# block 1

**Block 1: metal 1**

Scale bar: 20 um. Supply wires on this layer in grey. Cells faint in the background.
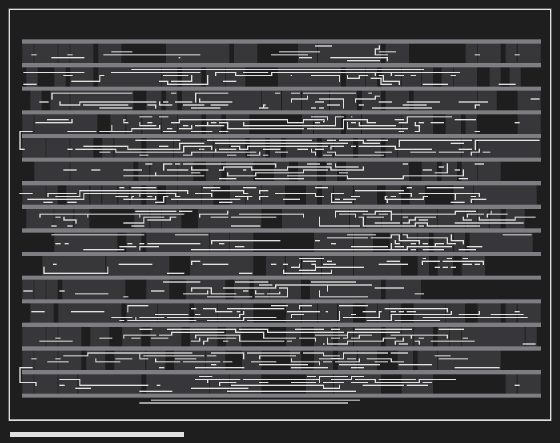

===== src/rtl/mcu_addr_seq_if.sv =====
// Connects the 8051-style address sequencer to code memory (hold, code_data)
// and to the datapath (timing, PC controls and one-hot bus selects).
interface mcu_addr_seq_if #(
    parameter int SFR_NUM = 7,
    parameter int CYC_W   = 2
);
    logic               hold;
    logic [7:0]         code_data;
    logic [2:0]         S;
    logic               Phase;
    logic [CYC_W-1:0]   cycles;
    logic [7:0]         IR_q;
    logic               PC_en;
    logic               PC_add_rel;
    logic               Jump_flag;
    logic               Rn_ext;
    logic               Ri_at;
    logic [SFR_NUM+5:0] Addr_src;
    logic [SFR_NUM+7:0] Addr_dst;
    logic               illegal_op;

    modport master (
        input  hold, code_data,
        output S, Phase, cycles, IR_q, PC_en, PC_add_rel, Jump_flag,
               Rn_ext, Ri_at, Addr_src, Addr_dst, illegal_op
    );

    modport slave (
        output hold, code_data,
        input  S, Phase, cycles, IR_q, PC_en, PC_add_rel, Jump_flag,
               Rn_ext, Ri_at, Addr_src, Addr_dst, illegal_op
    );
endinterface


===== src/rtl/mcu_addr_seq.sv =====
// Clocked address sequencer: S1..S6 phase ring, instruction register and
// machine-cycle counter, decoded into PC controls and one-hot bus selects.
module mcu_addr_seq #(
    parameter int PHASE_CLKS = 1,
    parameter int SFR_NUM    = 7,
    parameter int CYC_W      = 2
) (
    input  logic           clk,
    input  logic           rst_n,
    mcu_addr_seq_if.master bus
);
    localparam int SRC_W    = SFR_NUM + 6;
    localparam int DST_W    = SFR_NUM + 8;
    localparam int DIV_W    = (PHASE_CLKS > 1) ? $clog2(PHASE_CLKS) : 1;
    localparam logic [DIV_W-1:0] DIV_LAST = DIV_W'(PHASE_CLKS - 1);

    localparam int SRC_CODE = SFR_NUM + 5;
    localparam int SRC_DATA = SFR_NUM + 4;
    localparam int DST_DATA = SFR_NUM + 7;
    localparam int DST_REL  = SFR_NUM + 5;
    localparam int DST_IR   = SFR_NUM + 4;
    localparam int SFR_A    = 1;

    typedef enum logic [2:0] {
        S4 = 3'b000, S1 = 3'b001, S3 = 3'b010,
        S2 = 3'b011, S5 = 3'b100, S6 = 3'b101
    } state_t;

    typedef enum logic [2:0] {
        OP_NOP, OP_MOV_IMM, OP_MOV_A_RN, OP_MOV_RN_A,
        OP_MOV_A_RI, OP_MOV_RI_A, OP_SJMP, OP_ILLEGAL
    } op_t;

    typedef struct packed {
        logic             pc_en;
        logic             pc_rel;
        logic             jump;
        logic             illegal;
        logic             rn_ext;
        logic             ri_at;
        logic [SRC_W-1:0] src;
        logic [DST_W-1:0] dst;
    } dec_t;

    function automatic op_t classify(input logic [7:0] op);
        if (op == 8'h00)                return OP_NOP;
        else if (op == 8'h74)           return OP_MOV_IMM;
        else if (op == 8'h80)           return OP_SJMP;
        else if (op[7:3] == 5'b11101)   return OP_MOV_A_RN;
        else if (op[7:3] == 5'b11111)   return OP_MOV_RN_A;
        else if (op[7:1] == 7'b1110011) return OP_MOV_A_RI;
        else if (op[7:1] == 7'b1111011) return OP_MOV_RI_A;
        else                            return OP_ILLEGAL;
    endfunction

    // Value of the cycles counter during an instruction's first machine cycle.
    function automatic logic [CYC_W-1:0] first_cyc(input logic [7:0] op);
        return (op == 8'h80) ? CYC_W'(1) : '0;
    endfunction

    function automatic state_t next_state(input state_t s);
        case (s)
            S1:      return S2;
            S2:      return S3;
            S3:      return S4;
            S4:      return S5;
            S5:      return S6;
            default: return S1;
        endcase
    endfunction

    function automatic dec_t decode(input state_t s, input logic ph,
                                    input logic [CYC_W-1:0] cyc,
                                    input logic [7:0] ir);
        dec_t d;
        op_t  op;
        logic first;
        logic last;
        d     = '0;
        op    = classify(ir);
        last  = (cyc == '0);
        first = (cyc == first_cyc(ir));
        if (s == S6 && last) begin
            d.src[SRC_CODE] = 1'b1;
            d.dst[DST_IR]   = ph;
        end
        if (first) begin
            case (s)
                S1: begin
                    d.pc_en   = ph;
                    d.illegal = !ph && (op == OP_ILLEGAL);
                end
                S3: begin
                    d.rn_ext = (op == OP_MOV_A_RN) || (op == OP_MOV_RN_A);
                    d.ri_at  = (op == OP_MOV_A_RI) || (op == OP_MOV_RI_A);
                    if (ph) begin
                        case (op)
                            OP_MOV_IMM: begin
                                d.src[SRC_CODE] = 1'b1;
                                d.dst[SFR_A]    = 1'b1;
                            end
                            OP_MOV_A_RN, OP_MOV_A_RI: begin
                                d.src[SRC_DATA] = 1'b1;
                                d.dst[SFR_A]    = 1'b1;
                            end
                            OP_MOV_RN_A, OP_MOV_RI_A: begin
                                d.src[SFR_A]    = 1'b1;
                                d.dst[DST_DATA] = 1'b1;
                            end
                            OP_SJMP: begin
                                d.src[SRC_CODE] = 1'b1;
                                d.dst[DST_REL]  = 1'b1;
                            end
                            default: ;
                        endcase
                    end
                end
                S5:      d.pc_en = !ph && (op == OP_MOV_IMM || op == OP_SJMP);
                default: ;
            endcase
        end
        if (op == OP_SJMP && last && s == S5 && !ph) begin
            d.pc_en  = 1'b1;
            d.pc_rel = 1'b1;
            d.jump   = 1'b1;
        end
        return d;
    endfunction

    state_t           s_q, s_n;
    logic             ph_q, ph_n;
    logic [CYC_W-1:0] cyc_q, cyc_n;
    logic [7:0]       ir_q, ir_n;
    logic [DIV_W-1:0] div_q;
    dec_t             dec_q;
    logic             tick;

    assign tick = (div_q == DIV_LAST) && !bus.hold;

    always_comb begin
        // NOTE: every target gets a default first, so no path can infer a latch.
        s_n   = s_q;
        ph_n  = ph_q;
        cyc_n = cyc_q;
        ir_n  = ir_q;
        if (tick) begin
            if (!ph_q) begin
                ph_n = 1'b1;
            end else begin
                ph_n = 1'b0;
                s_n  = next_state(s_q);
                if (s_q == S6) begin
                    if (cyc_q != '0) begin
                        cyc_n = cyc_q - 1'b1;
                    end else begin
                        ir_n  = bus.code_data;
                        cyc_n = first_cyc(bus.code_data);
                    end
                end
            end
        end
    end

    // Selects are decoded from the next state and registered on the tick, so
    // they read zero after reset until timing first moves.
    always_ff @(posedge clk) begin
        // NOTE: non-blocking assignments keep every flop sampling pre-edge values.
        if (!rst_n) begin
            s_q   <= S6;
            ph_q  <= 1'b0;
            cyc_q <= '0;
            ir_q  <= 8'h00;
            div_q <= '0;
            dec_q <= '0;
        end else begin
            if (!bus.hold) begin
                div_q <= (div_q == DIV_LAST) ? '0 : div_q + 1'b1;
            end
            if (tick) begin
                s_q   <= s_n;
                ph_q  <= ph_n;
                cyc_q <= cyc_n;
                ir_q  <= ir_n;
                dec_q <= decode(s_n, ph_n, cyc_n, ir_n);
            end
        end
    end

    // Strobes gated by tick fire once per phase; hold simply defers them.
    assign bus.S          = s_q;
    assign bus.Phase      = ph_q;
    assign bus.cycles     = cyc_q;
    assign bus.IR_q       = ir_q;
    assign bus.PC_en      = dec_q.pc_en   & tick;
    assign bus.PC_add_rel = dec_q.pc_rel  & tick;
    assign bus.Jump_flag  = dec_q.jump    & tick;
    assign bus.illegal_op = dec_q.illegal & tick;
    assign bus.Rn_ext     = dec_q.rn_ext;
    assign bus.Ri_at      = dec_q.ri_at;
    assign bus.Addr_src   = dec_q.src;
    assign bus.Addr_dst   = tick ? dec_q.dst : '0;
endmodule


===== src/flat_wrapper.sv =====
// flat-port wrapper written by rule: the top's interface ports become plain ports
module mcu_addr_seq_flat 
#(
    parameter int PHASE_CLKS = 1,
    parameter int SFR_NUM    = 7,
    parameter int CYC_W      = 2
)
  (clk, rst_n, bus_hold, bus_code_data, bus_S, bus_Phase, bus_cycles, bus_IR_q, bus_PC_en, bus_PC_add_rel, bus_Jump_flag, bus_Rn_ext, bus_Ri_at, bus_Addr_src, bus_Addr_dst, bus_illegal_op);
  mcu_addr_seq_if #(.SFR_NUM(SFR_NUM), .CYC_W(CYC_W)) bus_i ();
  input  logic clk;
  input  logic rst_n;
  input wire logic [$bits(bus_i.hold)-1:0] bus_hold;
  input wire logic [$bits(bus_i.code_data)-1:0] bus_code_data;
  output wire logic [$bits(bus_i.S)-1:0] bus_S;
  output wire logic [$bits(bus_i.Phase)-1:0] bus_Phase;
  output wire logic [$bits(bus_i.cycles)-1:0] bus_cycles;
  output wire logic [$bits(bus_i.IR_q)-1:0] bus_IR_q;
  output wire logic [$bits(bus_i.PC_en)-1:0] bus_PC_en;
  output wire logic [$bits(bus_i.PC_add_rel)-1:0] bus_PC_add_rel;
  output wire logic [$bits(bus_i.Jump_flag)-1:0] bus_Jump_flag;
  output wire logic [$bits(bus_i.Rn_ext)-1:0] bus_Rn_ext;
  output wire logic [$bits(bus_i.Ri_at)-1:0] bus_Ri_at;
  output wire logic [$bits(bus_i.Addr_src)-1:0] bus_Addr_src;
  output wire logic [$bits(bus_i.Addr_dst)-1:0] bus_Addr_dst;
  output wire logic [$bits(bus_i.illegal_op)-1:0] bus_illegal_op;
  assign bus_i.hold = bus_hold;
  assign bus_i.code_data = bus_code_data;
  assign bus_S = bus_i.S;
  assign bus_Phase = bus_i.Phase;
  assign bus_cycles = bus_i.cycles;
  assign bus_IR_q = bus_i.IR_q;
  assign bus_PC_en = bus_i.PC_en;
  assign bus_PC_add_rel = bus_i.PC_add_rel;
  assign bus_Jump_flag = bus_i.Jump_flag;
  assign bus_Rn_ext = bus_i.Rn_ext;
  assign bus_Ri_at = bus_i.Ri_at;
  assign bus_Addr_src = bus_i.Addr_src;
  assign bus_Addr_dst = bus_i.Addr_dst;
  assign bus_illegal_op = bus_i.illegal_op;
  mcu_addr_seq #(.PHASE_CLKS(PHASE_CLKS), .SFR_NUM(SFR_NUM), .CYC_W(CYC_W)) u_core (.clk(clk), .rst_n(rst_n), .bus(bus_i));
endmodule

===== config.mk =====
export PLATFORM = sky130hd
export DESIGN_NAME = mcu_addr_seq_flat
export DESIGN_NICKNAME = d
export VERILOG_FILES = /design/src/rtl/mcu_addr_seq_if.sv /design/src/rtl/mcu_addr_seq.sv /design/src/flat_wrapper.sv
export SDC_FILE = /design/constraint.sdc
export NUM_CORES = 1
export LEC_CHECK = 0
export CORE_ASPECT_RATIO = 0.75
export CORE_UTILIZATION = 65
export DETAILED_ROUTE_END_ITERATION = 10
export DONT_BUFFER_PORTS = 1
export GPL_TIMING_DRIVEN = 0
export PLACE_DENSITY = 0.81
export SLEW_MARGIN = 20
export SYNTH_ARGS = -nofsm -noshare
export SYNTH_HDL_FRONTEND = slang
export SYNTH_SLANG_ARGS = --single-unit

===== constraint.sdc =====
create_clock -name clk -period 4.8 [get_ports clk]
set_clock_uncertainty 0.15 [all_clocks]
set_input_delay 1.2 -clock clk [delete_from_list [all_inputs] [get_ports clk]]
set_output_delay 1.2 -clock clk [all_outputs]
set_load 0.005 [all_outputs]

# block 2

`src/rtl/keyboard_movement_decoder_pkg.sv`:
```
// Scancodes, decoder state type and key-mask helpers shared by the
// keyboard movement decoder and its PS/2 frame receiver.
package keyboard_movement_decoder_pkg;

    // Set-2 scancodes of interest
    localparam logic [7:0] KC_EXT   = 8'hE0;
    localparam logic [7:0] KC_BRK   = 8'hF0;
    localparam logic [7:0] KC_UP    = 8'h75;
    localparam logic [7:0] KC_DOWN  = 8'h72;
    localparam logic [7:0] KC_LEFT  = 8'h6B;
    localparam logic [7:0] KC_RIGHT = 8'h74;
    localparam logic [7:0] KC_KP8   = 8'h75;
    localparam logic [7:0] KC_KP2   = 8'h72;
    localparam logic [7:0] KC_KP4   = 8'h6B;
    localparam logic [7:0] KC_KP6   = 8'h74;
    localparam logic [7:0] KC_OVR0  = 8'h00;
    localparam logic [7:0] KC_OVR1  = 8'hFF;

    // Bit positions inside the 4-bit held-key vector
    localparam int KEY_RIGHT = 0;
    localparam int KEY_LEFT  = 1;
    localparam int KEY_FWD   = 2;
    localparam int KEY_BACK  = 3;

    localparam int FRAME_BITS = 11;

    typedef enum logic [1:0] {
        ST_IDLE,
        ST_GOT_E0,
        ST_GOT_F0,
        ST_GOT_E0F0
    } dec_state_e;

    // Extended (E0-prefixed) arrow code -> key mask
    function automatic logic [3:0] arrow_mask(input logic [7:0] code);
        logic [3:0] m;
        m = 4'b0000;
        case (code)
            KC_UP:    m[KEY_FWD]   = 1'b1;
            KC_DOWN:  m[KEY_BACK]  = 1'b1;
            KC_LEFT:  m[KEY_LEFT]  = 1'b1;
            KC_RIGHT: m[KEY_RIGHT] = 1'b1;
            default:  m = 4'b0000;
        endcase
        return m;
    endfunction

    // Non-extended keypad arrow code -> key mask
    function automatic logic [3:0] keypad_mask(input logic [7:0] code);
        logic [3:0] m;
        m = 4'b0000;
        case (code)
            KC_KP8:  m[KEY_FWD]   = 1'b1;
            KC_KP2:  m[KEY_BACK]  = 1'b1;
            KC_KP4:  m[KEY_LEFT]  = 1'b1;
            KC_KP6:  m[KEY_RIGHT] = 1'b1;
            default: m = 4'b0000;
        endcase
        return m;
    endfunction

endpackage

```
`src/rtl/keyboard_movement_decoder_ps2_rx_frame.sv`:
```
// PS/2 frame receiver: synchronises the raw lines, shifts in 11-bit
// frames on ps2_clk falling edges, checks start/parity/stop and times out
// stalled frames.
//   clock, reset        : system clock, synchronous active-high reset
//   ps2_clk, ps2_dat    : raw asynchronous PS/2 lines
//   byte_valid          : 1-cycle strobe, good frame received
//   byte_data           : last good byte, held between frames
//   frame_error         : 1-cycle strobe, bad frame or timeout
module keyboard_movement_decoder_ps2_rx_frame
    import keyboard_movement_decoder_pkg::*;
#(
    parameter int TIMEOUT_CYCLES = 50000
) (
    input  logic       clock,
    input  logic       reset,
    input  logic       ps2_clk,
    input  logic       ps2_dat,
    output logic       byte_valid,
    output logic [7:0] byte_data,
    output logic       frame_error
);

    localparam int TW = $clog2(TIMEOUT_CYCLES + 1);
    localparam logic [TW-1:0] TMO_LAST = TW'(TIMEOUT_CYCLES - 1);
    localparam logic [3:0] LAST_BIT = 4'(FRAME_BITS - 1);

    logic [1:0]    clk_sync_q;
    logic [1:0]    dat_sync_q;
    logic          clk_prev_q;
    logic [3:0]    bit_idx_q, bit_idx_d;
    logic [9:0]    shift_q, shift_d;
    logic [TW-1:0] tmo_q, tmo_d;
    logic          valid_q, valid_d;
    logic          err_q, err_d;
    logic [7:0]    data_q, data_d;

    logic fall;
    logic bit_dat;
    logic frame_ok;

    // Idle-high lines: reset the synchronisers to 1 so no false edge fires
    always_ff @(posedge clock) begin
        if (reset) begin
            clk_sync_q <= 2'b11;
            dat_sync_q <= 2'b11;
            clk_prev_q <= 1'b1;
        end else begin
            clk_sync_q <= {clk_sync_q[0], ps2_clk};
            dat_sync_q <= {dat_sync_q[0], ps2_dat};
            clk_prev_q <= clk_sync_q[1];
        end
    end

    assign fall    = clk_prev_q & ~clk_sync_q[1];
    assign bit_dat = dat_sync_q[1];

    // shift_q[0] is the start bit, [8:1] data, [9] parity; stop is live
    assign frame_ok = ~shift_q[0] & (^shift_q[9:1]) & bit_dat;

    always_comb begin
        bit_idx_d = bit_idx_q;
        shift_d   = shift_q;
        tmo_d     = tmo_q;
        valid_d   = 1'b0;
        err_d     = 1'b0;
        data_d    = data_q;
        if (fall) begin
            tmo_d = '0;
            if (bit_idx_q == LAST_BIT) begin
                bit_idx_d = 4'd0;
                if (frame_ok) begin
                    valid_d = 1'b1;
                    data_d  = shift_q[8:1];
                end else begin
                    err_d = 1'b1;
                end
            end else begin
                shift_d   = {bit_dat, shift_q[9:1]};
                bit_idx_d = bit_idx_q + 4'd1;
            end
        end else if (bit_idx_q != 4'd0) begin
            if (tmo_q == TMO_LAST) begin
                tmo_d     = '0;
                bit_idx_d = 4'd0;
                err_d     = 1'b1;
            end else begin
                tmo_d = tmo_q + 1'b1;
            end
        end
    end

    always_ff @(posedge clock) begin
        if (reset) begin
            bit_idx_q <= 4'd0;
            shift_q   <= '0;
            tmo_q     <= '0;
            valid_q   <= 1'b0;
            err_q     <= 1'b0;
            data_q    <= 8'h00;
        end else begin
            bit_idx_q <= bit_idx_d;
            shift_q   <= shift_d;
            tmo_q     <= tmo_d;
            valid_q   <= valid_d;
            err_q     <= err_d;
            data_q    <= data_d;
        end
    end

    assign byte_valid  = valid_q;
    assign byte_data   = data_q;
    assign frame_error = err_q;

endmodule

```
`src/rtl/keyboard_movement_decoder.sv`:
```
// PS/2 keyboard -> held arrow-key levels for player_updater.
// Ports:
//   clock, reset        : 50 MHz clock, synchronous active-high reset
//   ps2_clk, ps2_dat    : raw asynchronous PS/2 lines
//   turn_right/turn_left/move_forward/move_backward : held-key levels
//   byte_valid, byte_data, frame_error : receiver status
module keyboard_movement_decoder
    import keyboard_movement_decoder_pkg::*;
#(
    parameter int TIMEOUT_CYCLES = 50000,
    parameter int ACCEPT_KEYPAD  = 1
) (
    input  logic       clock,
    input  logic       reset,
    input  logic       ps2_clk,
    input  logic       ps2_dat,
    output logic       turn_right,
    output logic       turn_left,
    output logic       move_forward,
    output logic       move_backward,
    output logic       byte_valid,
    output logic [7:0] byte_data,
    output logic       frame_error
);

    localparam bit KP_EN = (ACCEPT_KEYPAD != 0);

    dec_state_e state_q, state_d;
    logic [3:0] keys_q, keys_d;
    logic [3:0] ext_m;
    logic [3:0] kp_m;
    logic       rx_valid;
    logic [7:0] rx_data;
    logic       rx_err;
    logic       overrun;

    keyboard_movement_decoder_ps2_rx_frame #(
        .TIMEOUT_CYCLES(TIMEOUT_CYCLES)
    ) u_rx (
        .clock      (clock),
        .reset      (reset),
        .ps2_clk    (ps2_clk),
        .ps2_dat    (ps2_dat),
        .byte_valid (rx_valid),
        .byte_data  (rx_data),
        .frame_error(rx_err)
    );

    assign ext_m   = arrow_mask(rx_data);
    assign kp_m    = KP_EN ? keypad_mask(rx_data) : 4'b0000;
    assign overrun = (rx_data == KC_OVR0) || (rx_data == KC_OVR1);

    always_comb begin
        state_d = state_q;
        keys_d  = keys_q;
        if (rx_err) begin
            // Partial prefix is meaningless after a bad frame
            state_d = ST_IDLE;
        end else if (rx_valid) begin
            if (overrun) begin
                keys_d  = 4'b0000;
                state_d = ST_IDLE;
            end else begin
                unique case (state_q)
                    ST_IDLE: begin
                        if (rx_data == KC_EXT) begin
                            state_d = ST_GOT_E0;
                        end else if (rx_data == KC_BRK) begin
                            state_d = ST_GOT_F0;
                        end else begin
                            keys_d = keys_q | kp_m;
                        end
                    end
                    ST_GOT_E0: begin
                        // A repeated E0 keeps the extended prefix alive
                        if (rx_data == KC_BRK) begin
                            state_d = ST_GOT_E0F0;
                        end else if (rx_data != KC_EXT) begin
                            keys_d  = keys_q | ext_m;
                            state_d = ST_IDLE;
                        end
                    end
                    ST_GOT_F0: begin
                        keys_d  = keys_q & ~kp_m;
                        state_d = ST_IDLE;
                    end
                    ST_GOT_E0F0: begin
                        keys_d  = keys_q & ~ext_m;
                        state_d = ST_IDLE;
                    end
                    default: state_d = ST_IDLE;
                endcase
            end
        end
    end

    always_ff @(posedge clock) begin
        if (reset) begin
            state_q <= ST_IDLE;
            keys_q  <= 4'b0000;
        end else begin
            state_q <= state_d;
            keys_q  <= keys_d;
        end
    end

    assign turn_right    = keys_q[KEY_RIGHT];
    assign turn_left     = keys_q[KEY_LEFT];
    assign move_forward  = keys_q[KEY_FWD];
    assign move_backward = keys_q[KEY_BACK];
    assign byte_valid    = rx_valid;
    assign byte_data     = rx_data;
    assign frame_error   = rx_err;

endmodule

```
`config.mk`:
```
export PLATFORM = sky130hd
export DESIGN_NAME = keyboard_movement_decoder
export DESIGN_NICKNAME = d
export VERILOG_FILES = /design/src/rtl/keyboard_movement_decoder_pkg.sv /design/src/rtl/keyboard_movement_decoder_ps2_rx_frame.sv /design/src/rtl/keyboard_movement_decoder.sv
export SDC_FILE = /design/constraint.sdc
export NUM_CORES = 1
export LEC_CHECK = 0
export CORE_MARGIN = 5
export CORE_UTILIZATION = 45
export DETAILED_ROUTE_END_ITERATION = 10
export GPL_TIMING_DRIVEN = 0
export PLACE_DENSITY_LB_ADDON = 0.15
export SYNTH_ARGS = -nofsm -noshare
export SYNTH_HDL_FRONTEND = slang
export SYNTH_SLANG_ARGS = --single-unit
```
`constraint.sdc`:
```
create_clock -name clock -period 2.27 [get_ports clock]
set_input_delay 0.454 -clock clock [delete_from_list [all_inputs] [get_ports clock]]
set_output_delay 0.454 -clock clock [all_outputs]
set_load 0.02 [all_outputs]
```
# block 3

===== config.mk =====
export PLATFORM = sky130hd
export DESIGN_NAME = fl_div_32bit_seq
export DESIGN_NICKNAME = d
export VERILOG_FILES = /design/src/rtl/fl_div_32bit_seq.sv
export SDC_FILE = /design/constraint.sdc
export NUM_CORES = 1
export LEC_CHECK = 0
export ABC_CLOCK_PERIOD_IN_PS = 8900
export CAP_MARGIN = 15
export CORE_MARGIN = 2
export CORE_UTILIZATION = 45
export CTS_BUF_LIST = sky130_fd_sc_hd__clkbuf_4
export DETAILED_ROUTE_END_ITERATION = 8
export DONT_BUFFER_PORTS = 1
export PLACE_DENSITY = 0.62
export SYNTH_ARGS = -nofsm -noshare
export SYNTH_HDL_FRONTEND = slang
export SYNTH_SLANG_ARGS = --single-unit

===== constraint.sdc =====
create_clock -name clk -period 8.9 [get_ports clk]
set_input_delay 1.335 -clock clk [delete_from_list [all_inputs] [get_ports clk]]
set_output_delay 1.335 -clock clk [all_outputs]
set_load 0.03 [all_outputs]

===== src/rtl/fl_div_32bit_seq.sv =====
// Sequential binary32 divider: restoring mantissa division, one quotient bit per clock,
// truncating rounding, denormals flushed to zero, start/done handshake.
module fl_div_32bit_seq (
  input  logic        clk,
  input  logic        rst,
  input  logic        start,
  input  logic [31:0] in0,
  input  logic [31:0] in1,
  output logic [31:0] quotient,
  output logic        busy,
  output logic        done,
  output logic        div_by_zero,
  output logic        invalid
);

  localparam logic [1:0] S_IDLE = 2'd0;
  localparam logic [1:0] S_DIV  = 2'd1;
  localparam logic [1:0] S_NORM = 2'd2;
  localparam logic [1:0] S_DONE = 2'd3;

  logic [1:0]  state_q, state_d;
  logic [25:0] rem_q, rem_d;
  logic [23:0] div_q, div_d;
  logic [24:0] q_q, q_d;
  logic [4:0]  count_q, count_d;
  logic        sign_q, sign_d;
  logic [7:0]  ea_q, ea_d;
  logic [7:0]  eb_q, eb_d;
  logic [31:0] quot_q, quot_d;
  logic        dbz_q, dbz_d;
  logic        inv_q, inv_d;
  logic        done_q, done_d;
  logic [34:0] spec;

  // Returns {is_special, invalid, div_by_zero, result}; checks are in priority order.
  function automatic logic [34:0] special_case(input logic [31:0] a, input logic [31:0] b);
    logic s, nan_a, nan_b, inf_a, inf_b, zero_a, zero_b;
    s      = a[31] ^ b[31];
    nan_a  = (a[30:23] == 8'hff) && (a[22:0] != 23'd0);
    nan_b  = (b[30:23] == 8'hff) && (b[22:0] != 23'd0);
    inf_a  = (a[30:23] == 8'hff) && (a[22:0] == 23'd0);
    inf_b  = (b[30:23] == 8'hff) && (b[22:0] == 23'd0);
    zero_a = (a[30:23] == 8'h00);
    zero_b = (b[30:23] == 8'h00);
    if (nan_a || nan_b || (zero_a && zero_b) || (inf_a && inf_b))
      return {3'b110, 32'h7fc00000};
    else if (inf_a)  return {3'b100, s, 8'hff, 23'd0};
    else if (inf_b)  return {3'b100, s, 31'd0};
    else if (zero_b) return {3'b101, s, 8'hff, 23'd0};
    else if (zero_a) return {3'b100, s, 31'd0};
    else             return {3'b000, 32'd0};
  endfunction

  // Normalise the 25-bit quotient, truncate, and saturate exponent to inf or zero.
  function automatic logic [31:0] norm_pack(input logic s, input logic [7:0] ea,
                                            input logic [7:0] eb, input logic [24:0] q);
    logic signed [9:0] e;
    logic [22:0]       f;
    f = q[24] ? q[23:1] : q[22:0];
    e = $signed({2'b00, ea}) - $signed({2'b00, eb}) + (q[24] ? 10'sd127 : 10'sd126);
    if (e >= 10'sd255)    return {s, 8'hff, 23'd0};
    else if (e <= 10'sd0) return {s, 31'd0};
    else                  return {s, e[7:0], f};
  endfunction

  assign spec = special_case(in0, in1);

  always_comb begin
    state_d = state_q;
    rem_d   = rem_q;
    div_d   = div_q;
    q_d     = q_q;
    count_d = count_q;
    sign_d  = sign_q;
    ea_d    = ea_q;
    eb_d    = eb_q;
    quot_d  = quot_q;
    dbz_d   = dbz_q;
    inv_d   = inv_q;
    done_d  = 1'b0;
    case (state_q)
      S_IDLE: begin
        if (start) begin
          sign_d = in0[31] ^ in1[31];
          ea_d   = in0[30:23];
          eb_d   = in1[30:23];
          if (spec[34]) begin
            quot_d  = spec[31:0];
            inv_d   = spec[33];
            dbz_d   = spec[32];
            state_d = S_DONE;
          end else begin
            rem_d   = {2'b01, in0[22:0], 1'b0} >> 1;
            div_d   = {1'b1, in1[22:0]};
            q_d     = 25'd0;
            count_d = 5'd24;
            state_d = S_DIV;
          end
        end
      end
      S_DIV: begin
        // Quotient bits shift in from the bottom, so the first bit ends up in q[24].
        q_d     = {q_q[23:0], (rem_q >= {2'b00, div_q})};
        rem_d   = ((rem_q >= {2'b00, div_q}) ? (rem_q - {2'b00, div_q}) : rem_q) << 1;
        count_d = count_q - 5'd1;
        if (count_q == 5'd0) state_d = S_NORM;
      end
      S_NORM: begin
        quot_d  = norm_pack(sign_q, ea_q, eb_q, q_q);
        dbz_d   = 1'b0;
        inv_d   = 1'b0;
        state_d = S_DONE;
      end
      default: begin
        done_d  = 1'b1;
        state_d = S_IDLE;
      end
    endcase
  end

  always_ff @(posedge clk or posedge rst) begin
    if (rst) begin
      state_q <= S_IDLE;
      rem_q   <= 26'd0;
      div_q   <= 24'd0;
      q_q     <= 25'd0;
      count_q <= 5'd0;
      sign_q  <= 1'b0;
      ea_q    <= 8'd0;
      eb_q    <= 8'd0;
      quot_q  <= 32'd0;
      dbz_q   <= 1'b0;
      inv_q   <= 1'b0;
      done_q  <= 1'b0;
    end else begin
      state_q <= state_d;
      rem_q   <= rem_d;
      div_q   <= div_d;
      q_q     <= q_d;
      count_q <= count_d;
      sign_q  <= sign_d;
      ea_q    <= ea_d;
      eb_q    <= eb_d;
      quot_q  <= quot_d;
      dbz_q   <= dbz_d;
      inv_q   <= inv_d;
      done_q  <= done_d;
    end
  end

  assign quotient    = quot_q;
  assign busy        = (state_q == S_DIV) || (state_q == S_NORM);
  assign done        = done_q;
  assign div_by_zero = dbz_q;
  assign invalid     = inv_q;

endmodule


**Block 3: metal 1**

Scale bar: 50 um. Supply wires on this layer in grey. Cells faint in the background.
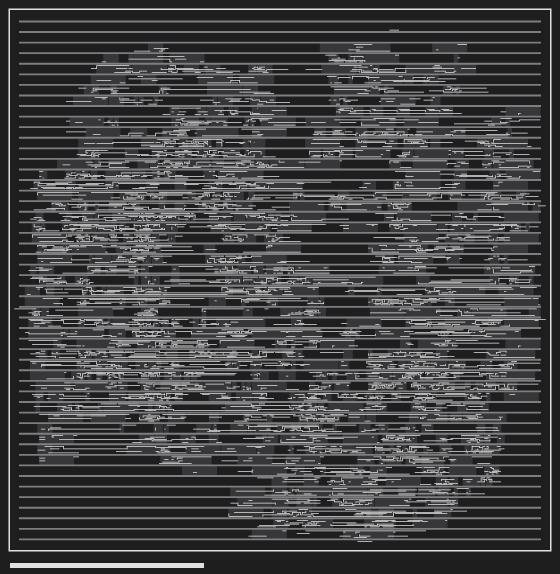
The layer carries 9040 um of wire. 878 nets have wire on it. The longest straight run is 42.3 um.

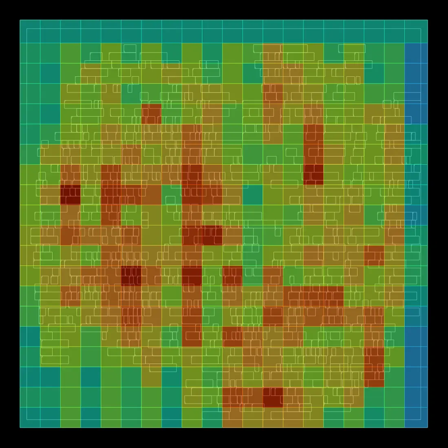
**Above:** block 3 (routing congestion map).
GRT Overall Usage: 20.83%
global-route met1 utilization: 27.81%
drt wl/cell: 18.78 um
met3 Usage GRT: 5.007%
most used routing layer: met2

==> summary.txt, block 3 <==
flow finished, numbers: run status finished clean, row count between 40 and 50, total setup buffers inserted after CTS 0, Dominant Register Cell dfrtp_1, Layout fillers 1685, WL met2 9.241 mm, fp util ~46%, First-pass DRT Iterations 5, Reg2Reg Capture Point rem_q[2], post-route clock period utilization 48.91%, Util after Layout between 40 and 50%, end point of the critical path rem_q[2], Hold Path Depth 2, met2 usage approximately a third, crit path DAT approximately 4.8 ns, n_diodes 2, R2R setup slack 4.55 ns, fin crit period approximately 4.4 ns, Area-dominant class logic gates, HP Class reg -> reg, distinct lib cells around 80, RSZ-0062 raised after global routing no, setup ws final 4.547 ns, placed instance count ~1000, initial antenna violation count 1
==> block 3: cells in the final DEF, fill, tap and decap left out, types with 4 or more instances in the layout <==
cell	count
xor2_1	12
dfrtp_1	134
or4_1	5
inv_1	53
nand2_1	66
nor3b_1	4
nor4_1	15
and2_1	6
and3_1	20
o21bai_1	4
xnor2_1	17
a211oi_1	6
buf_4	6
a31oi_1	8
nand3_1	13
o211ai_1	6
o21ai_0	53
ha_1	40
o31a_1	4
inv_6	6
nor2b_1	6
a21o_1	14
nor3_1	10
a21oi_1	48
mux2_2	42
clkbuf_4	18
or3_1	4
nand2b_1	6
o2111ai_1	4
mux2i_1	30
o31ai_1	25
o21a_1	8
nor2_1	26
nand4_1	10
a22o_1	25
a221o_1	10
==> block 3: cells by family after synthesis <==
family / synth area share (%)
AOI/OAI and AO/OA: 22.29
DFF: 40.92
xor gates and xnor gates: 3.573
buffers and inverters: 4.687
muxes: 9.435
and+or+nand+nor: 12.50
adders and majority gates: 6.595
==> block 3: sequential cells by signal, summed over array words and instances, names as in the netlist, 2 cells and up <==
signal,cells
count_q,5
div_q,24
ea_q,8
eb_q,8
q_q,25
quotient,32
rem_q,26
state_q,2
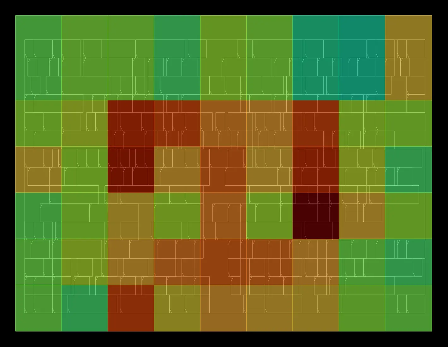
**Above:** block 1 (routing congestion map).
most used routing layer: met2
drt wl/cell: 14.66 um
met2 usage: 46.59%

About 'metal 1' of block 1:
The wires run mostly horizontal. The layer carries 1690 um of wire.

==> summary.txt, block 1 <==
flow finished, numbers: Synth flops 25, post-synth top area cell dfxtp_1, distinct lib cells around 52, Slew @ Worst Pin slightly below 0.6 ns, Non-Filler Instances between 200 and 300, Die Wd 62.20 um, run status finished clean, Post-synth mux share between 7 and 8%, adder-cell share of the synthesized area 0%, crit path DAT between 1.5 and 2 ns, Post-DRT Antenna Nets 0, Reg2Reg Capture Point u_core.dec_q[12], Hold Vio Cnt, Final 0, Tool Warnings 28, via count 1595
block 1: worst min-delay path, delay by kind of cell, from the launching register on:
family | cells | cell delay [ns]
compound gates | 1 | 0.05
simple gates | 1 | 0.06
flops | 1 | 0.35
block 1: synth_stat cells (2+ instances only):
cell type and number:
nand4_1 3, buf_6 2, a21oi_1 9, dfxtp_1 25, nor3b_1 3, nor2_1 11
a31oi_1 3, nand4b_1 3, nand2_1 12, nor2b_1 21, nor4b_1 2, a31o_2 2
nor3_1 6, nand3_1 13, nor4_1 3, inv_1 5, and3_1 3, and2_1 2
o21ai_1 3, buf_4 26, clkbuf_1 8, mux2i_1 10, or2_2 2, o21ai_0 10
nand2b_1 2
block 1: registers in the layout, indices dropped and copies added (netlist names):
signal and count:
u_core.bus.cycles 2, u_core.bus.Phase 1, u_core.bus.Ri_at 1, u_core.dec_q 6, u_core.bus.Rn_ext 1, u_core.bus.Addr_src 3, u_core.bus.S 3, u_core.bus.IR_q 8
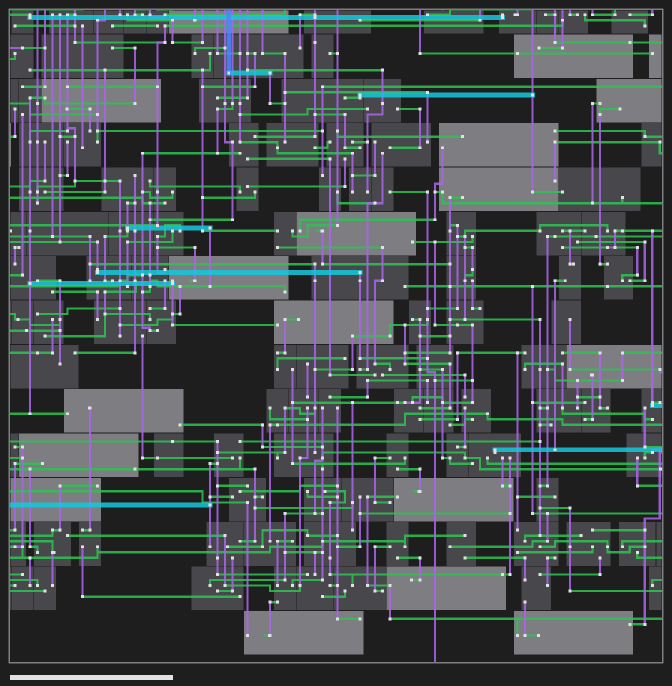
**Above:** block 2 (a small window of the routed layout).
Scale bar: 10 um. Region (22, 5) to (62, 45) um. Cells in grey, sequential cells in the stronger grey; small squares are vias.
Key: cyan = met3; green = met1; blue = met4; purple = met2
118 logic cells have their middle in the window. Netlist names of flops here include u_rx.tmo_q (11), u_rx.bit_idx_q (2). Sequential cells in the window: 17. Most frequent: dfxtp_1 (17), nor2_1 (11), nand2_1 (8).

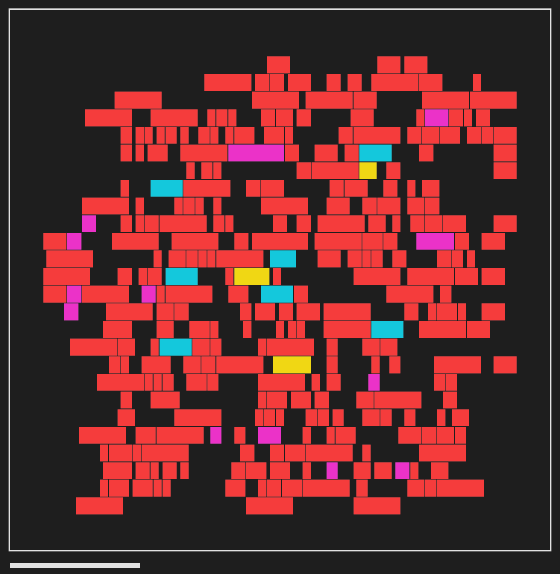
**Above:** block 2 (sizing map).
Scale bar: 20 um.
Key: yellow = drive 3 to 4 [cells 3, share 1.0%]; red = drive 1 or less [cells 275, share 92%]; cyan = drive 6 and up [cells 7, share 2.3%]; magenta = drive 2 [cells 13, share 4.4%]

==> summary.txt, block 2 <==
flow finished, numbers: grt ovf 0, Post-synth mux share under 10%, DIE AREA 6931 um2, Hold Vio Cnt, Final 0, Post-synth seq share 41.45%, Post-DRT Antenna Nets 0, Yosys Warn Count 0, Clock-cell share roughly 3.4%, worst-path cell chain inv_1 > ha_1 > or3b_1 > buf_2 > nand2_1 > or4_1 > a21oi_1, drt initial violations ~100, xor/xnor share 6.321%, Final nets roughly 310, row count 26, run status finished clean, FF/Latch Area 1001 um2, maximum clock path buffer count 2, IO Pins 18, dominant logic cell type in the layout dfxtp_1, Slew HR between 50% and 60%, Area-dominant class logic gates
## block 2: stage by stage
| step | cells | hold WS (ns) | instance area (um2) |
|---|---|---|---|
| 2_1_floorplan | 274 | 0.3895 | 2415 |
| 3_3_place_gp | 360 | 0.3921 | 2663 |
| 3_5_place_dp | 360 | 0.4005 | 2663 |
| 4_1_cts | 368 | 0.4209 | 2758 |
| 5_1_grt | 368 | 0.4361 | 2770 |
| 6_report | 368 | 0.4169 | 2770 |
## block 2: worst reg2reg max path: stages, from the launching register on
cell and delay (ns):
dfxtp_1 0.39, inv_1 0.09, ha_1 0.19, or3b_1 0.17
buf_2 0.23, nand2_1 0.23, or4_1 0.55, a21oi_1 0.15
## block 2: layer usage
metal	vias up	GRT usage, %	part of all wire, %
li1	1026	-	-
met1	932	20.24	49
met2	45	23.40	45
met3	4	3.465	5.2
met4	0	5.052	0.80
met5	-	0	0
## block 2: repair_timing
item	CTS	global route
endpoints found under the setup margin	0	10
resized	0	2
endpoints found under the hold margin	0	0

==> screenshots <==
Signal wires on met2.
(a)
Scale bar: 50 um. Cells faint in the background.
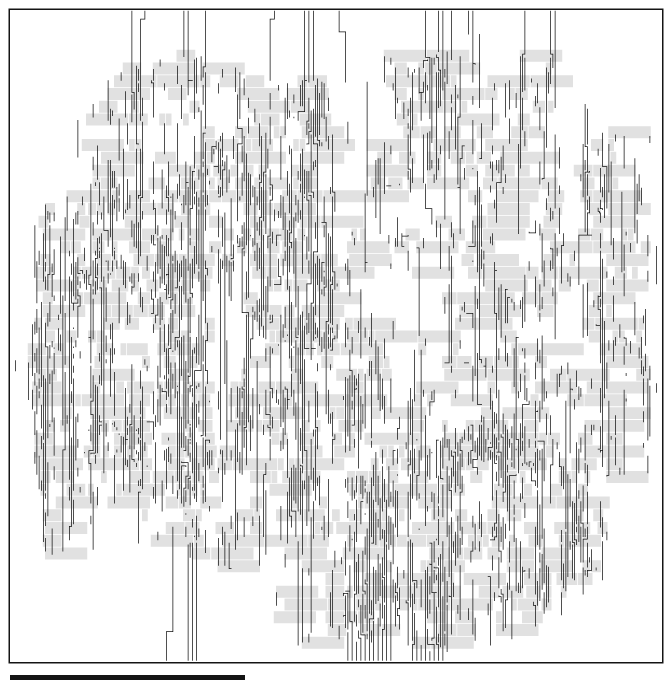
(b)
Scale bar: 20 um. Cells faint in the background.
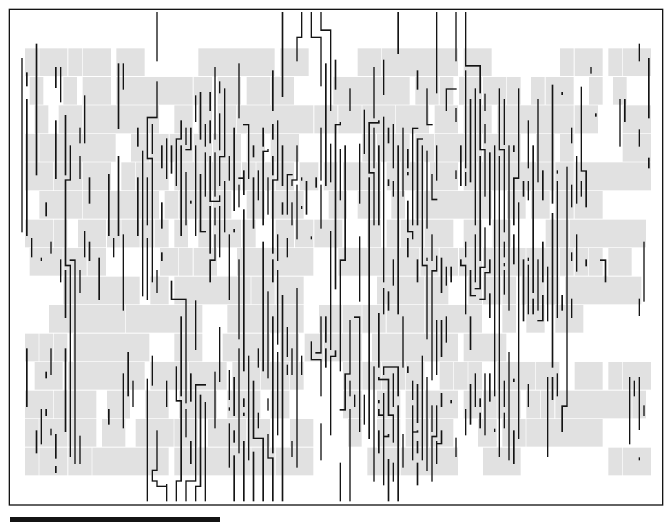
(c)
Scale bar: 20 um. Cells faint in the background.
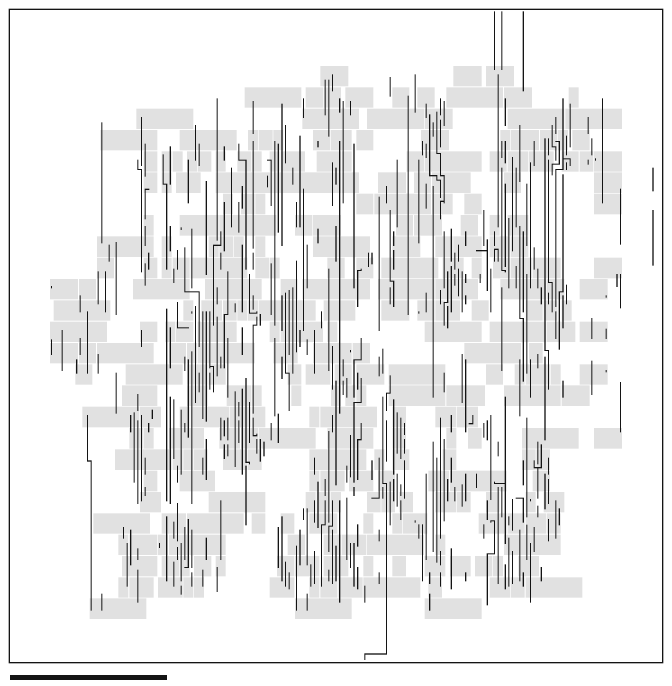
(b): block 1
(a): block 3
(c): block 2
The one with the largest die is (a).
The one with the smallest die is (b).


# block 4

**Block 4: routing congestion map**

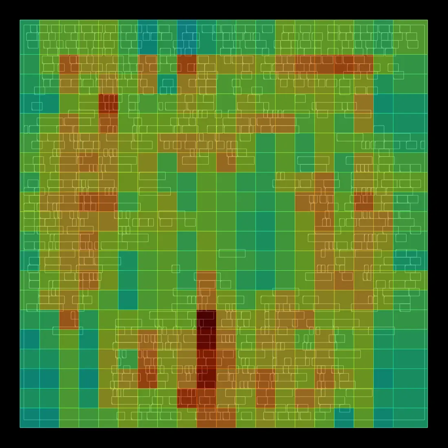

`config.mk`:
```
export PLATFORM = sky130hd
export DESIGN_NAME = cache_refill_ctrl
export DESIGN_NICKNAME = d
export VERILOG_FILES = /design/src/rtl/cache_refill_ctrl_pkg.sv /design/src/rtl/cache_refill_ctrl_way_prio_onehot.sv /design/src/rtl/cache_refill_ctrl.sv
export SDC_FILE = /design/constraint.sdc
export NUM_CORES = 1
export LEC_CHECK = 0
export CAP_MARGIN = 0
export CORE_MARGIN = 1
export CORE_UTILIZATION = 25
export CTS_CLUSTER_DIAMETER = 200
export DETAILED_ROUTE_END_ITERATION = 7
export PLACE_DENSITY = 0.61
export SYNTH_ARGS = -nofsm -noshare
export SYNTH_HDL_FRONTEND = slang
export SYNTH_SLANG_ARGS = --single-unit
```
`constraint.sdc`:
```
create_clock -name clk -period 5.01 [get_ports clk]
set_input_delay 1.002 -clock clk [delete_from_list [all_inputs] [get_ports clk]]
set_output_delay 1.002 -clock clk [all_outputs]
set_load 0.05 [all_outputs]
```
`src/rtl/cache_refill_ctrl_pkg.sv`:
```
// Shared sizing, refill FSM encoding and victim-way codes for the miss refill path.
package cache_refill_ctrl_pkg;

  localparam int unsigned CACHE_WAY_NUM     = 4;
  localparam int unsigned CACHE_INDEX_WIDTH = 7;
  localparam int unsigned CACHE_TAG_WIDTH   = 21;
  localparam int unsigned CACHE_LINE_WORDS  = 4;
  localparam int unsigned CACHE_DATA_WIDTH  = 32;
  localparam int unsigned CACHE_ADDR_WIDTH  = 32;

  typedef enum logic [2:0] {
    REFILL_IDLE   = 3'd0,
    REFILL_WB     = 3'd1,
    REFILL_RD     = 3'd2,
    REFILL_COMMIT = 3'd3,
    REFILL_DONE   = 3'd4
  } refill_state_e;

  localparam logic [CACHE_WAY_NUM-1:0] REPLACE_WAY0   = CACHE_WAY_NUM'(1);
  localparam logic [CACHE_WAY_NUM-1:0] REPLACE_WAY1   = CACHE_WAY_NUM'(2);
  localparam logic [CACHE_WAY_NUM-1:0] REPLACE_WAY2   = CACHE_WAY_NUM'(4);
  localparam logic [CACHE_WAY_NUM-1:0] REPLACE_WAY3   = CACHE_WAY_NUM'(8);
  localparam logic [CACHE_WAY_NUM-1:0] NO_REPLACE_WAY = CACHE_WAY_NUM'(0);

endpackage

```
`src/rtl/cache_refill_ctrl_way_prio_onehot.sv`:
```
// Reduces a (normally one-hot) victim vector to its lowest set bit.
module way_prio_onehot
  import cache_refill_ctrl_pkg::*;
#(
  parameter int unsigned WAY_NUM = CACHE_WAY_NUM
) (
  input  logic [WAY_NUM-1:0] i_vec,
  output logic [WAY_NUM-1:0] o_onehot_c
);

  // x & -x isolates the least significant set bit; zero in gives zero out
  assign o_onehot_c = i_vec & (~i_vec + WAY_NUM'(1));

endmodule

```
`src/rtl/cache_refill_ctrl.sv`:
```
// Miss refill controller: optional dirty-victim write-back, line fetch, tag commit.
module cache_refill_ctrl
  import cache_refill_ctrl_pkg::*;
#(
  parameter int unsigned WAY_NUM     = CACHE_WAY_NUM,
  parameter int unsigned INDEX_WIDTH = CACHE_INDEX_WIDTH,
  parameter int unsigned TAG_WIDTH   = CACHE_TAG_WIDTH,
  parameter int unsigned LINE_WORDS  = CACHE_LINE_WORDS,
  parameter int unsigned DATA_WIDTH  = CACHE_DATA_WIDTH,
  parameter int unsigned ADDR_WIDTH  = CACHE_ADDR_WIDTH
) (
  input  logic                          clk,
  input  logic                          rst_n,
  input  logic                          miss_req,
  input  logic [TAG_WIDTH-1:0]          miss_tag,
  input  logic [INDEX_WIDTH-1:0]        miss_index,
  input  logic [WAY_NUM-1:0]            replace_en,
  input  logic                          victim_valid,
  input  logic                          victim_dirty,
  input  logic [TAG_WIDTH-1:0]          victim_tag,
  input  logic [DATA_WIDTH-1:0]         victim_rdata,
  output logic                          mem_req,
  output logic                          mem_we,
  output logic [ADDR_WIDTH-1:0]         mem_addr,
  output logic [DATA_WIDTH-1:0]         mem_wdata,
  input  logic                          mem_ack,
  input  logic [DATA_WIDTH-1:0]         mem_rdata,
  output logic [WAY_NUM-1:0]            way_sel,
  output logic [INDEX_WIDTH-1:0]        arr_index,
  output logic [$clog2(LINE_WORDS)-1:0] arr_word,
  output logic                          data_we,
  output logic [DATA_WIDTH-1:0]         data_wdata,
  output logic                          tag_we,
  output logic [TAG_WIDTH-1:0]          tag_wdata,
  output logic                          valid_clr,
  output logic                          stall,
  output logic                          refill_done
);

  localparam int unsigned CW = $clog2(LINE_WORDS);
  localparam logic [CW-1:0] LAST_WORD = CW'(LINE_WORDS - 1);

  refill_state_e          r_state;
  logic [CW-1:0]          r_cnt;
  logic [WAY_NUM-1:0]     r_way;
  logic [INDEX_WIDTH-1:0] r_index;
  logic [TAG_WIDTH-1:0]   r_tag;
  logic [TAG_WIDTH-1:0]   r_vtag;
  logic                   r_mem_req;
  logic                   r_mem_we;
  logic [ADDR_WIDTH-1:0]  r_mem_addr;
  logic                   r_tag_we;
  logic                   r_done;
  logic                   r_stall;

  logic [WAY_NUM-1:0]     w_onehot;
  logic                   w_accept;
  logic                   w_wb;
  logic                   w_last;
  logic                   w_data_we;
  logic [CW-1:0]          w_cnt_inc;

  // Word-aligned beat address from tag, set index and word offset
  function automatic logic [ADDR_WIDTH-1:0] beat_addr(
    input logic [TAG_WIDTH-1:0]   tag,
    input logic [INDEX_WIDTH-1:0] idx,
    input logic [CW-1:0]          word
  );
    return ADDR_WIDTH'({tag, idx, word, 2'b00});
  endfunction

  way_prio_onehot #(
    .WAY_NUM (WAY_NUM)
  ) u_way_prio (
    .i_vec      (replace_en),
    .o_onehot_c (w_onehot)
  );

  // Accept is qualified by rst_n so nothing leaks out while reset is held
  assign w_accept  = rst_n & (r_state == REFILL_IDLE) & miss_req & (|replace_en);
  assign w_wb      = victim_valid & victim_dirty;
  assign w_last    = (r_cnt == LAST_WORD);
  // LINE_WORDS is a power of two, so the increment wraps to 0 after the last word
  assign w_cnt_inc = r_cnt + CW'(1);
  assign w_data_we = (r_state == REFILL_RD) & mem_ack;

  // Refill sequencer: latches the miss on accept, then walks WB -> RD -> COMMIT -> DONE
  always_ff @(posedge clk or negedge rst_n) begin
    if (!rst_n) begin
      r_state    <= REFILL_IDLE;
      r_cnt      <= '0;
      r_way      <= '0;
      r_index    <= '0;
      r_tag      <= '0;
      r_vtag     <= '0;
      r_mem_req  <= 1'b0;
      r_mem_we   <= 1'b0;
      r_mem_addr <= '0;
      r_tag_we   <= 1'b0;
      r_done     <= 1'b0;
      r_stall    <= 1'b0;
    end else begin
      case (r_state)
        REFILL_IDLE: begin
          if (w_accept) begin
            r_way      <= w_onehot;
            r_index    <= miss_index;
            r_tag      <= miss_tag;
            r_vtag     <= victim_tag;
            r_cnt      <= '0;
            r_mem_req  <= 1'b1;
            r_mem_we   <= w_wb;
            r_stall    <= 1'b1;
            r_mem_addr <= beat_addr(w_wb ? victim_tag : miss_tag, miss_index, CW'(0));
            r_state    <= w_wb ? REFILL_WB : REFILL_RD;
          end
        end
        REFILL_WB: begin
          if (mem_ack) begin
            r_cnt <= w_cnt_inc;
            if (w_last) begin
              r_mem_we   <= 1'b0;
              r_mem_addr <= beat_addr(r_tag, r_index, CW'(0));
              r_state    <= REFILL_RD;
            end else begin
              r_mem_addr <= beat_addr(r_vtag, r_index, w_cnt_inc);
            end
          end
        end
        REFILL_RD: begin
          if (mem_ack) begin
            r_cnt <= w_cnt_inc;
            if (w_last) begin
              r_mem_req  <= 1'b0;
              r_mem_addr <= '0;
              r_tag_we   <= 1'b1;
              r_state    <= REFILL_COMMIT;
            end else begin
              r_mem_addr <= beat_addr(r_tag, r_index, w_cnt_inc);
            end
          end
        end
        REFILL_COMMIT: begin
          r_tag_we <= 1'b0;
          r_stall  <= 1'b0;
          r_done   <= 1'b1;
          r_state  <= REFILL_DONE;
        end
        REFILL_DONE: begin
          r_done  <= 1'b0;
          r_state <= REFILL_IDLE;
        end
        default: begin
          r_state <= REFILL_IDLE;
        end
      endcase
    end
  end

  // Output mapping; the same-cycle paths (accept, write data, read fill) are gated by state
  assign mem_req     = r_mem_req;
  assign mem_we      = r_mem_we;
  assign mem_addr    = r_mem_addr;
  assign mem_wdata   = (r_state == REFILL_WB) ? victim_rdata : '0;
  assign way_sel     = r_way;
  assign arr_index   = r_index;
  assign arr_word    = r_cnt;
  assign data_we     = w_data_we;
  assign data_wdata  = w_data_we ? mem_rdata : '0;
  assign tag_we      = r_tag_we;
  assign tag_wdata   = r_tag;
  assign valid_clr   = w_accept;
  assign stall       = r_stall | w_accept;
  assign refill_done = r_done;

endmodule

```
# block 5

<file path="config.mk">
export PLATFORM = sky130hd
export DESIGN_NAME = oam_dma_controller
export DESIGN_NICKNAME = d
export VERILOG_FILES = /design/src/rtl/oam_dma_controller.sv
export SDC_FILE = /design/constraint.sdc
export NUM_CORES = 1
export LEC_CHECK = 0
export CAP_MARGIN = 20
export CORE_UTILIZATION = 39
export CTS_CLUSTER_DIAMETER = 50
export DETAILED_ROUTE_END_ITERATION = 10
export PLACE_DENSITY = 0.79
export SLEW_MARGIN = 20
export SYNTH_ARGS = -nofsm -noshare
export SYNTH_HDL_FRONTEND = slang
export SYNTH_SLANG_ARGS = --single-unit
</file>
<file path="constraint.sdc">
create_clock -name clock -period 2 [get_ports clock]
set_input_delay 0.4 -clock clock [delete_from_list [all_inputs] [get_ports clock]]
set_output_delay 0.4 -clock clock [all_outputs]
set_load 0.01 [all_outputs]
</file>
<file path="src/rtl/oam_dma_controller.sv">
// Sprite DMA engine. A CPU write to DMA_REG_ADDR halts the CPU and copies
// 256 bytes from page {page,8'h00} into the PPU OAM data port.
module oam_dma_controller #(
  parameter logic [15:0] DMA_REG_ADDR  = 16'h4014,
  parameter logic [15:0] OAM_DATA_ADDR = 16'h2004
) (
  input  logic        clock,
  input  logic        resetN,
  input  logic        clock_EN,
  input  logic        cpuWrite,
  input  logic [15:0] cpuAddress,
  input  logic [7:0]  cpuData_IN,
  input  logic [7:0]  memData_IN,
  output logic        cpuHalt,
  output logic        busGrant,
  output logic [15:0] dmaAddress,
  output logic        dmaRW,
  output logic        oamWrite_EN,
  output logic [7:0]  oamData_OUT,
  output logic        busy
);

  typedef enum logic [2:0] {IDLE, HALT, ALIGN, READ, WRITE} stateT;

  typedef struct packed {
    logic        busy;
    logic        cpuHalt;
    logic        busGrant;
    logic [15:0] dmaAddress;
    logic        dmaRW;
    logic        oamWrite_EN;
    logic [7:0]  oamData_OUT;
  } outT;

  stateT      state;
  logic       putCycle;
  logic [7:0] page;
  logic [7:0] index;
  logic [7:0] dataReg;
  logic [7:0] indexInc;
  outT        outR;

  assign indexInc = index + 8'd1;

  // Output word for a given state; registered alongside the state transition
  function automatic outT decode(input stateT s, input logic [7:0] pg,
                                 input logic [7:0] idx, input logic [7:0] d);
    outT o;
    o         = '0;
    o.dmaRW   = 1'b1;
    o.busy    = (s != IDLE);
    o.cpuHalt = (s != IDLE);
    case (s)
      READ: begin
        o.busGrant   = 1'b1;
        o.dmaAddress = {pg, idx};
      end
      WRITE: begin
        o.busGrant    = 1'b1;
        o.dmaAddress  = OAM_DATA_ADDR;
        o.dmaRW       = 1'b0;
        o.oamWrite_EN = 1'b1;
        o.oamData_OUT = d;
      end
      default: ;
    endcase
    return o;
  endfunction

  always_ff @(posedge clock or negedge resetN) begin
    if (!resetN) begin
      state    <= IDLE;
      putCycle <= 1'b0;
      page     <= 8'h00;
      index    <= 8'h00;
      dataReg  <= 8'h00;
      outR     <= decode(IDLE, 8'h00, 8'h00, 8'h00);
    end else if (clock_EN) begin
      putCycle <= ~putCycle;
      case (state)
        IDLE: begin
          if (cpuWrite && (cpuAddress == DMA_REG_ADDR)) begin
            page  <= cpuData_IN;
            index <= 8'h00;
            state <= HALT;
            outR  <= decode(HALT, cpuData_IN, 8'h00, dataReg);
          end
        end
        HALT: begin
          // A put-cycle trigger goes straight to READ; a get-cycle trigger
          // needs one extra ALIGN cycle.
          if (!putCycle) begin
            state <= READ;
            outR  <= decode(READ, page, index, dataReg);
          end else begin
            state <= ALIGN;
            outR  <= decode(ALIGN, page, index, dataReg);
          end
        end
        ALIGN: begin
          state <= READ;
          outR  <= decode(READ, page, index, dataReg);
        end
        READ: begin
          dataReg <= memData_IN;
          state   <= WRITE;
          outR    <= decode(WRITE, page, index, memData_IN);
        end
        WRITE: begin
          index <= indexInc;
          if (index == 8'hFF) begin
            state <= IDLE;
            outR  <= decode(IDLE, page, indexInc, dataReg);
          end else begin
            state <= READ;
            outR  <= decode(READ, page, indexInc, dataReg);
          end
        end
        default: begin
          state <= IDLE;
          outR  <= decode(IDLE, page, index, dataReg);
        end
      endcase
    end
  end

  assign busy        = outR.busy;
  assign cpuHalt     = outR.cpuHalt;
  assign busGrant    = outR.busGrant;
  assign dmaAddress  = outR.dmaAddress;
  assign dmaRW       = outR.dmaRW;
  assign oamWrite_EN = outR.oamWrite_EN;
  assign oamData_OUT = outR.oamData_OUT;

endmodule

</file>
# block 6

==> src/rtl/yarp_decode_q_pkg.sv <==
// Shared decode definitions: RV32 base opcodes, one-hot type bit positions and
// the decoded-field bundle passed from the decode core to the output register.
package yarp_pkg;

  localparam int XLEN_MAX = 64;

  localparam logic [6:0] R_TYPE   = 7'h33;
  localparam logic [6:0] I_TYPE_0 = 7'h03;
  localparam logic [6:0] I_TYPE_1 = 7'h13;
  localparam logic [6:0] I_TYPE_2 = 7'h67;
  localparam logic [6:0] S_TYPE   = 7'h23;
  localparam logic [6:0] B_TYPE   = 7'h63;
  localparam logic [6:0] U_TYPE_0 = 7'h37;
  localparam logic [6:0] U_TYPE_1 = 7'h17;
  localparam logic [6:0] J_TYPE   = 7'h6F;

  // Bit positions inside the one-hot instr_type vector.
  typedef enum logic [2:0] {
    IT_R = 3'd0,
    IT_I = 3'd1,
    IT_S = 3'd2,
    IT_B = 3'd3,
    IT_U = 3'd4,
    IT_J = 3'd5
  } instr_type_e;

  typedef struct packed {
    logic [4:0]          rs1;
    logic [4:0]          rs2;
    logic [4:0]          rd;
    logic [6:0]          op;
    logic [2:0]          funct3;
    logic [6:0]          funct7;
    logic [5:0]          itype;
    logic [XLEN_MAX-1:0] imm;
    logic                illegal;
  } dec_fields_t;

endpackage

==> src/rtl/yarp_decode_q_if.sv <==
// Fetch-side and consumer-side handshakes of the buffered decode stage.
// slave is the decode stage's view, master is the surrounding pipeline's.
interface yarp_decode_q_if #(
  parameter int XLEN  = 32,
  parameter int DEPTH = 2
);
  localparam int CNT_W = $clog2(DEPTH + 1);

  logic              flush_i;
  logic              fetch_valid_i;
  logic              fetch_ready_o;
  logic [31:0]       fetch_instr_i;
  logic [XLEN-1:0]   fetch_pc_i;
  logic              dec_valid_o;
  logic              dec_ready_i;
  logic [XLEN-1:0]   dec_pc_o;
  logic [4:0]        rs1_o;
  logic [4:0]        rs2_o;
  logic [4:0]        rd_o;
  logic [6:0]        op_o;
  logic [2:0]        funct3_o;
  logic [6:0]        funct7_o;
  logic [5:0]        instr_type_o;
  logic [XLEN-1:0]   instr_imm_o;
  logic              illegal_o;
  logic [CNT_W-1:0]  occupancy_o;

  modport master (
    output flush_i, fetch_valid_i, fetch_instr_i, fetch_pc_i, dec_ready_i,
    input  fetch_ready_o, dec_valid_o, dec_pc_o, rs1_o, rs2_o, rd_o, op_o,
           funct3_o, funct7_o, instr_type_o, instr_imm_o, illegal_o, occupancy_o
  );

  modport slave (
    input  flush_i, fetch_valid_i, fetch_instr_i, fetch_pc_i, dec_ready_i,
    output fetch_ready_o, dec_valid_o, dec_pc_o, rs1_o, rs2_o, rd_o, op_o,
           funct3_o, funct7_o, instr_type_o, instr_imm_o, illegal_o, occupancy_o
  );

endinterface

==> src/rtl/yarp_decode_q_core.sv <==
// Purely combinational RV32 field extraction and immediate generation.
// Immediates are sign-extended from bit 31 and trimmed to XLEN.
module yarp_decode_core
  import yarp_pkg::*;
#(
  parameter int XLEN = 32
) (
  input  logic [31:0] i_instr,
  output dec_fields_t o_fields
);

  localparam logic [XLEN_MAX-1:0] IMM_MASK = {XLEN_MAX{1'b1}} >> (XLEN_MAX - XLEN);

  logic [31:0] w_imm32;

  always_comb begin
    o_fields        = '0;
    w_imm32         = '0;
    o_fields.rs1    = i_instr[19:15];
    o_fields.rs2    = i_instr[24:20];
    o_fields.rd     = i_instr[11:7];
    o_fields.op     = i_instr[6:0];
    o_fields.funct3 = i_instr[14:12];
    o_fields.funct7 = i_instr[31:25];
    // Opcodes with instr[1:0] != 2'b11 never match and fall through as illegal.
    case (i_instr[6:0])
      R_TYPE: o_fields.itype[IT_R] = 1'b1;
      I_TYPE_0, I_TYPE_1, I_TYPE_2: begin
        o_fields.itype[IT_I] = 1'b1;
        w_imm32 = {{20{i_instr[31]}}, i_instr[31:20]};
      end
      S_TYPE: begin
        o_fields.itype[IT_S] = 1'b1;
        w_imm32 = {{20{i_instr[31]}}, i_instr[31:25], i_instr[11:7]};
      end
      B_TYPE: begin
        o_fields.itype[IT_B] = 1'b1;
        w_imm32 = {{19{i_instr[31]}}, i_instr[31], i_instr[7], i_instr[30:25],
                   i_instr[11:8], 1'b0};
      end
      U_TYPE_0, U_TYPE_1: begin
        o_fields.itype[IT_U] = 1'b1;
        w_imm32 = {i_instr[31:12], 12'b0};
      end
      J_TYPE: begin
        o_fields.itype[IT_J] = 1'b1;
        w_imm32 = {{11{i_instr[31]}}, i_instr[31], i_instr[19:12], i_instr[20],
                   i_instr[30:21], 1'b0};
      end
      default: o_fields.illegal = 1'b1;
    endcase
    o_fields.imm = {{(XLEN_MAX-32){w_imm32[31]}}, w_imm32} & IMM_MASK;
  end

endmodule

==> src/rtl/yarp_decode_q.sv <==
// Buffered decode stage: DEPTH-entry instruction FIFO feeding one registered
// decoded-output slot, with empty-FIFO bypass and synchronous flush.
module yarp_decode_q
  import yarp_pkg::*;
#(
  parameter int XLEN  = 32,
  parameter int DEPTH = 2
) (
  input  logic              clk,
  input  logic              reset,
  yarp_decode_q_if.slave    bus
);

  localparam int PTR_W = $clog2(DEPTH);
  localparam int CNT_W = $clog2(DEPTH + 1);

  logic [31:0]      r_mem_instr [DEPTH];
  logic [XLEN-1:0]  r_mem_pc    [DEPTH];
  logic [PTR_W-1:0] r_wr_ptr;
  logic [PTR_W-1:0] r_rd_ptr;
  logic [CNT_W-1:0] r_count;
  logic             r_fetch_ready;
  logic             r_dec_valid;
  logic [XLEN-1:0]  r_dec_pc;
  dec_fields_t      r_fields;

  logic             w_out_free;
  logic             w_push;
  logic             w_bypass;
  logic             w_fifo_push;
  logic             w_pop;
  logic             w_load;
  logic [31:0]      w_src_instr;
  logic [XLEN-1:0]  w_src_pc;
  logic [CNT_W-1:0] w_count_nxt;
  dec_fields_t      w_fields;

  assign w_out_free  = !r_dec_valid || bus.dec_ready_i;
  assign w_push      = bus.fetch_valid_i && r_fetch_ready && !bus.flush_i;
  assign w_bypass    = w_push && (r_count == '0) && w_out_free;
  assign w_fifo_push = w_push && !w_bypass;
  assign w_pop       = (r_count != '0) && w_out_free && !bus.flush_i;
  assign w_load      = w_bypass || w_pop;

  // With an empty FIFO the only possible source is the incoming beat.
  assign w_src_instr = (r_count == '0) ? bus.fetch_instr_i : r_mem_instr[r_rd_ptr];
  assign w_src_pc    = (r_count == '0) ? bus.fetch_pc_i    : r_mem_pc[r_rd_ptr];

  yarp_decode_core #(.XLEN(XLEN)) u_core (
    .i_instr  (w_src_instr),
    .o_fields (w_fields)
  );

  always_comb begin
    w_count_nxt = r_count;
    if (bus.flush_i)
      w_count_nxt = '0;
    else if (w_fifo_push && !w_pop)
      w_count_nxt = r_count + CNT_W'(1);
    else if (!w_fifo_push && w_pop)
      w_count_nxt = r_count - CNT_W'(1);
  end

  always_ff @(posedge clk or posedge reset) begin
    if (reset) begin
      r_wr_ptr      <= '0;
      r_rd_ptr      <= '0;
      r_count       <= '0;
      r_fetch_ready <= 1'b0;
      r_dec_valid   <= 1'b0;
      r_dec_pc      <= '0;
      r_fields      <= '0;
    end else begin
      r_count       <= w_count_nxt;
      r_fetch_ready <= (w_count_nxt != CNT_W'(DEPTH));
      if (bus.flush_i) begin
        r_wr_ptr    <= '0;
        r_rd_ptr    <= '0;
        r_dec_valid <= 1'b0;
      end else begin
        if (w_fifo_push)
          r_wr_ptr <= r_wr_ptr + PTR_W'(1);
        if (w_pop)
          r_rd_ptr <= r_rd_ptr + PTR_W'(1);
        if (w_load)
          r_dec_valid <= 1'b1;
        else if (bus.dec_ready_i)
          r_dec_valid <= 1'b0;
      end
      if (w_load) begin
        r_dec_pc <= w_src_pc;
        r_fields <= w_fields;
      end
    end
  end

  always_ff @(posedge clk) begin
    if (w_fifo_push) begin
      r_mem_instr[r_wr_ptr] <= bus.fetch_instr_i;
      r_mem_pc[r_wr_ptr]    <= bus.fetch_pc_i;
    end
  end

  if (XLEN < XLEN_MAX) begin : g_imm_pad
    logic w_unused_imm_hi;
    assign w_unused_imm_hi = ^r_fields.imm[XLEN_MAX-1:XLEN];
  end

  assign bus.fetch_ready_o = r_fetch_ready;
  assign bus.occupancy_o   = r_count;
  assign bus.dec_valid_o   = r_dec_valid;
  assign bus.dec_pc_o      = r_dec_pc;
  assign bus.rs1_o         = r_fields.rs1;
  assign bus.rs2_o         = r_fields.rs2;
  assign bus.rd_o          = r_fields.rd;
  assign bus.op_o          = r_fields.op;
  assign bus.funct3_o      = r_fields.funct3;
  assign bus.funct7_o      = r_fields.funct7;
  assign bus.instr_type_o  = r_fields.itype;
  assign bus.instr_imm_o   = r_fields.imm[XLEN-1:0];
  assign bus.illegal_o     = r_fields.illegal;

endmodule

==> src/flat_wrapper.sv <==
// flat-port wrapper written by rule: the top's interface ports become plain ports
module yarp_decode_q_flat import yarp_pkg::*;
#(
  parameter int XLEN  = 32,
  parameter int DEPTH = 2
)
  (clk, reset, bus_flush_i, bus_fetch_valid_i, bus_fetch_instr_i, bus_fetch_pc_i, bus_dec_ready_i, bus_fetch_ready_o, bus_dec_valid_o, bus_dec_pc_o, bus_rs1_o, bus_rs2_o, bus_rd_o, bus_op_o, bus_funct3_o, bus_funct7_o, bus_instr_type_o, bus_instr_imm_o, bus_illegal_o, bus_occupancy_o);
  yarp_decode_q_if #(.XLEN(XLEN), .DEPTH(DEPTH)) bus_i ();
  input  logic clk;
  input  logic reset;
  input wire logic [$bits(bus_i.flush_i)-1:0] bus_flush_i;
  input wire logic [$bits(bus_i.fetch_valid_i)-1:0] bus_fetch_valid_i;
  input wire logic [$bits(bus_i.fetch_instr_i)-1:0] bus_fetch_instr_i;
  input wire logic [$bits(bus_i.fetch_pc_i)-1:0] bus_fetch_pc_i;
  input wire logic [$bits(bus_i.dec_ready_i)-1:0] bus_dec_ready_i;
  output wire logic [$bits(bus_i.fetch_ready_o)-1:0] bus_fetch_ready_o;
  output wire logic [$bits(bus_i.dec_valid_o)-1:0] bus_dec_valid_o;
  output wire logic [$bits(bus_i.dec_pc_o)-1:0] bus_dec_pc_o;
  output wire logic [$bits(bus_i.rs1_o)-1:0] bus_rs1_o;
  output wire logic [$bits(bus_i.rs2_o)-1:0] bus_rs2_o;
  output wire logic [$bits(bus_i.rd_o)-1:0] bus_rd_o;
  output wire logic [$bits(bus_i.op_o)-1:0] bus_op_o;
  output wire logic [$bits(bus_i.funct3_o)-1:0] bus_funct3_o;
  output wire logic [$bits(bus_i.funct7_o)-1:0] bus_funct7_o;
  output wire logic [$bits(bus_i.instr_type_o)-1:0] bus_instr_type_o;
  output wire logic [$bits(bus_i.instr_imm_o)-1:0] bus_instr_imm_o;
  output wire logic [$bits(bus_i.illegal_o)-1:0] bus_illegal_o;
  output wire logic [$bits(bus_i.occupancy_o)-1:0] bus_occupancy_o;
  assign bus_i.flush_i = bus_flush_i;
  assign bus_i.fetch_valid_i = bus_fetch_valid_i;
  assign bus_i.fetch_instr_i = bus_fetch_instr_i;
  assign bus_i.fetch_pc_i = bus_fetch_pc_i;
  assign bus_i.dec_ready_i = bus_dec_ready_i;
  assign bus_fetch_ready_o = bus_i.fetch_ready_o;
  assign bus_dec_valid_o = bus_i.dec_valid_o;
  assign bus_dec_pc_o = bus_i.dec_pc_o;
  assign bus_rs1_o = bus_i.rs1_o;
  assign bus_rs2_o = bus_i.rs2_o;
  assign bus_rd_o = bus_i.rd_o;
  assign bus_op_o = bus_i.op_o;
  assign bus_funct3_o = bus_i.funct3_o;
  assign bus_funct7_o = bus_i.funct7_o;
  assign bus_instr_type_o = bus_i.instr_type_o;
  assign bus_instr_imm_o = bus_i.instr_imm_o;
  assign bus_illegal_o = bus_i.illegal_o;
  assign bus_occupancy_o = bus_i.occupancy_o;
  yarp_decode_q #(.XLEN(XLEN), .DEPTH(DEPTH)) u_core (.clk(clk), .reset(reset), .bus(bus_i));
endmodule
==> config.mk <==
export PLATFORM = sky130hd
export DESIGN_NAME = yarp_decode_q_flat
export DESIGN_NICKNAME = d
export VERILOG_FILES = /design/src/rtl/yarp_decode_q_pkg.sv /design/src/rtl/yarp_decode_q_if.sv /design/src/rtl/yarp_decode_q_core.sv /design/src/rtl/yarp_decode_q.sv /design/src/flat_wrapper.sv
export SDC_FILE = /design/constraint.sdc
export NUM_CORES = 1
export LEC_CHECK = 0
export ABC_AREA = 1
export ABC_CLOCK_PERIOD_IN_PS = 5300
export CORE_MARGIN = 5
export CORE_UTILIZATION = 50
export CTS_CLUSTER_DIAMETER = 200
export DETAILED_ROUTE_END_ITERATION = 7
export MAX_ROUTING_LAYER = met4
export PLACE_DENSITY = 0.83
export SETUP_SLACK_MARGIN = 0.02
export SYNTH_ARGS = -nofsm -noshare
export SYNTH_HDL_FRONTEND = slang
export SYNTH_SLANG_ARGS = --single-unit
==> constraint.sdc <==
create_clock -name clk -period 5.3 [get_ports clk]
set_clock_uncertainty 0.15 [all_clocks]
set_input_delay 0.53 -clock clk [delete_from_list [all_inputs] [get_ports clk]]
set_output_delay 0.53 -clock clk [all_outputs]
set_load 0.1 [all_outputs]
# block 7

<file path="config.mk">
export PLATFORM = sky130hd
export DESIGN_NAME = updown_rate_counter
export DESIGN_NICKNAME = d
export VERILOG_FILES = /design/src/rtl/counter_pkg.sv /design/src/rtl/tick_prescaler.sv /design/src/rtl/updown_rate_counter.sv
export SDC_FILE = /design/constraint.sdc
export NUM_CORES = 1
export LEC_CHECK = 0
export CORE_MARGIN = 2
export CORE_UTILIZATION = 30
export CTS_BUF_LIST = sky130_fd_sc_hd__clkbuf_2 sky130_fd_sc_hd__clkbuf_4 sky130_fd_sc_hd__clkbuf_8
export DETAILED_ROUTE_END_ITERATION = 8
export MAX_ROUTING_LAYER = met4
export SLEW_MARGIN = 20
export SYNTH_ARGS = -nofsm -noshare
export SYNTH_HDL_FRONTEND = slang
export SYNTH_SLANG_ARGS = --single-unit
</file>
<file path="constraint.sdc">
create_clock -name clk -period 5.5 [get_ports clk]
set_clock_uncertainty 0.05 [all_clocks]
set_input_delay 0.55 -clock clk [delete_from_list [all_inputs] [get_ports clk]]
set_output_delay 0.55 -clock clk [all_outputs]
set_load 0.05 [all_outputs]
</file>
<file path="src/rtl/counter_pkg.sv">
// counter_pkg: shared constants and helpers for the rate-divided counters.
//   DIV_SLOW_DEF / DIV_FAST_DEF : default clocks per count step (slow / fast rate)
//   dir_e                       : count direction encoding of the control input
//   max2()                      : larger of two ints, used to size the prescaler
package counter_pkg;

    localparam int DIV_SLOW_DEF = 25000000;
    localparam int DIV_FAST_DEF = 250000;

    typedef enum logic {
        DIR_UP   = 1'b0,
        DIR_DOWN = 1'b1
    } dir_e;

    function automatic int max2(input int a, input int b);
        return (a > b) ? a : b;
    endfunction

endpackage

</file>
<file path="src/rtl/tick_prescaler.sv">
// tick_prescaler: one shared prescaler counting 0..DIV-1 for the selected rate.
//   clk     : clock, rising edge
//   rst     : synchronous active-high reset, clears the count
//   en      : advance enable; 0 holds the count
//   clr     : restart to 0 with no step (load or rate change); beats a step
//   div_sel : 0 = DIV_SLOW, 1 = DIV_FAST
//   step    : combinational, high on the edge where the count wraps
module tick_prescaler
    import counter_pkg::*;
#(
    parameter int DIV_SLOW = DIV_SLOW_DEF,
    parameter int DIV_FAST = DIV_FAST_DEF
) (
    input  logic clk,
    input  logic rst,
    input  logic en,
    input  logic clr,
    input  logic div_sel,
    output logic step
);

    localparam int PW = $clog2(max2(DIV_SLOW, DIV_FAST));
    localparam logic [PW-1:0] LAST_SLOW = PW'(DIV_SLOW - 1);
    localparam logic [PW-1:0] LAST_FAST = PW'(DIV_FAST - 1);

    logic [PW-1:0] cnt;
    logic [PW-1:0] last;
    logic          at_last;

    assign last    = div_sel ? LAST_FAST : LAST_SLOW;
    assign at_last = (cnt == last);
    // A restart swallows a step that would otherwise land on the same edge.
    assign step    = en & ~clr & at_last;

    always_ff @(posedge clk) begin
        if (rst || clr) begin
            cnt <= '0;
        end else if (en) begin
            cnt <= at_last ? '0 : cnt + 1'b1;
        end
    end

endmodule

</file>
<file path="src/rtl/updown_rate_counter.sv">
// updown_rate_counter: up/down counter stepped at one of two prescaled rates.
//   clk      : clock, rising edge
//   rst      : synchronous active-high reset
//   en       : count enable; 0 freezes prescaler and count (load still works)
//   hz       : rate select, 0 = DIV_SLOW, 1 = DIV_FAST; a change restarts the prescaler
//   control  : direction, 0 = up, 1 = down
//   sat      : boundary mode, 0 = wrap, 1 = saturate
//   load     : synchronous load of load_val (clamped to MAX_VAL); beats a step
//   load_val : value to load
//   out      : registered count
//   tick     : one-cycle strobe in the cycle a step has been applied to out
//   tc       : one-cycle strobe alongside tick when the step was taken at a boundary
module updown_rate_counter
    import counter_pkg::*;
#(
    parameter int WIDTH    = 4,
    parameter int DIV_SLOW = DIV_SLOW_DEF,
    parameter int DIV_FAST = DIV_FAST_DEF,
    parameter int MAX_VAL  = 2**WIDTH - 1
) (
    input  logic             clk,
    input  logic             rst,
    input  logic             en,
    input  logic             hz,
    input  logic             control,
    input  logic             sat,
    input  logic             load,
    input  logic [WIDTH-1:0] load_val,
    output logic [WIDTH-1:0] out,
    output logic             tick,
    output logic             tc
);

    if (DIV_SLOW < 2) begin : g_bad_div_slow
        $fatal(1, "DIV_SLOW must be at least 2");
    end
    if (DIV_FAST < 2) begin : g_bad_div_fast
        $fatal(1, "DIV_FAST must be at least 2");
    end
    if (MAX_VAL > 2**WIDTH - 1) begin : g_bad_max_val
        $fatal(1, "MAX_VAL does not fit in WIDTH bits");
    end

    localparam logic [WIDTH-1:0] MAXV = WIDTH'(MAX_VAL);

    logic             hz_q;
    logic             hz_chg;
    logic             step;
    logic             at_bound;
    dir_e             dir;
    logic [WIDTH-1:0] nxt;
    logic [WIDTH-1:0] load_clamped;

    // hz history is just the previous hz; reset loads it with the live value
    // so releasing reset never looks like a rate change.
    always_ff @(posedge clk) begin
        hz_q <= hz;
    end
    assign hz_chg = hz ^ hz_q;

    tick_prescaler #(
        .DIV_SLOW (DIV_SLOW),
        .DIV_FAST (DIV_FAST)
    ) u_prescaler (
        .clk     (clk),
        .rst     (rst),
        .en      (en),
        .clr     (load | hz_chg),
        .div_sel (hz),
        .step    (step)
    );

    assign dir          = dir_e'(control);
    assign at_bound     = (dir == DIR_UP) ? (out == MAXV) : (out == '0);
    assign load_clamped = (load_val > MAXV) ? MAXV : load_val;

    always_comb begin
        nxt = out;
        if (at_bound) begin
            if (!sat) nxt = (dir == DIR_UP) ? '0 : MAXV;
        end else begin
            nxt = (dir == DIR_UP) ? out + 1'b1 : out - 1'b1;
        end
    end

    always_ff @(posedge clk) begin
        if (rst) begin
            out  <= '0;
            tick <= 1'b0;
            tc   <= 1'b0;
        end else if (load) begin
            out  <= load_clamped;
            tick <= 1'b0;
            tc   <= 1'b0;
        end else if (step) begin
            out  <= nxt;
            tick <= 1'b1;
            tc   <= at_bound;
        end else begin
            tick <= 1'b0;
            tc   <= 1'b0;
        end
    end

endmodule

</file>
**Block 6: signal wires on met2**

Scale bar: 50 um. Cells faint in the background.
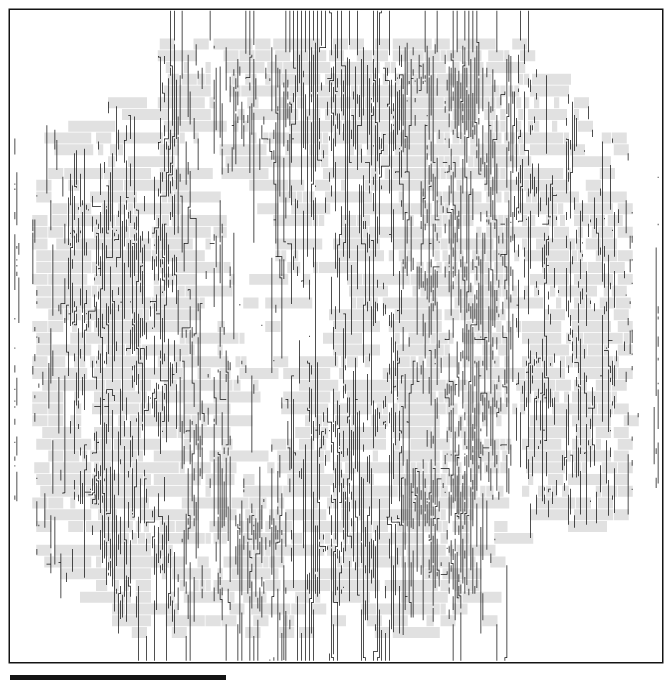
961 nets have wire on it. The layer holds 48% of the routed length. The layer carries 11600 um of wire. The longest straight run is 58.5 um. The wires run mostly vertical.

==> summary.txt, block 6 <==
flow finished, numbers: vias per cell between 5 and 6, IO buf count 175, Clock transition at path regs 0.06 ns, via count between 7000 and 8000, count leader, synth nand2_1, Worst EP required approximately 5.6 ns, Slew Limit Fails 0, CP Depth 11, maximum clock path buffer count 3, IO Pins between 150 and 200, Largest regs u_core.r_mem_instr x64, u_core.r_mem_pc x64, post-route clock period utilization slightly below 70%, clock sinks ~240, FF/Latch Area ~6600 um2, CTS buffer count 24, Worst Min Path Start u_core.bus.instr_imm_o[17], run status finished clean, DIE AREA between 20000 and 25000 um2, cell count of the worst reg-to-reg path 11, Synth flops around 240, Synth Instances between 900 and 1000, ys cells roughly 1000, Hold Path Depth 2, Area leader share a little under 40%, Post-DRT Antenna Nets 0, setup violators final 0, Post-synth seq share 66.46%, pin count of the biggest net entering global routing about 110, final wirelength 24.07 mm, drt wl/cell around 17 um
-- block 6: cells in the final DEF, fill, tap and decap left out, types with 3 or more instances in the layout --
cell,instances
clkinv_1,4
clkinv_4,3
inv_2,14
nand2_2,15
a21oi_1,12
a31oi_1,8
inv_1,21
dfrtp_1,108
clkbuf_8,3
diode_2,4
inv_6,3
buf_4,10
nand3_1,58
clkinv_2,3
o21ai_1,8
edfxtp_1,128
nor2_4,6
clkdlybuf4s50_1,175
nor2_1,39
nand2_1,422
o21ai_0,40
o211ai_1,33
clkbuf_16,25
-- block 6: layout make-up --
cell class,instances,share of cell area (%)
diodes,4,0.07958
clock buffers,30,5.362
clock inverters,14,0.8853
inverters,37,1.164
multi-input cells,655,23.10
flip-flops and latches,237,52.25
well taps,265,2.636
repair buffers,185,14.52
-- block 6: routing by layer --
layer | vias up | track usage [%] | wire length, um
met3 | 29 | 3.823 | 1817
met1 | 3570 | 29.15 | 10300
met2 | 300 | 35.08 | 11590
met5 | - | - | 0
met4 | 0 | 5.168 | 371
li1 | 3570 | - | -
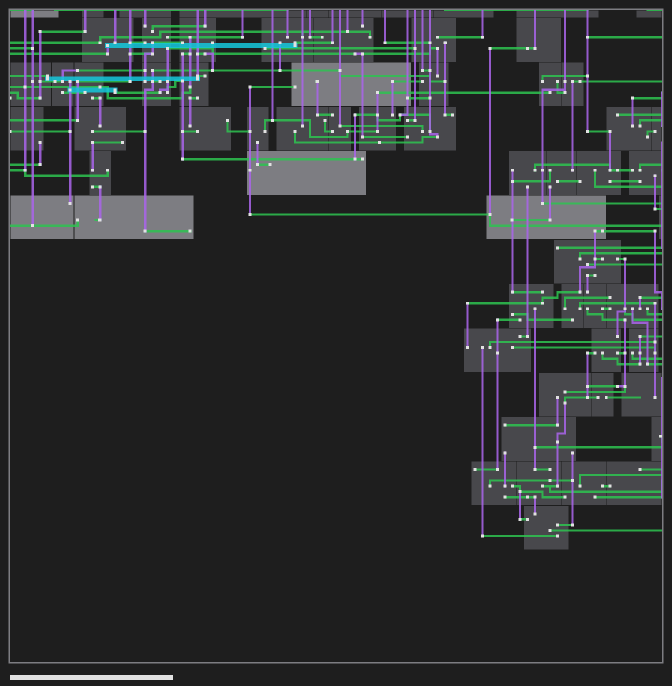
**Above:** block 7 (a small window of the routed layout).
Scale bar: 10 um. Region (20, 4) to (60, 44) um. Cells in grey, sequential cells in the stronger grey; small squares are vias.
Key: green = met1; purple = met2; cyan = met3
Sequential cells in the window: 5. 50 logic cells have their middle in the window. Most frequent: nor2_1 (6), xnor2_1 (5), dfxtp_1 (5). Netlist names of flops here include u_prescaler.cnt (4), out (1).

==> summary.txt, block 7 <==
flow finished, numbers: nature of the critical path endpoint register, root buffer cell clkbuf_8, final wirelength around 3.5 mm, worst-path cell chain clkdlybuf4s50_1 > or4b_2 > a2bb2oi_1 > o21bai_1 > o21ai_0 > a311oi_2, distinct lib cells 44, cell count of the worst reg-to-reg path 5, Final nets roughly 240, Non-Clock Inverter Count 8, NonClk Buf Share just under 8%, drt wl/cell between 10 and 15 um, run status finished clean, setup TNS 0 ns, setup violators final 0, R2R setup slack between 3 and 4 ns, Worst EP required 5.65 ns, crit path DAT roughly 2.9 ns, Post-DRT Antenna Nets 0, placed instance count roughly 290
-- block 7: through the flow --
| stage | utilization [%] | hold WS (ns) | setup WS (ns) |
|---|---|---|---|
| final | 37.15 | 0.4979 | 2.782 |
| after global routing | 37.15 | 0.5270 | 2.573 |
| after CTS | 37.15 | 0.5037 | 2.770 |
| after detailed placement | 35.40 | 0.4721 | 2.477 |
| after global placement | 35.40 | 0.4741 | 2.490 |
| after floorplan | - | 0.4411 | 3.244 |
-- block 7: per-layer routing --
layer | part of all wire, % | track usage, % | up-vias | wire (um)
met3 | 5.8 | 3.596 | 3 | 206
li1 | - | - | 766 | -
met5 | 0 | - | - | 0
met1 | 54 | 17.54 | 679 | 1908
met4 | 0.82 | 3.559 | 0 | 29
met2 | 40 | 17.50 | 33 | 1403
-- block 7: registers in the layout, indices dropped and copies added (netlist names) --
signal and flops:
u_prescaler.cnt 25, out 4, hz_q 1, tc 1
tick 1
-- block 7: cells by family after synthesis --
family                   after synthesis
AND/OR/NAND/NOR                      103
flip-flops                            32
XOR/XNOR                              26
AND-OR/OR-AND                         23
buffers and inverters                 12
adder cells (fa/ha/maj)                4
multiplexers                           2
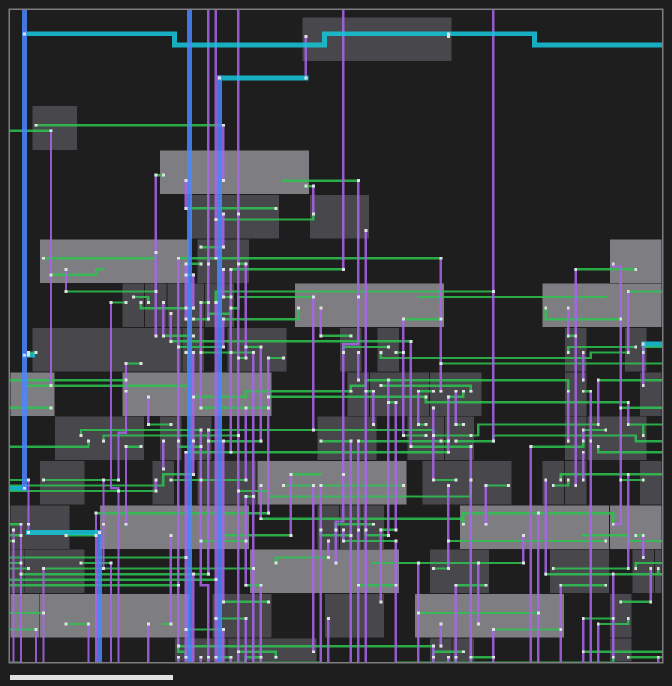
**Above:** block 4 (a small window of the routed layout).
Scale bar: 10 um. Region (52, 23) to (92, 63) um. Cells in grey, sequential cells in the stronger grey; small squares are vias.
Key: blue = met4; green = met1; purple = met2; cyan = met3
Most frequent: nand2_1 (23), dfrtp_1 (11), clkdlybuf4s50_1 (8). Netlist names of flops here include r_vtag (5), mem_addr (4), tag_wdata (2). 61 logic cells have their middle in the window. Sequential cells in the window: 11.

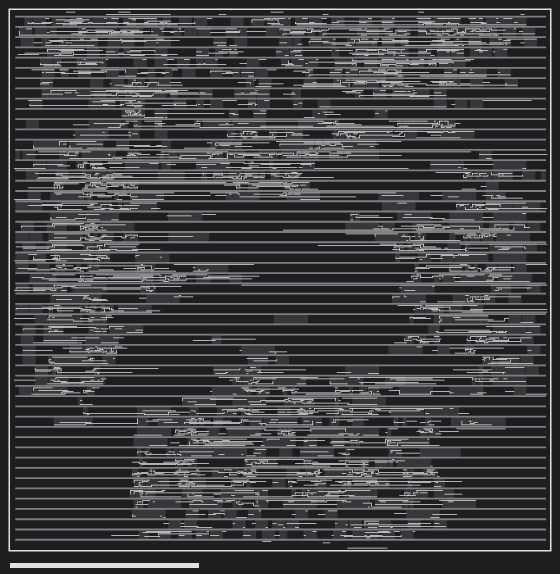
**Above:** block 4 (metal 1).
Scale bar: 50 um. Supply wires on this layer in grey. Cells faint in the background.
The layer carries 8390 um of wire. The longest straight run is 81.0 um. The wires run mostly horizontal. The layer holds 47% of the routed length. 788 nets have wire on it.

Notes on 'routing congestion map' of block 4 above:
Util after Layout: 41.63%
met3 Usage GRT: 3.421%
drt wl/cell: 17.19 um
most used routing layer: met2
global-route met1 utilization: 24.25%

==> summary.txt, block 4 <==
flow finished, numbers: Hold Vio Cnt, Final 0, run status finished clean, fp util ~26%, Worst EP required 4.01 ns, Slew HR approximately 28%, FF+latch count around 93, Crit Path Class in -> out, synth cell count leaders 156 x nand2_1, 93 x dfrtp_1, 36 x and2_1, 32 x and3_1, Largest cells by area dfrtp_1 47%, nand2_1 12%, mux2_4 8.1%, mux2i_1 4.6%, and2_1 4.5%, CP max stage cell clkdlybuf4s50_1, fin crit period 4.129 ns, row count roughly 51, setup TNS 0 ns, Final nets approximately 890, hold endpoint r_vtag[2], syn_area_per_cell around 9.4 um2, Slew Limit Fails 0, met3 routed WL 692 um, Synth flops a little over 90, n_diodes 0, ys cells around 530, Post-DRT Antenna Nets 0
==> block 4: layout by cell type, fill, tap and decap left out, types with 3 or more instances in the layout <==
cell type,instances
a21oi_1,5
inv_1,4
o22ai_1,21
and2_1,36
o21ai_0,27
dfrtp_1,93
a221oi_1,21
bufinv_16,3
mux2_4,27
and3_1,32
mux2i_1,23
clkbuf_16,9
a22o_1,7
buf_4,11
nand2_1,155
nor2_1,3
clkdlybuf4s50_1,254
==> block 4: state kept, by name, summed over array words and instances (netlist names), 2 cells and up <==
signal,count
tag_wdata,21
mem_addr,30
way_sel,4
r_vtag,21
arr_word,2
arr_index,7
r_state,3
==> block 4: worst max-delay path by stage <==
| stage | from | endpoint |
|---|---|---|
| floorplan | rst_n | valid_clr |
| global placement | mem_ack | data_we |
| detailed placement | mem_ack | data_we |
| CTS | mem_ack | data_we |
| global route | mem_ack | data_we |
| finish | mem_ack | data_we |
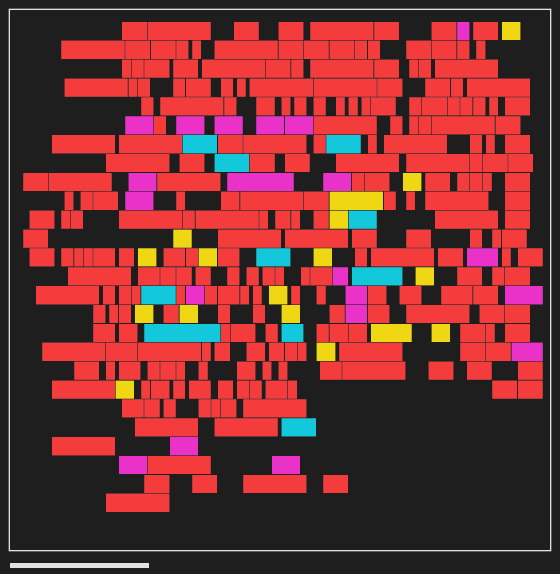
**Above:** block 5 (sizing map).
Scale bar: 20 um.
Key: cyan = drive 6 and up [cells 10, share 3.3%]; magenta = drive 2 [cells 20, share 6.7%]; yellow = drive 3 to 4 [cells 17, share 5.7%]; red = drive 1 or less [cells 253, share 84%]

==> summary.txt, block 5 <==
flow finished, numbers: run status finished clean, Slew Limit Fails 0, GPL Wtd Cong 0.8556, count leader, synth dfrtp_1, Final nets between 300 and 400, nature of the critical path endpoint register, placed instance count 364, xor/xnor share approximately 1.2%, total setup buffers inserted after CTS 0, CP max stage cell clkdlybuf4s50_1, synth cell count leaders 46 x dfrtp_1, 23 x o21ai_0, 19 x inv_1, 19 x nand3_1, 17 x nor2_1, Worst EP required ~2.2 ns, row count 27, comb area leader AND-OR/OR-AND gates, met3 Usage GRT under 10%, Die Wd just under 80 um, setup ws final 0.08784 ns, final instance area 3187 um2, Slew HR around 61%, EDFF count, synth 0, Util after Layout around 58%, final wirelength approximately 5.3 mm, CTS buffer count 5, Synth flops approximately 47, DP HPWL between 3 and 4 mm, root buffer cell clkbuf_8, Area Growth Syn to Fin 42.13%
==> block 5: routing by layer <==
| layer | share of wire, % | vias to the layer above |
|---|---|---|
| met5 | 0 | - |
| met4 | 1.9 | 0 |
| met3 | 5.6 | 12 |
| met2 | 50 | 62 |
| met1 | 43 | 939 |
| li1 | - | 939 |
==> block 5: area by class of cell <==
type	count	area, um2	area share (%)
clock buffer	6	82.58	2.591
inverter	19	71.32	2.238
sequential	47	1177	36.95
tap	72	90.09	2.827
clock inverter	2	38.79	1.217
multi-input combinational	145	947.2	29.72
timing repair buffer	81	779.5	24.46
==> block 5: path summary, 6_finish.rpt <==
path / startpoint / endpoint / slack [ns]
max: cpuAddress[8] / page[0] / 0.09
min: resetN / oamData_OUT[2] / 0.17
max reg2reg: state[1] / index[6] / 0.17
min reg2reg: putCycle / putCycle / 0.47
max in group asynchronous: resetN / dmaAddress[4] / 1.42
min in group clock: putCycle / putCycle / 0.47
==> block 5: critical path, delay by kind of cell <==
kind                   cells  cell delay [ns]
buffers and inverters      3             0.75
and+or+nand+nor            3             0.62
muxes                      1             0.34


==> gallery <==
A small window of the routed layout.
image #1
Scale bar: 10 um. Region (19, 3) to (59, 43) um. Cells in grey, sequential cells in the stronger grey; small squares are vias.
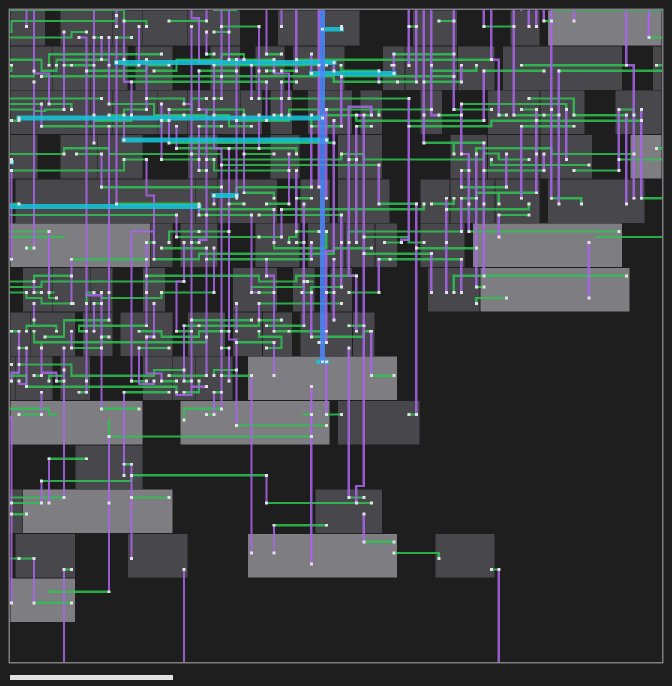
image #2
Scale bar: 10 um. Region (49, 22) to (89, 62) um. Cells in grey, sequential cells in the stronger grey; small squares are vias.
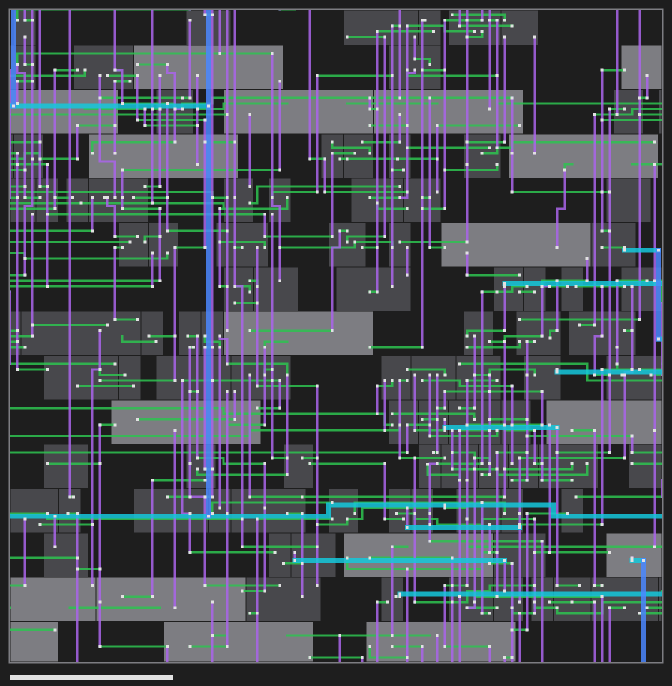
image #3
Scale bar: 10 um. Region (55, 25) to (95, 65) um. Cells in grey, sequential cells in the stronger grey; small squares are vias.
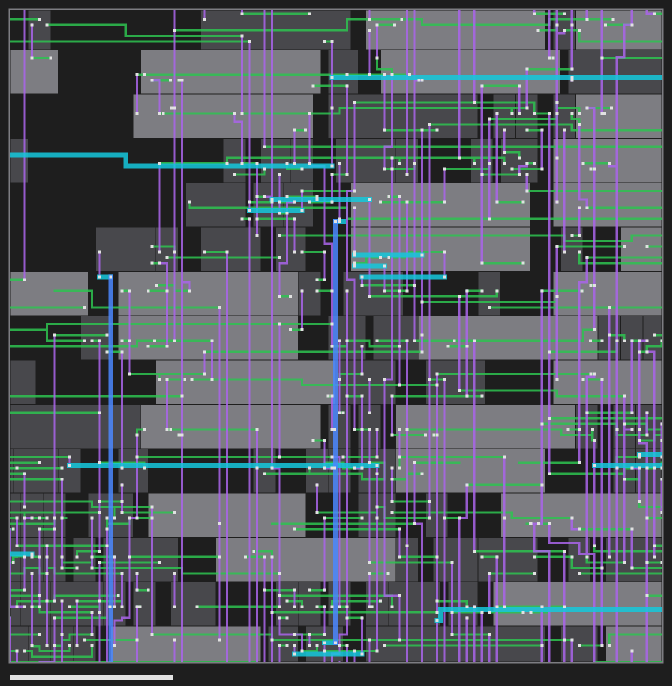
- largest die: image #3
- smallest die: image #1
Image #1 is block 5.
Image #3 is block 6.
Image #2 is block 3.

Key to image #2:
Key: purple = met2; cyan = met3; blue = met4; green = met1
102 logic cells have their middle in the window. Netlist names of flops here include count_q (4), rem_q (3), eb_q (2). Most frequent: dfrtp_1 (15), inv_1 (13), o21ai_0 (10). Sequential cells in the window: 15.


==> gallery <==
Metal 1.
Plate I
Scale bar: 50 um. Supply wires on this layer in grey. Cells faint in the background.
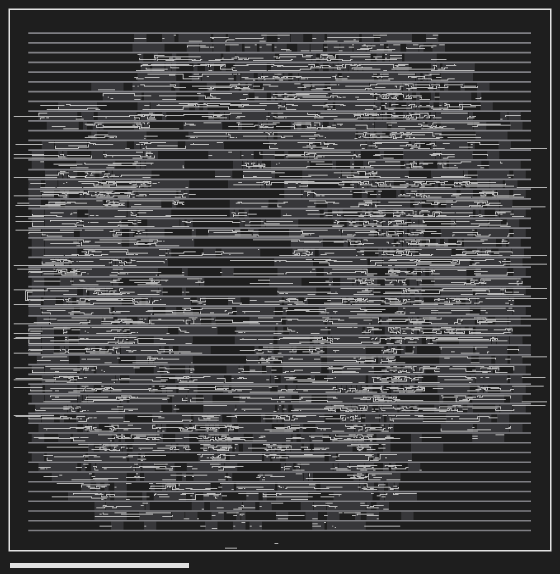
Plate II
Scale bar: 20 um. Supply wires on this layer in grey. Cells faint in the background.
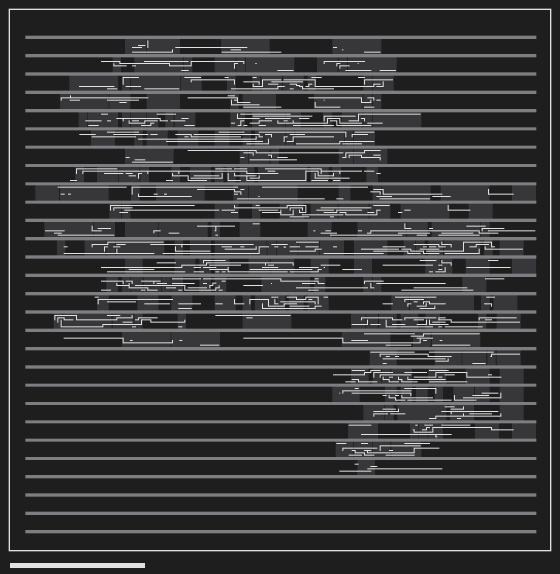
Plate III
Scale bar: 20 um. Supply wires on this layer in grey. Cells faint in the background.
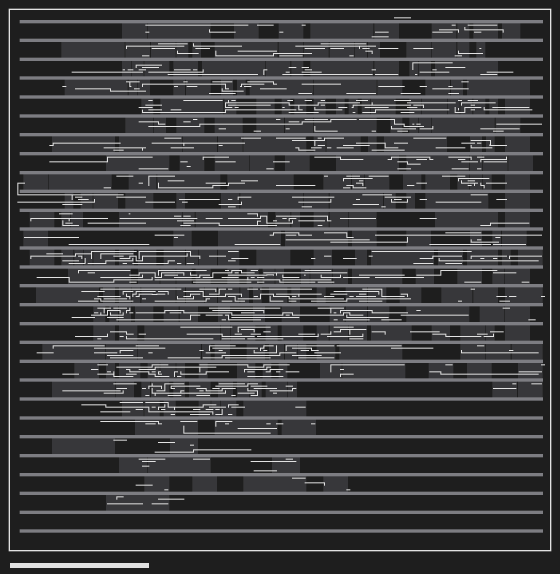
Plate IV
Scale bar: 20 um. Supply wires on this layer in grey. Cells faint in the background.
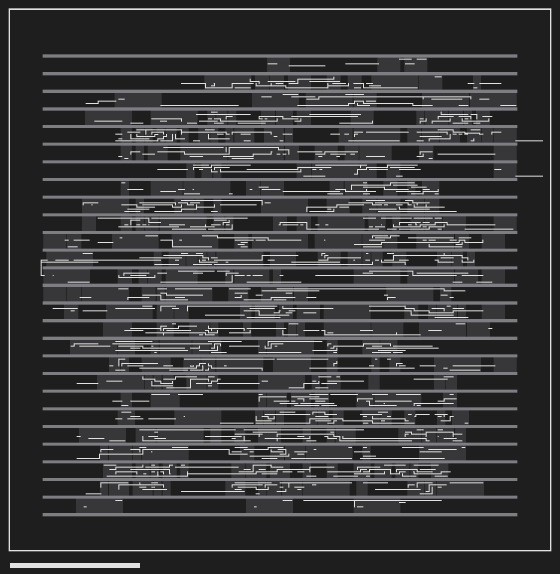
block 6: Plate I
block 7: Plate II
block 5: Plate III
block 2: Plate IV
- largest die: Plate I

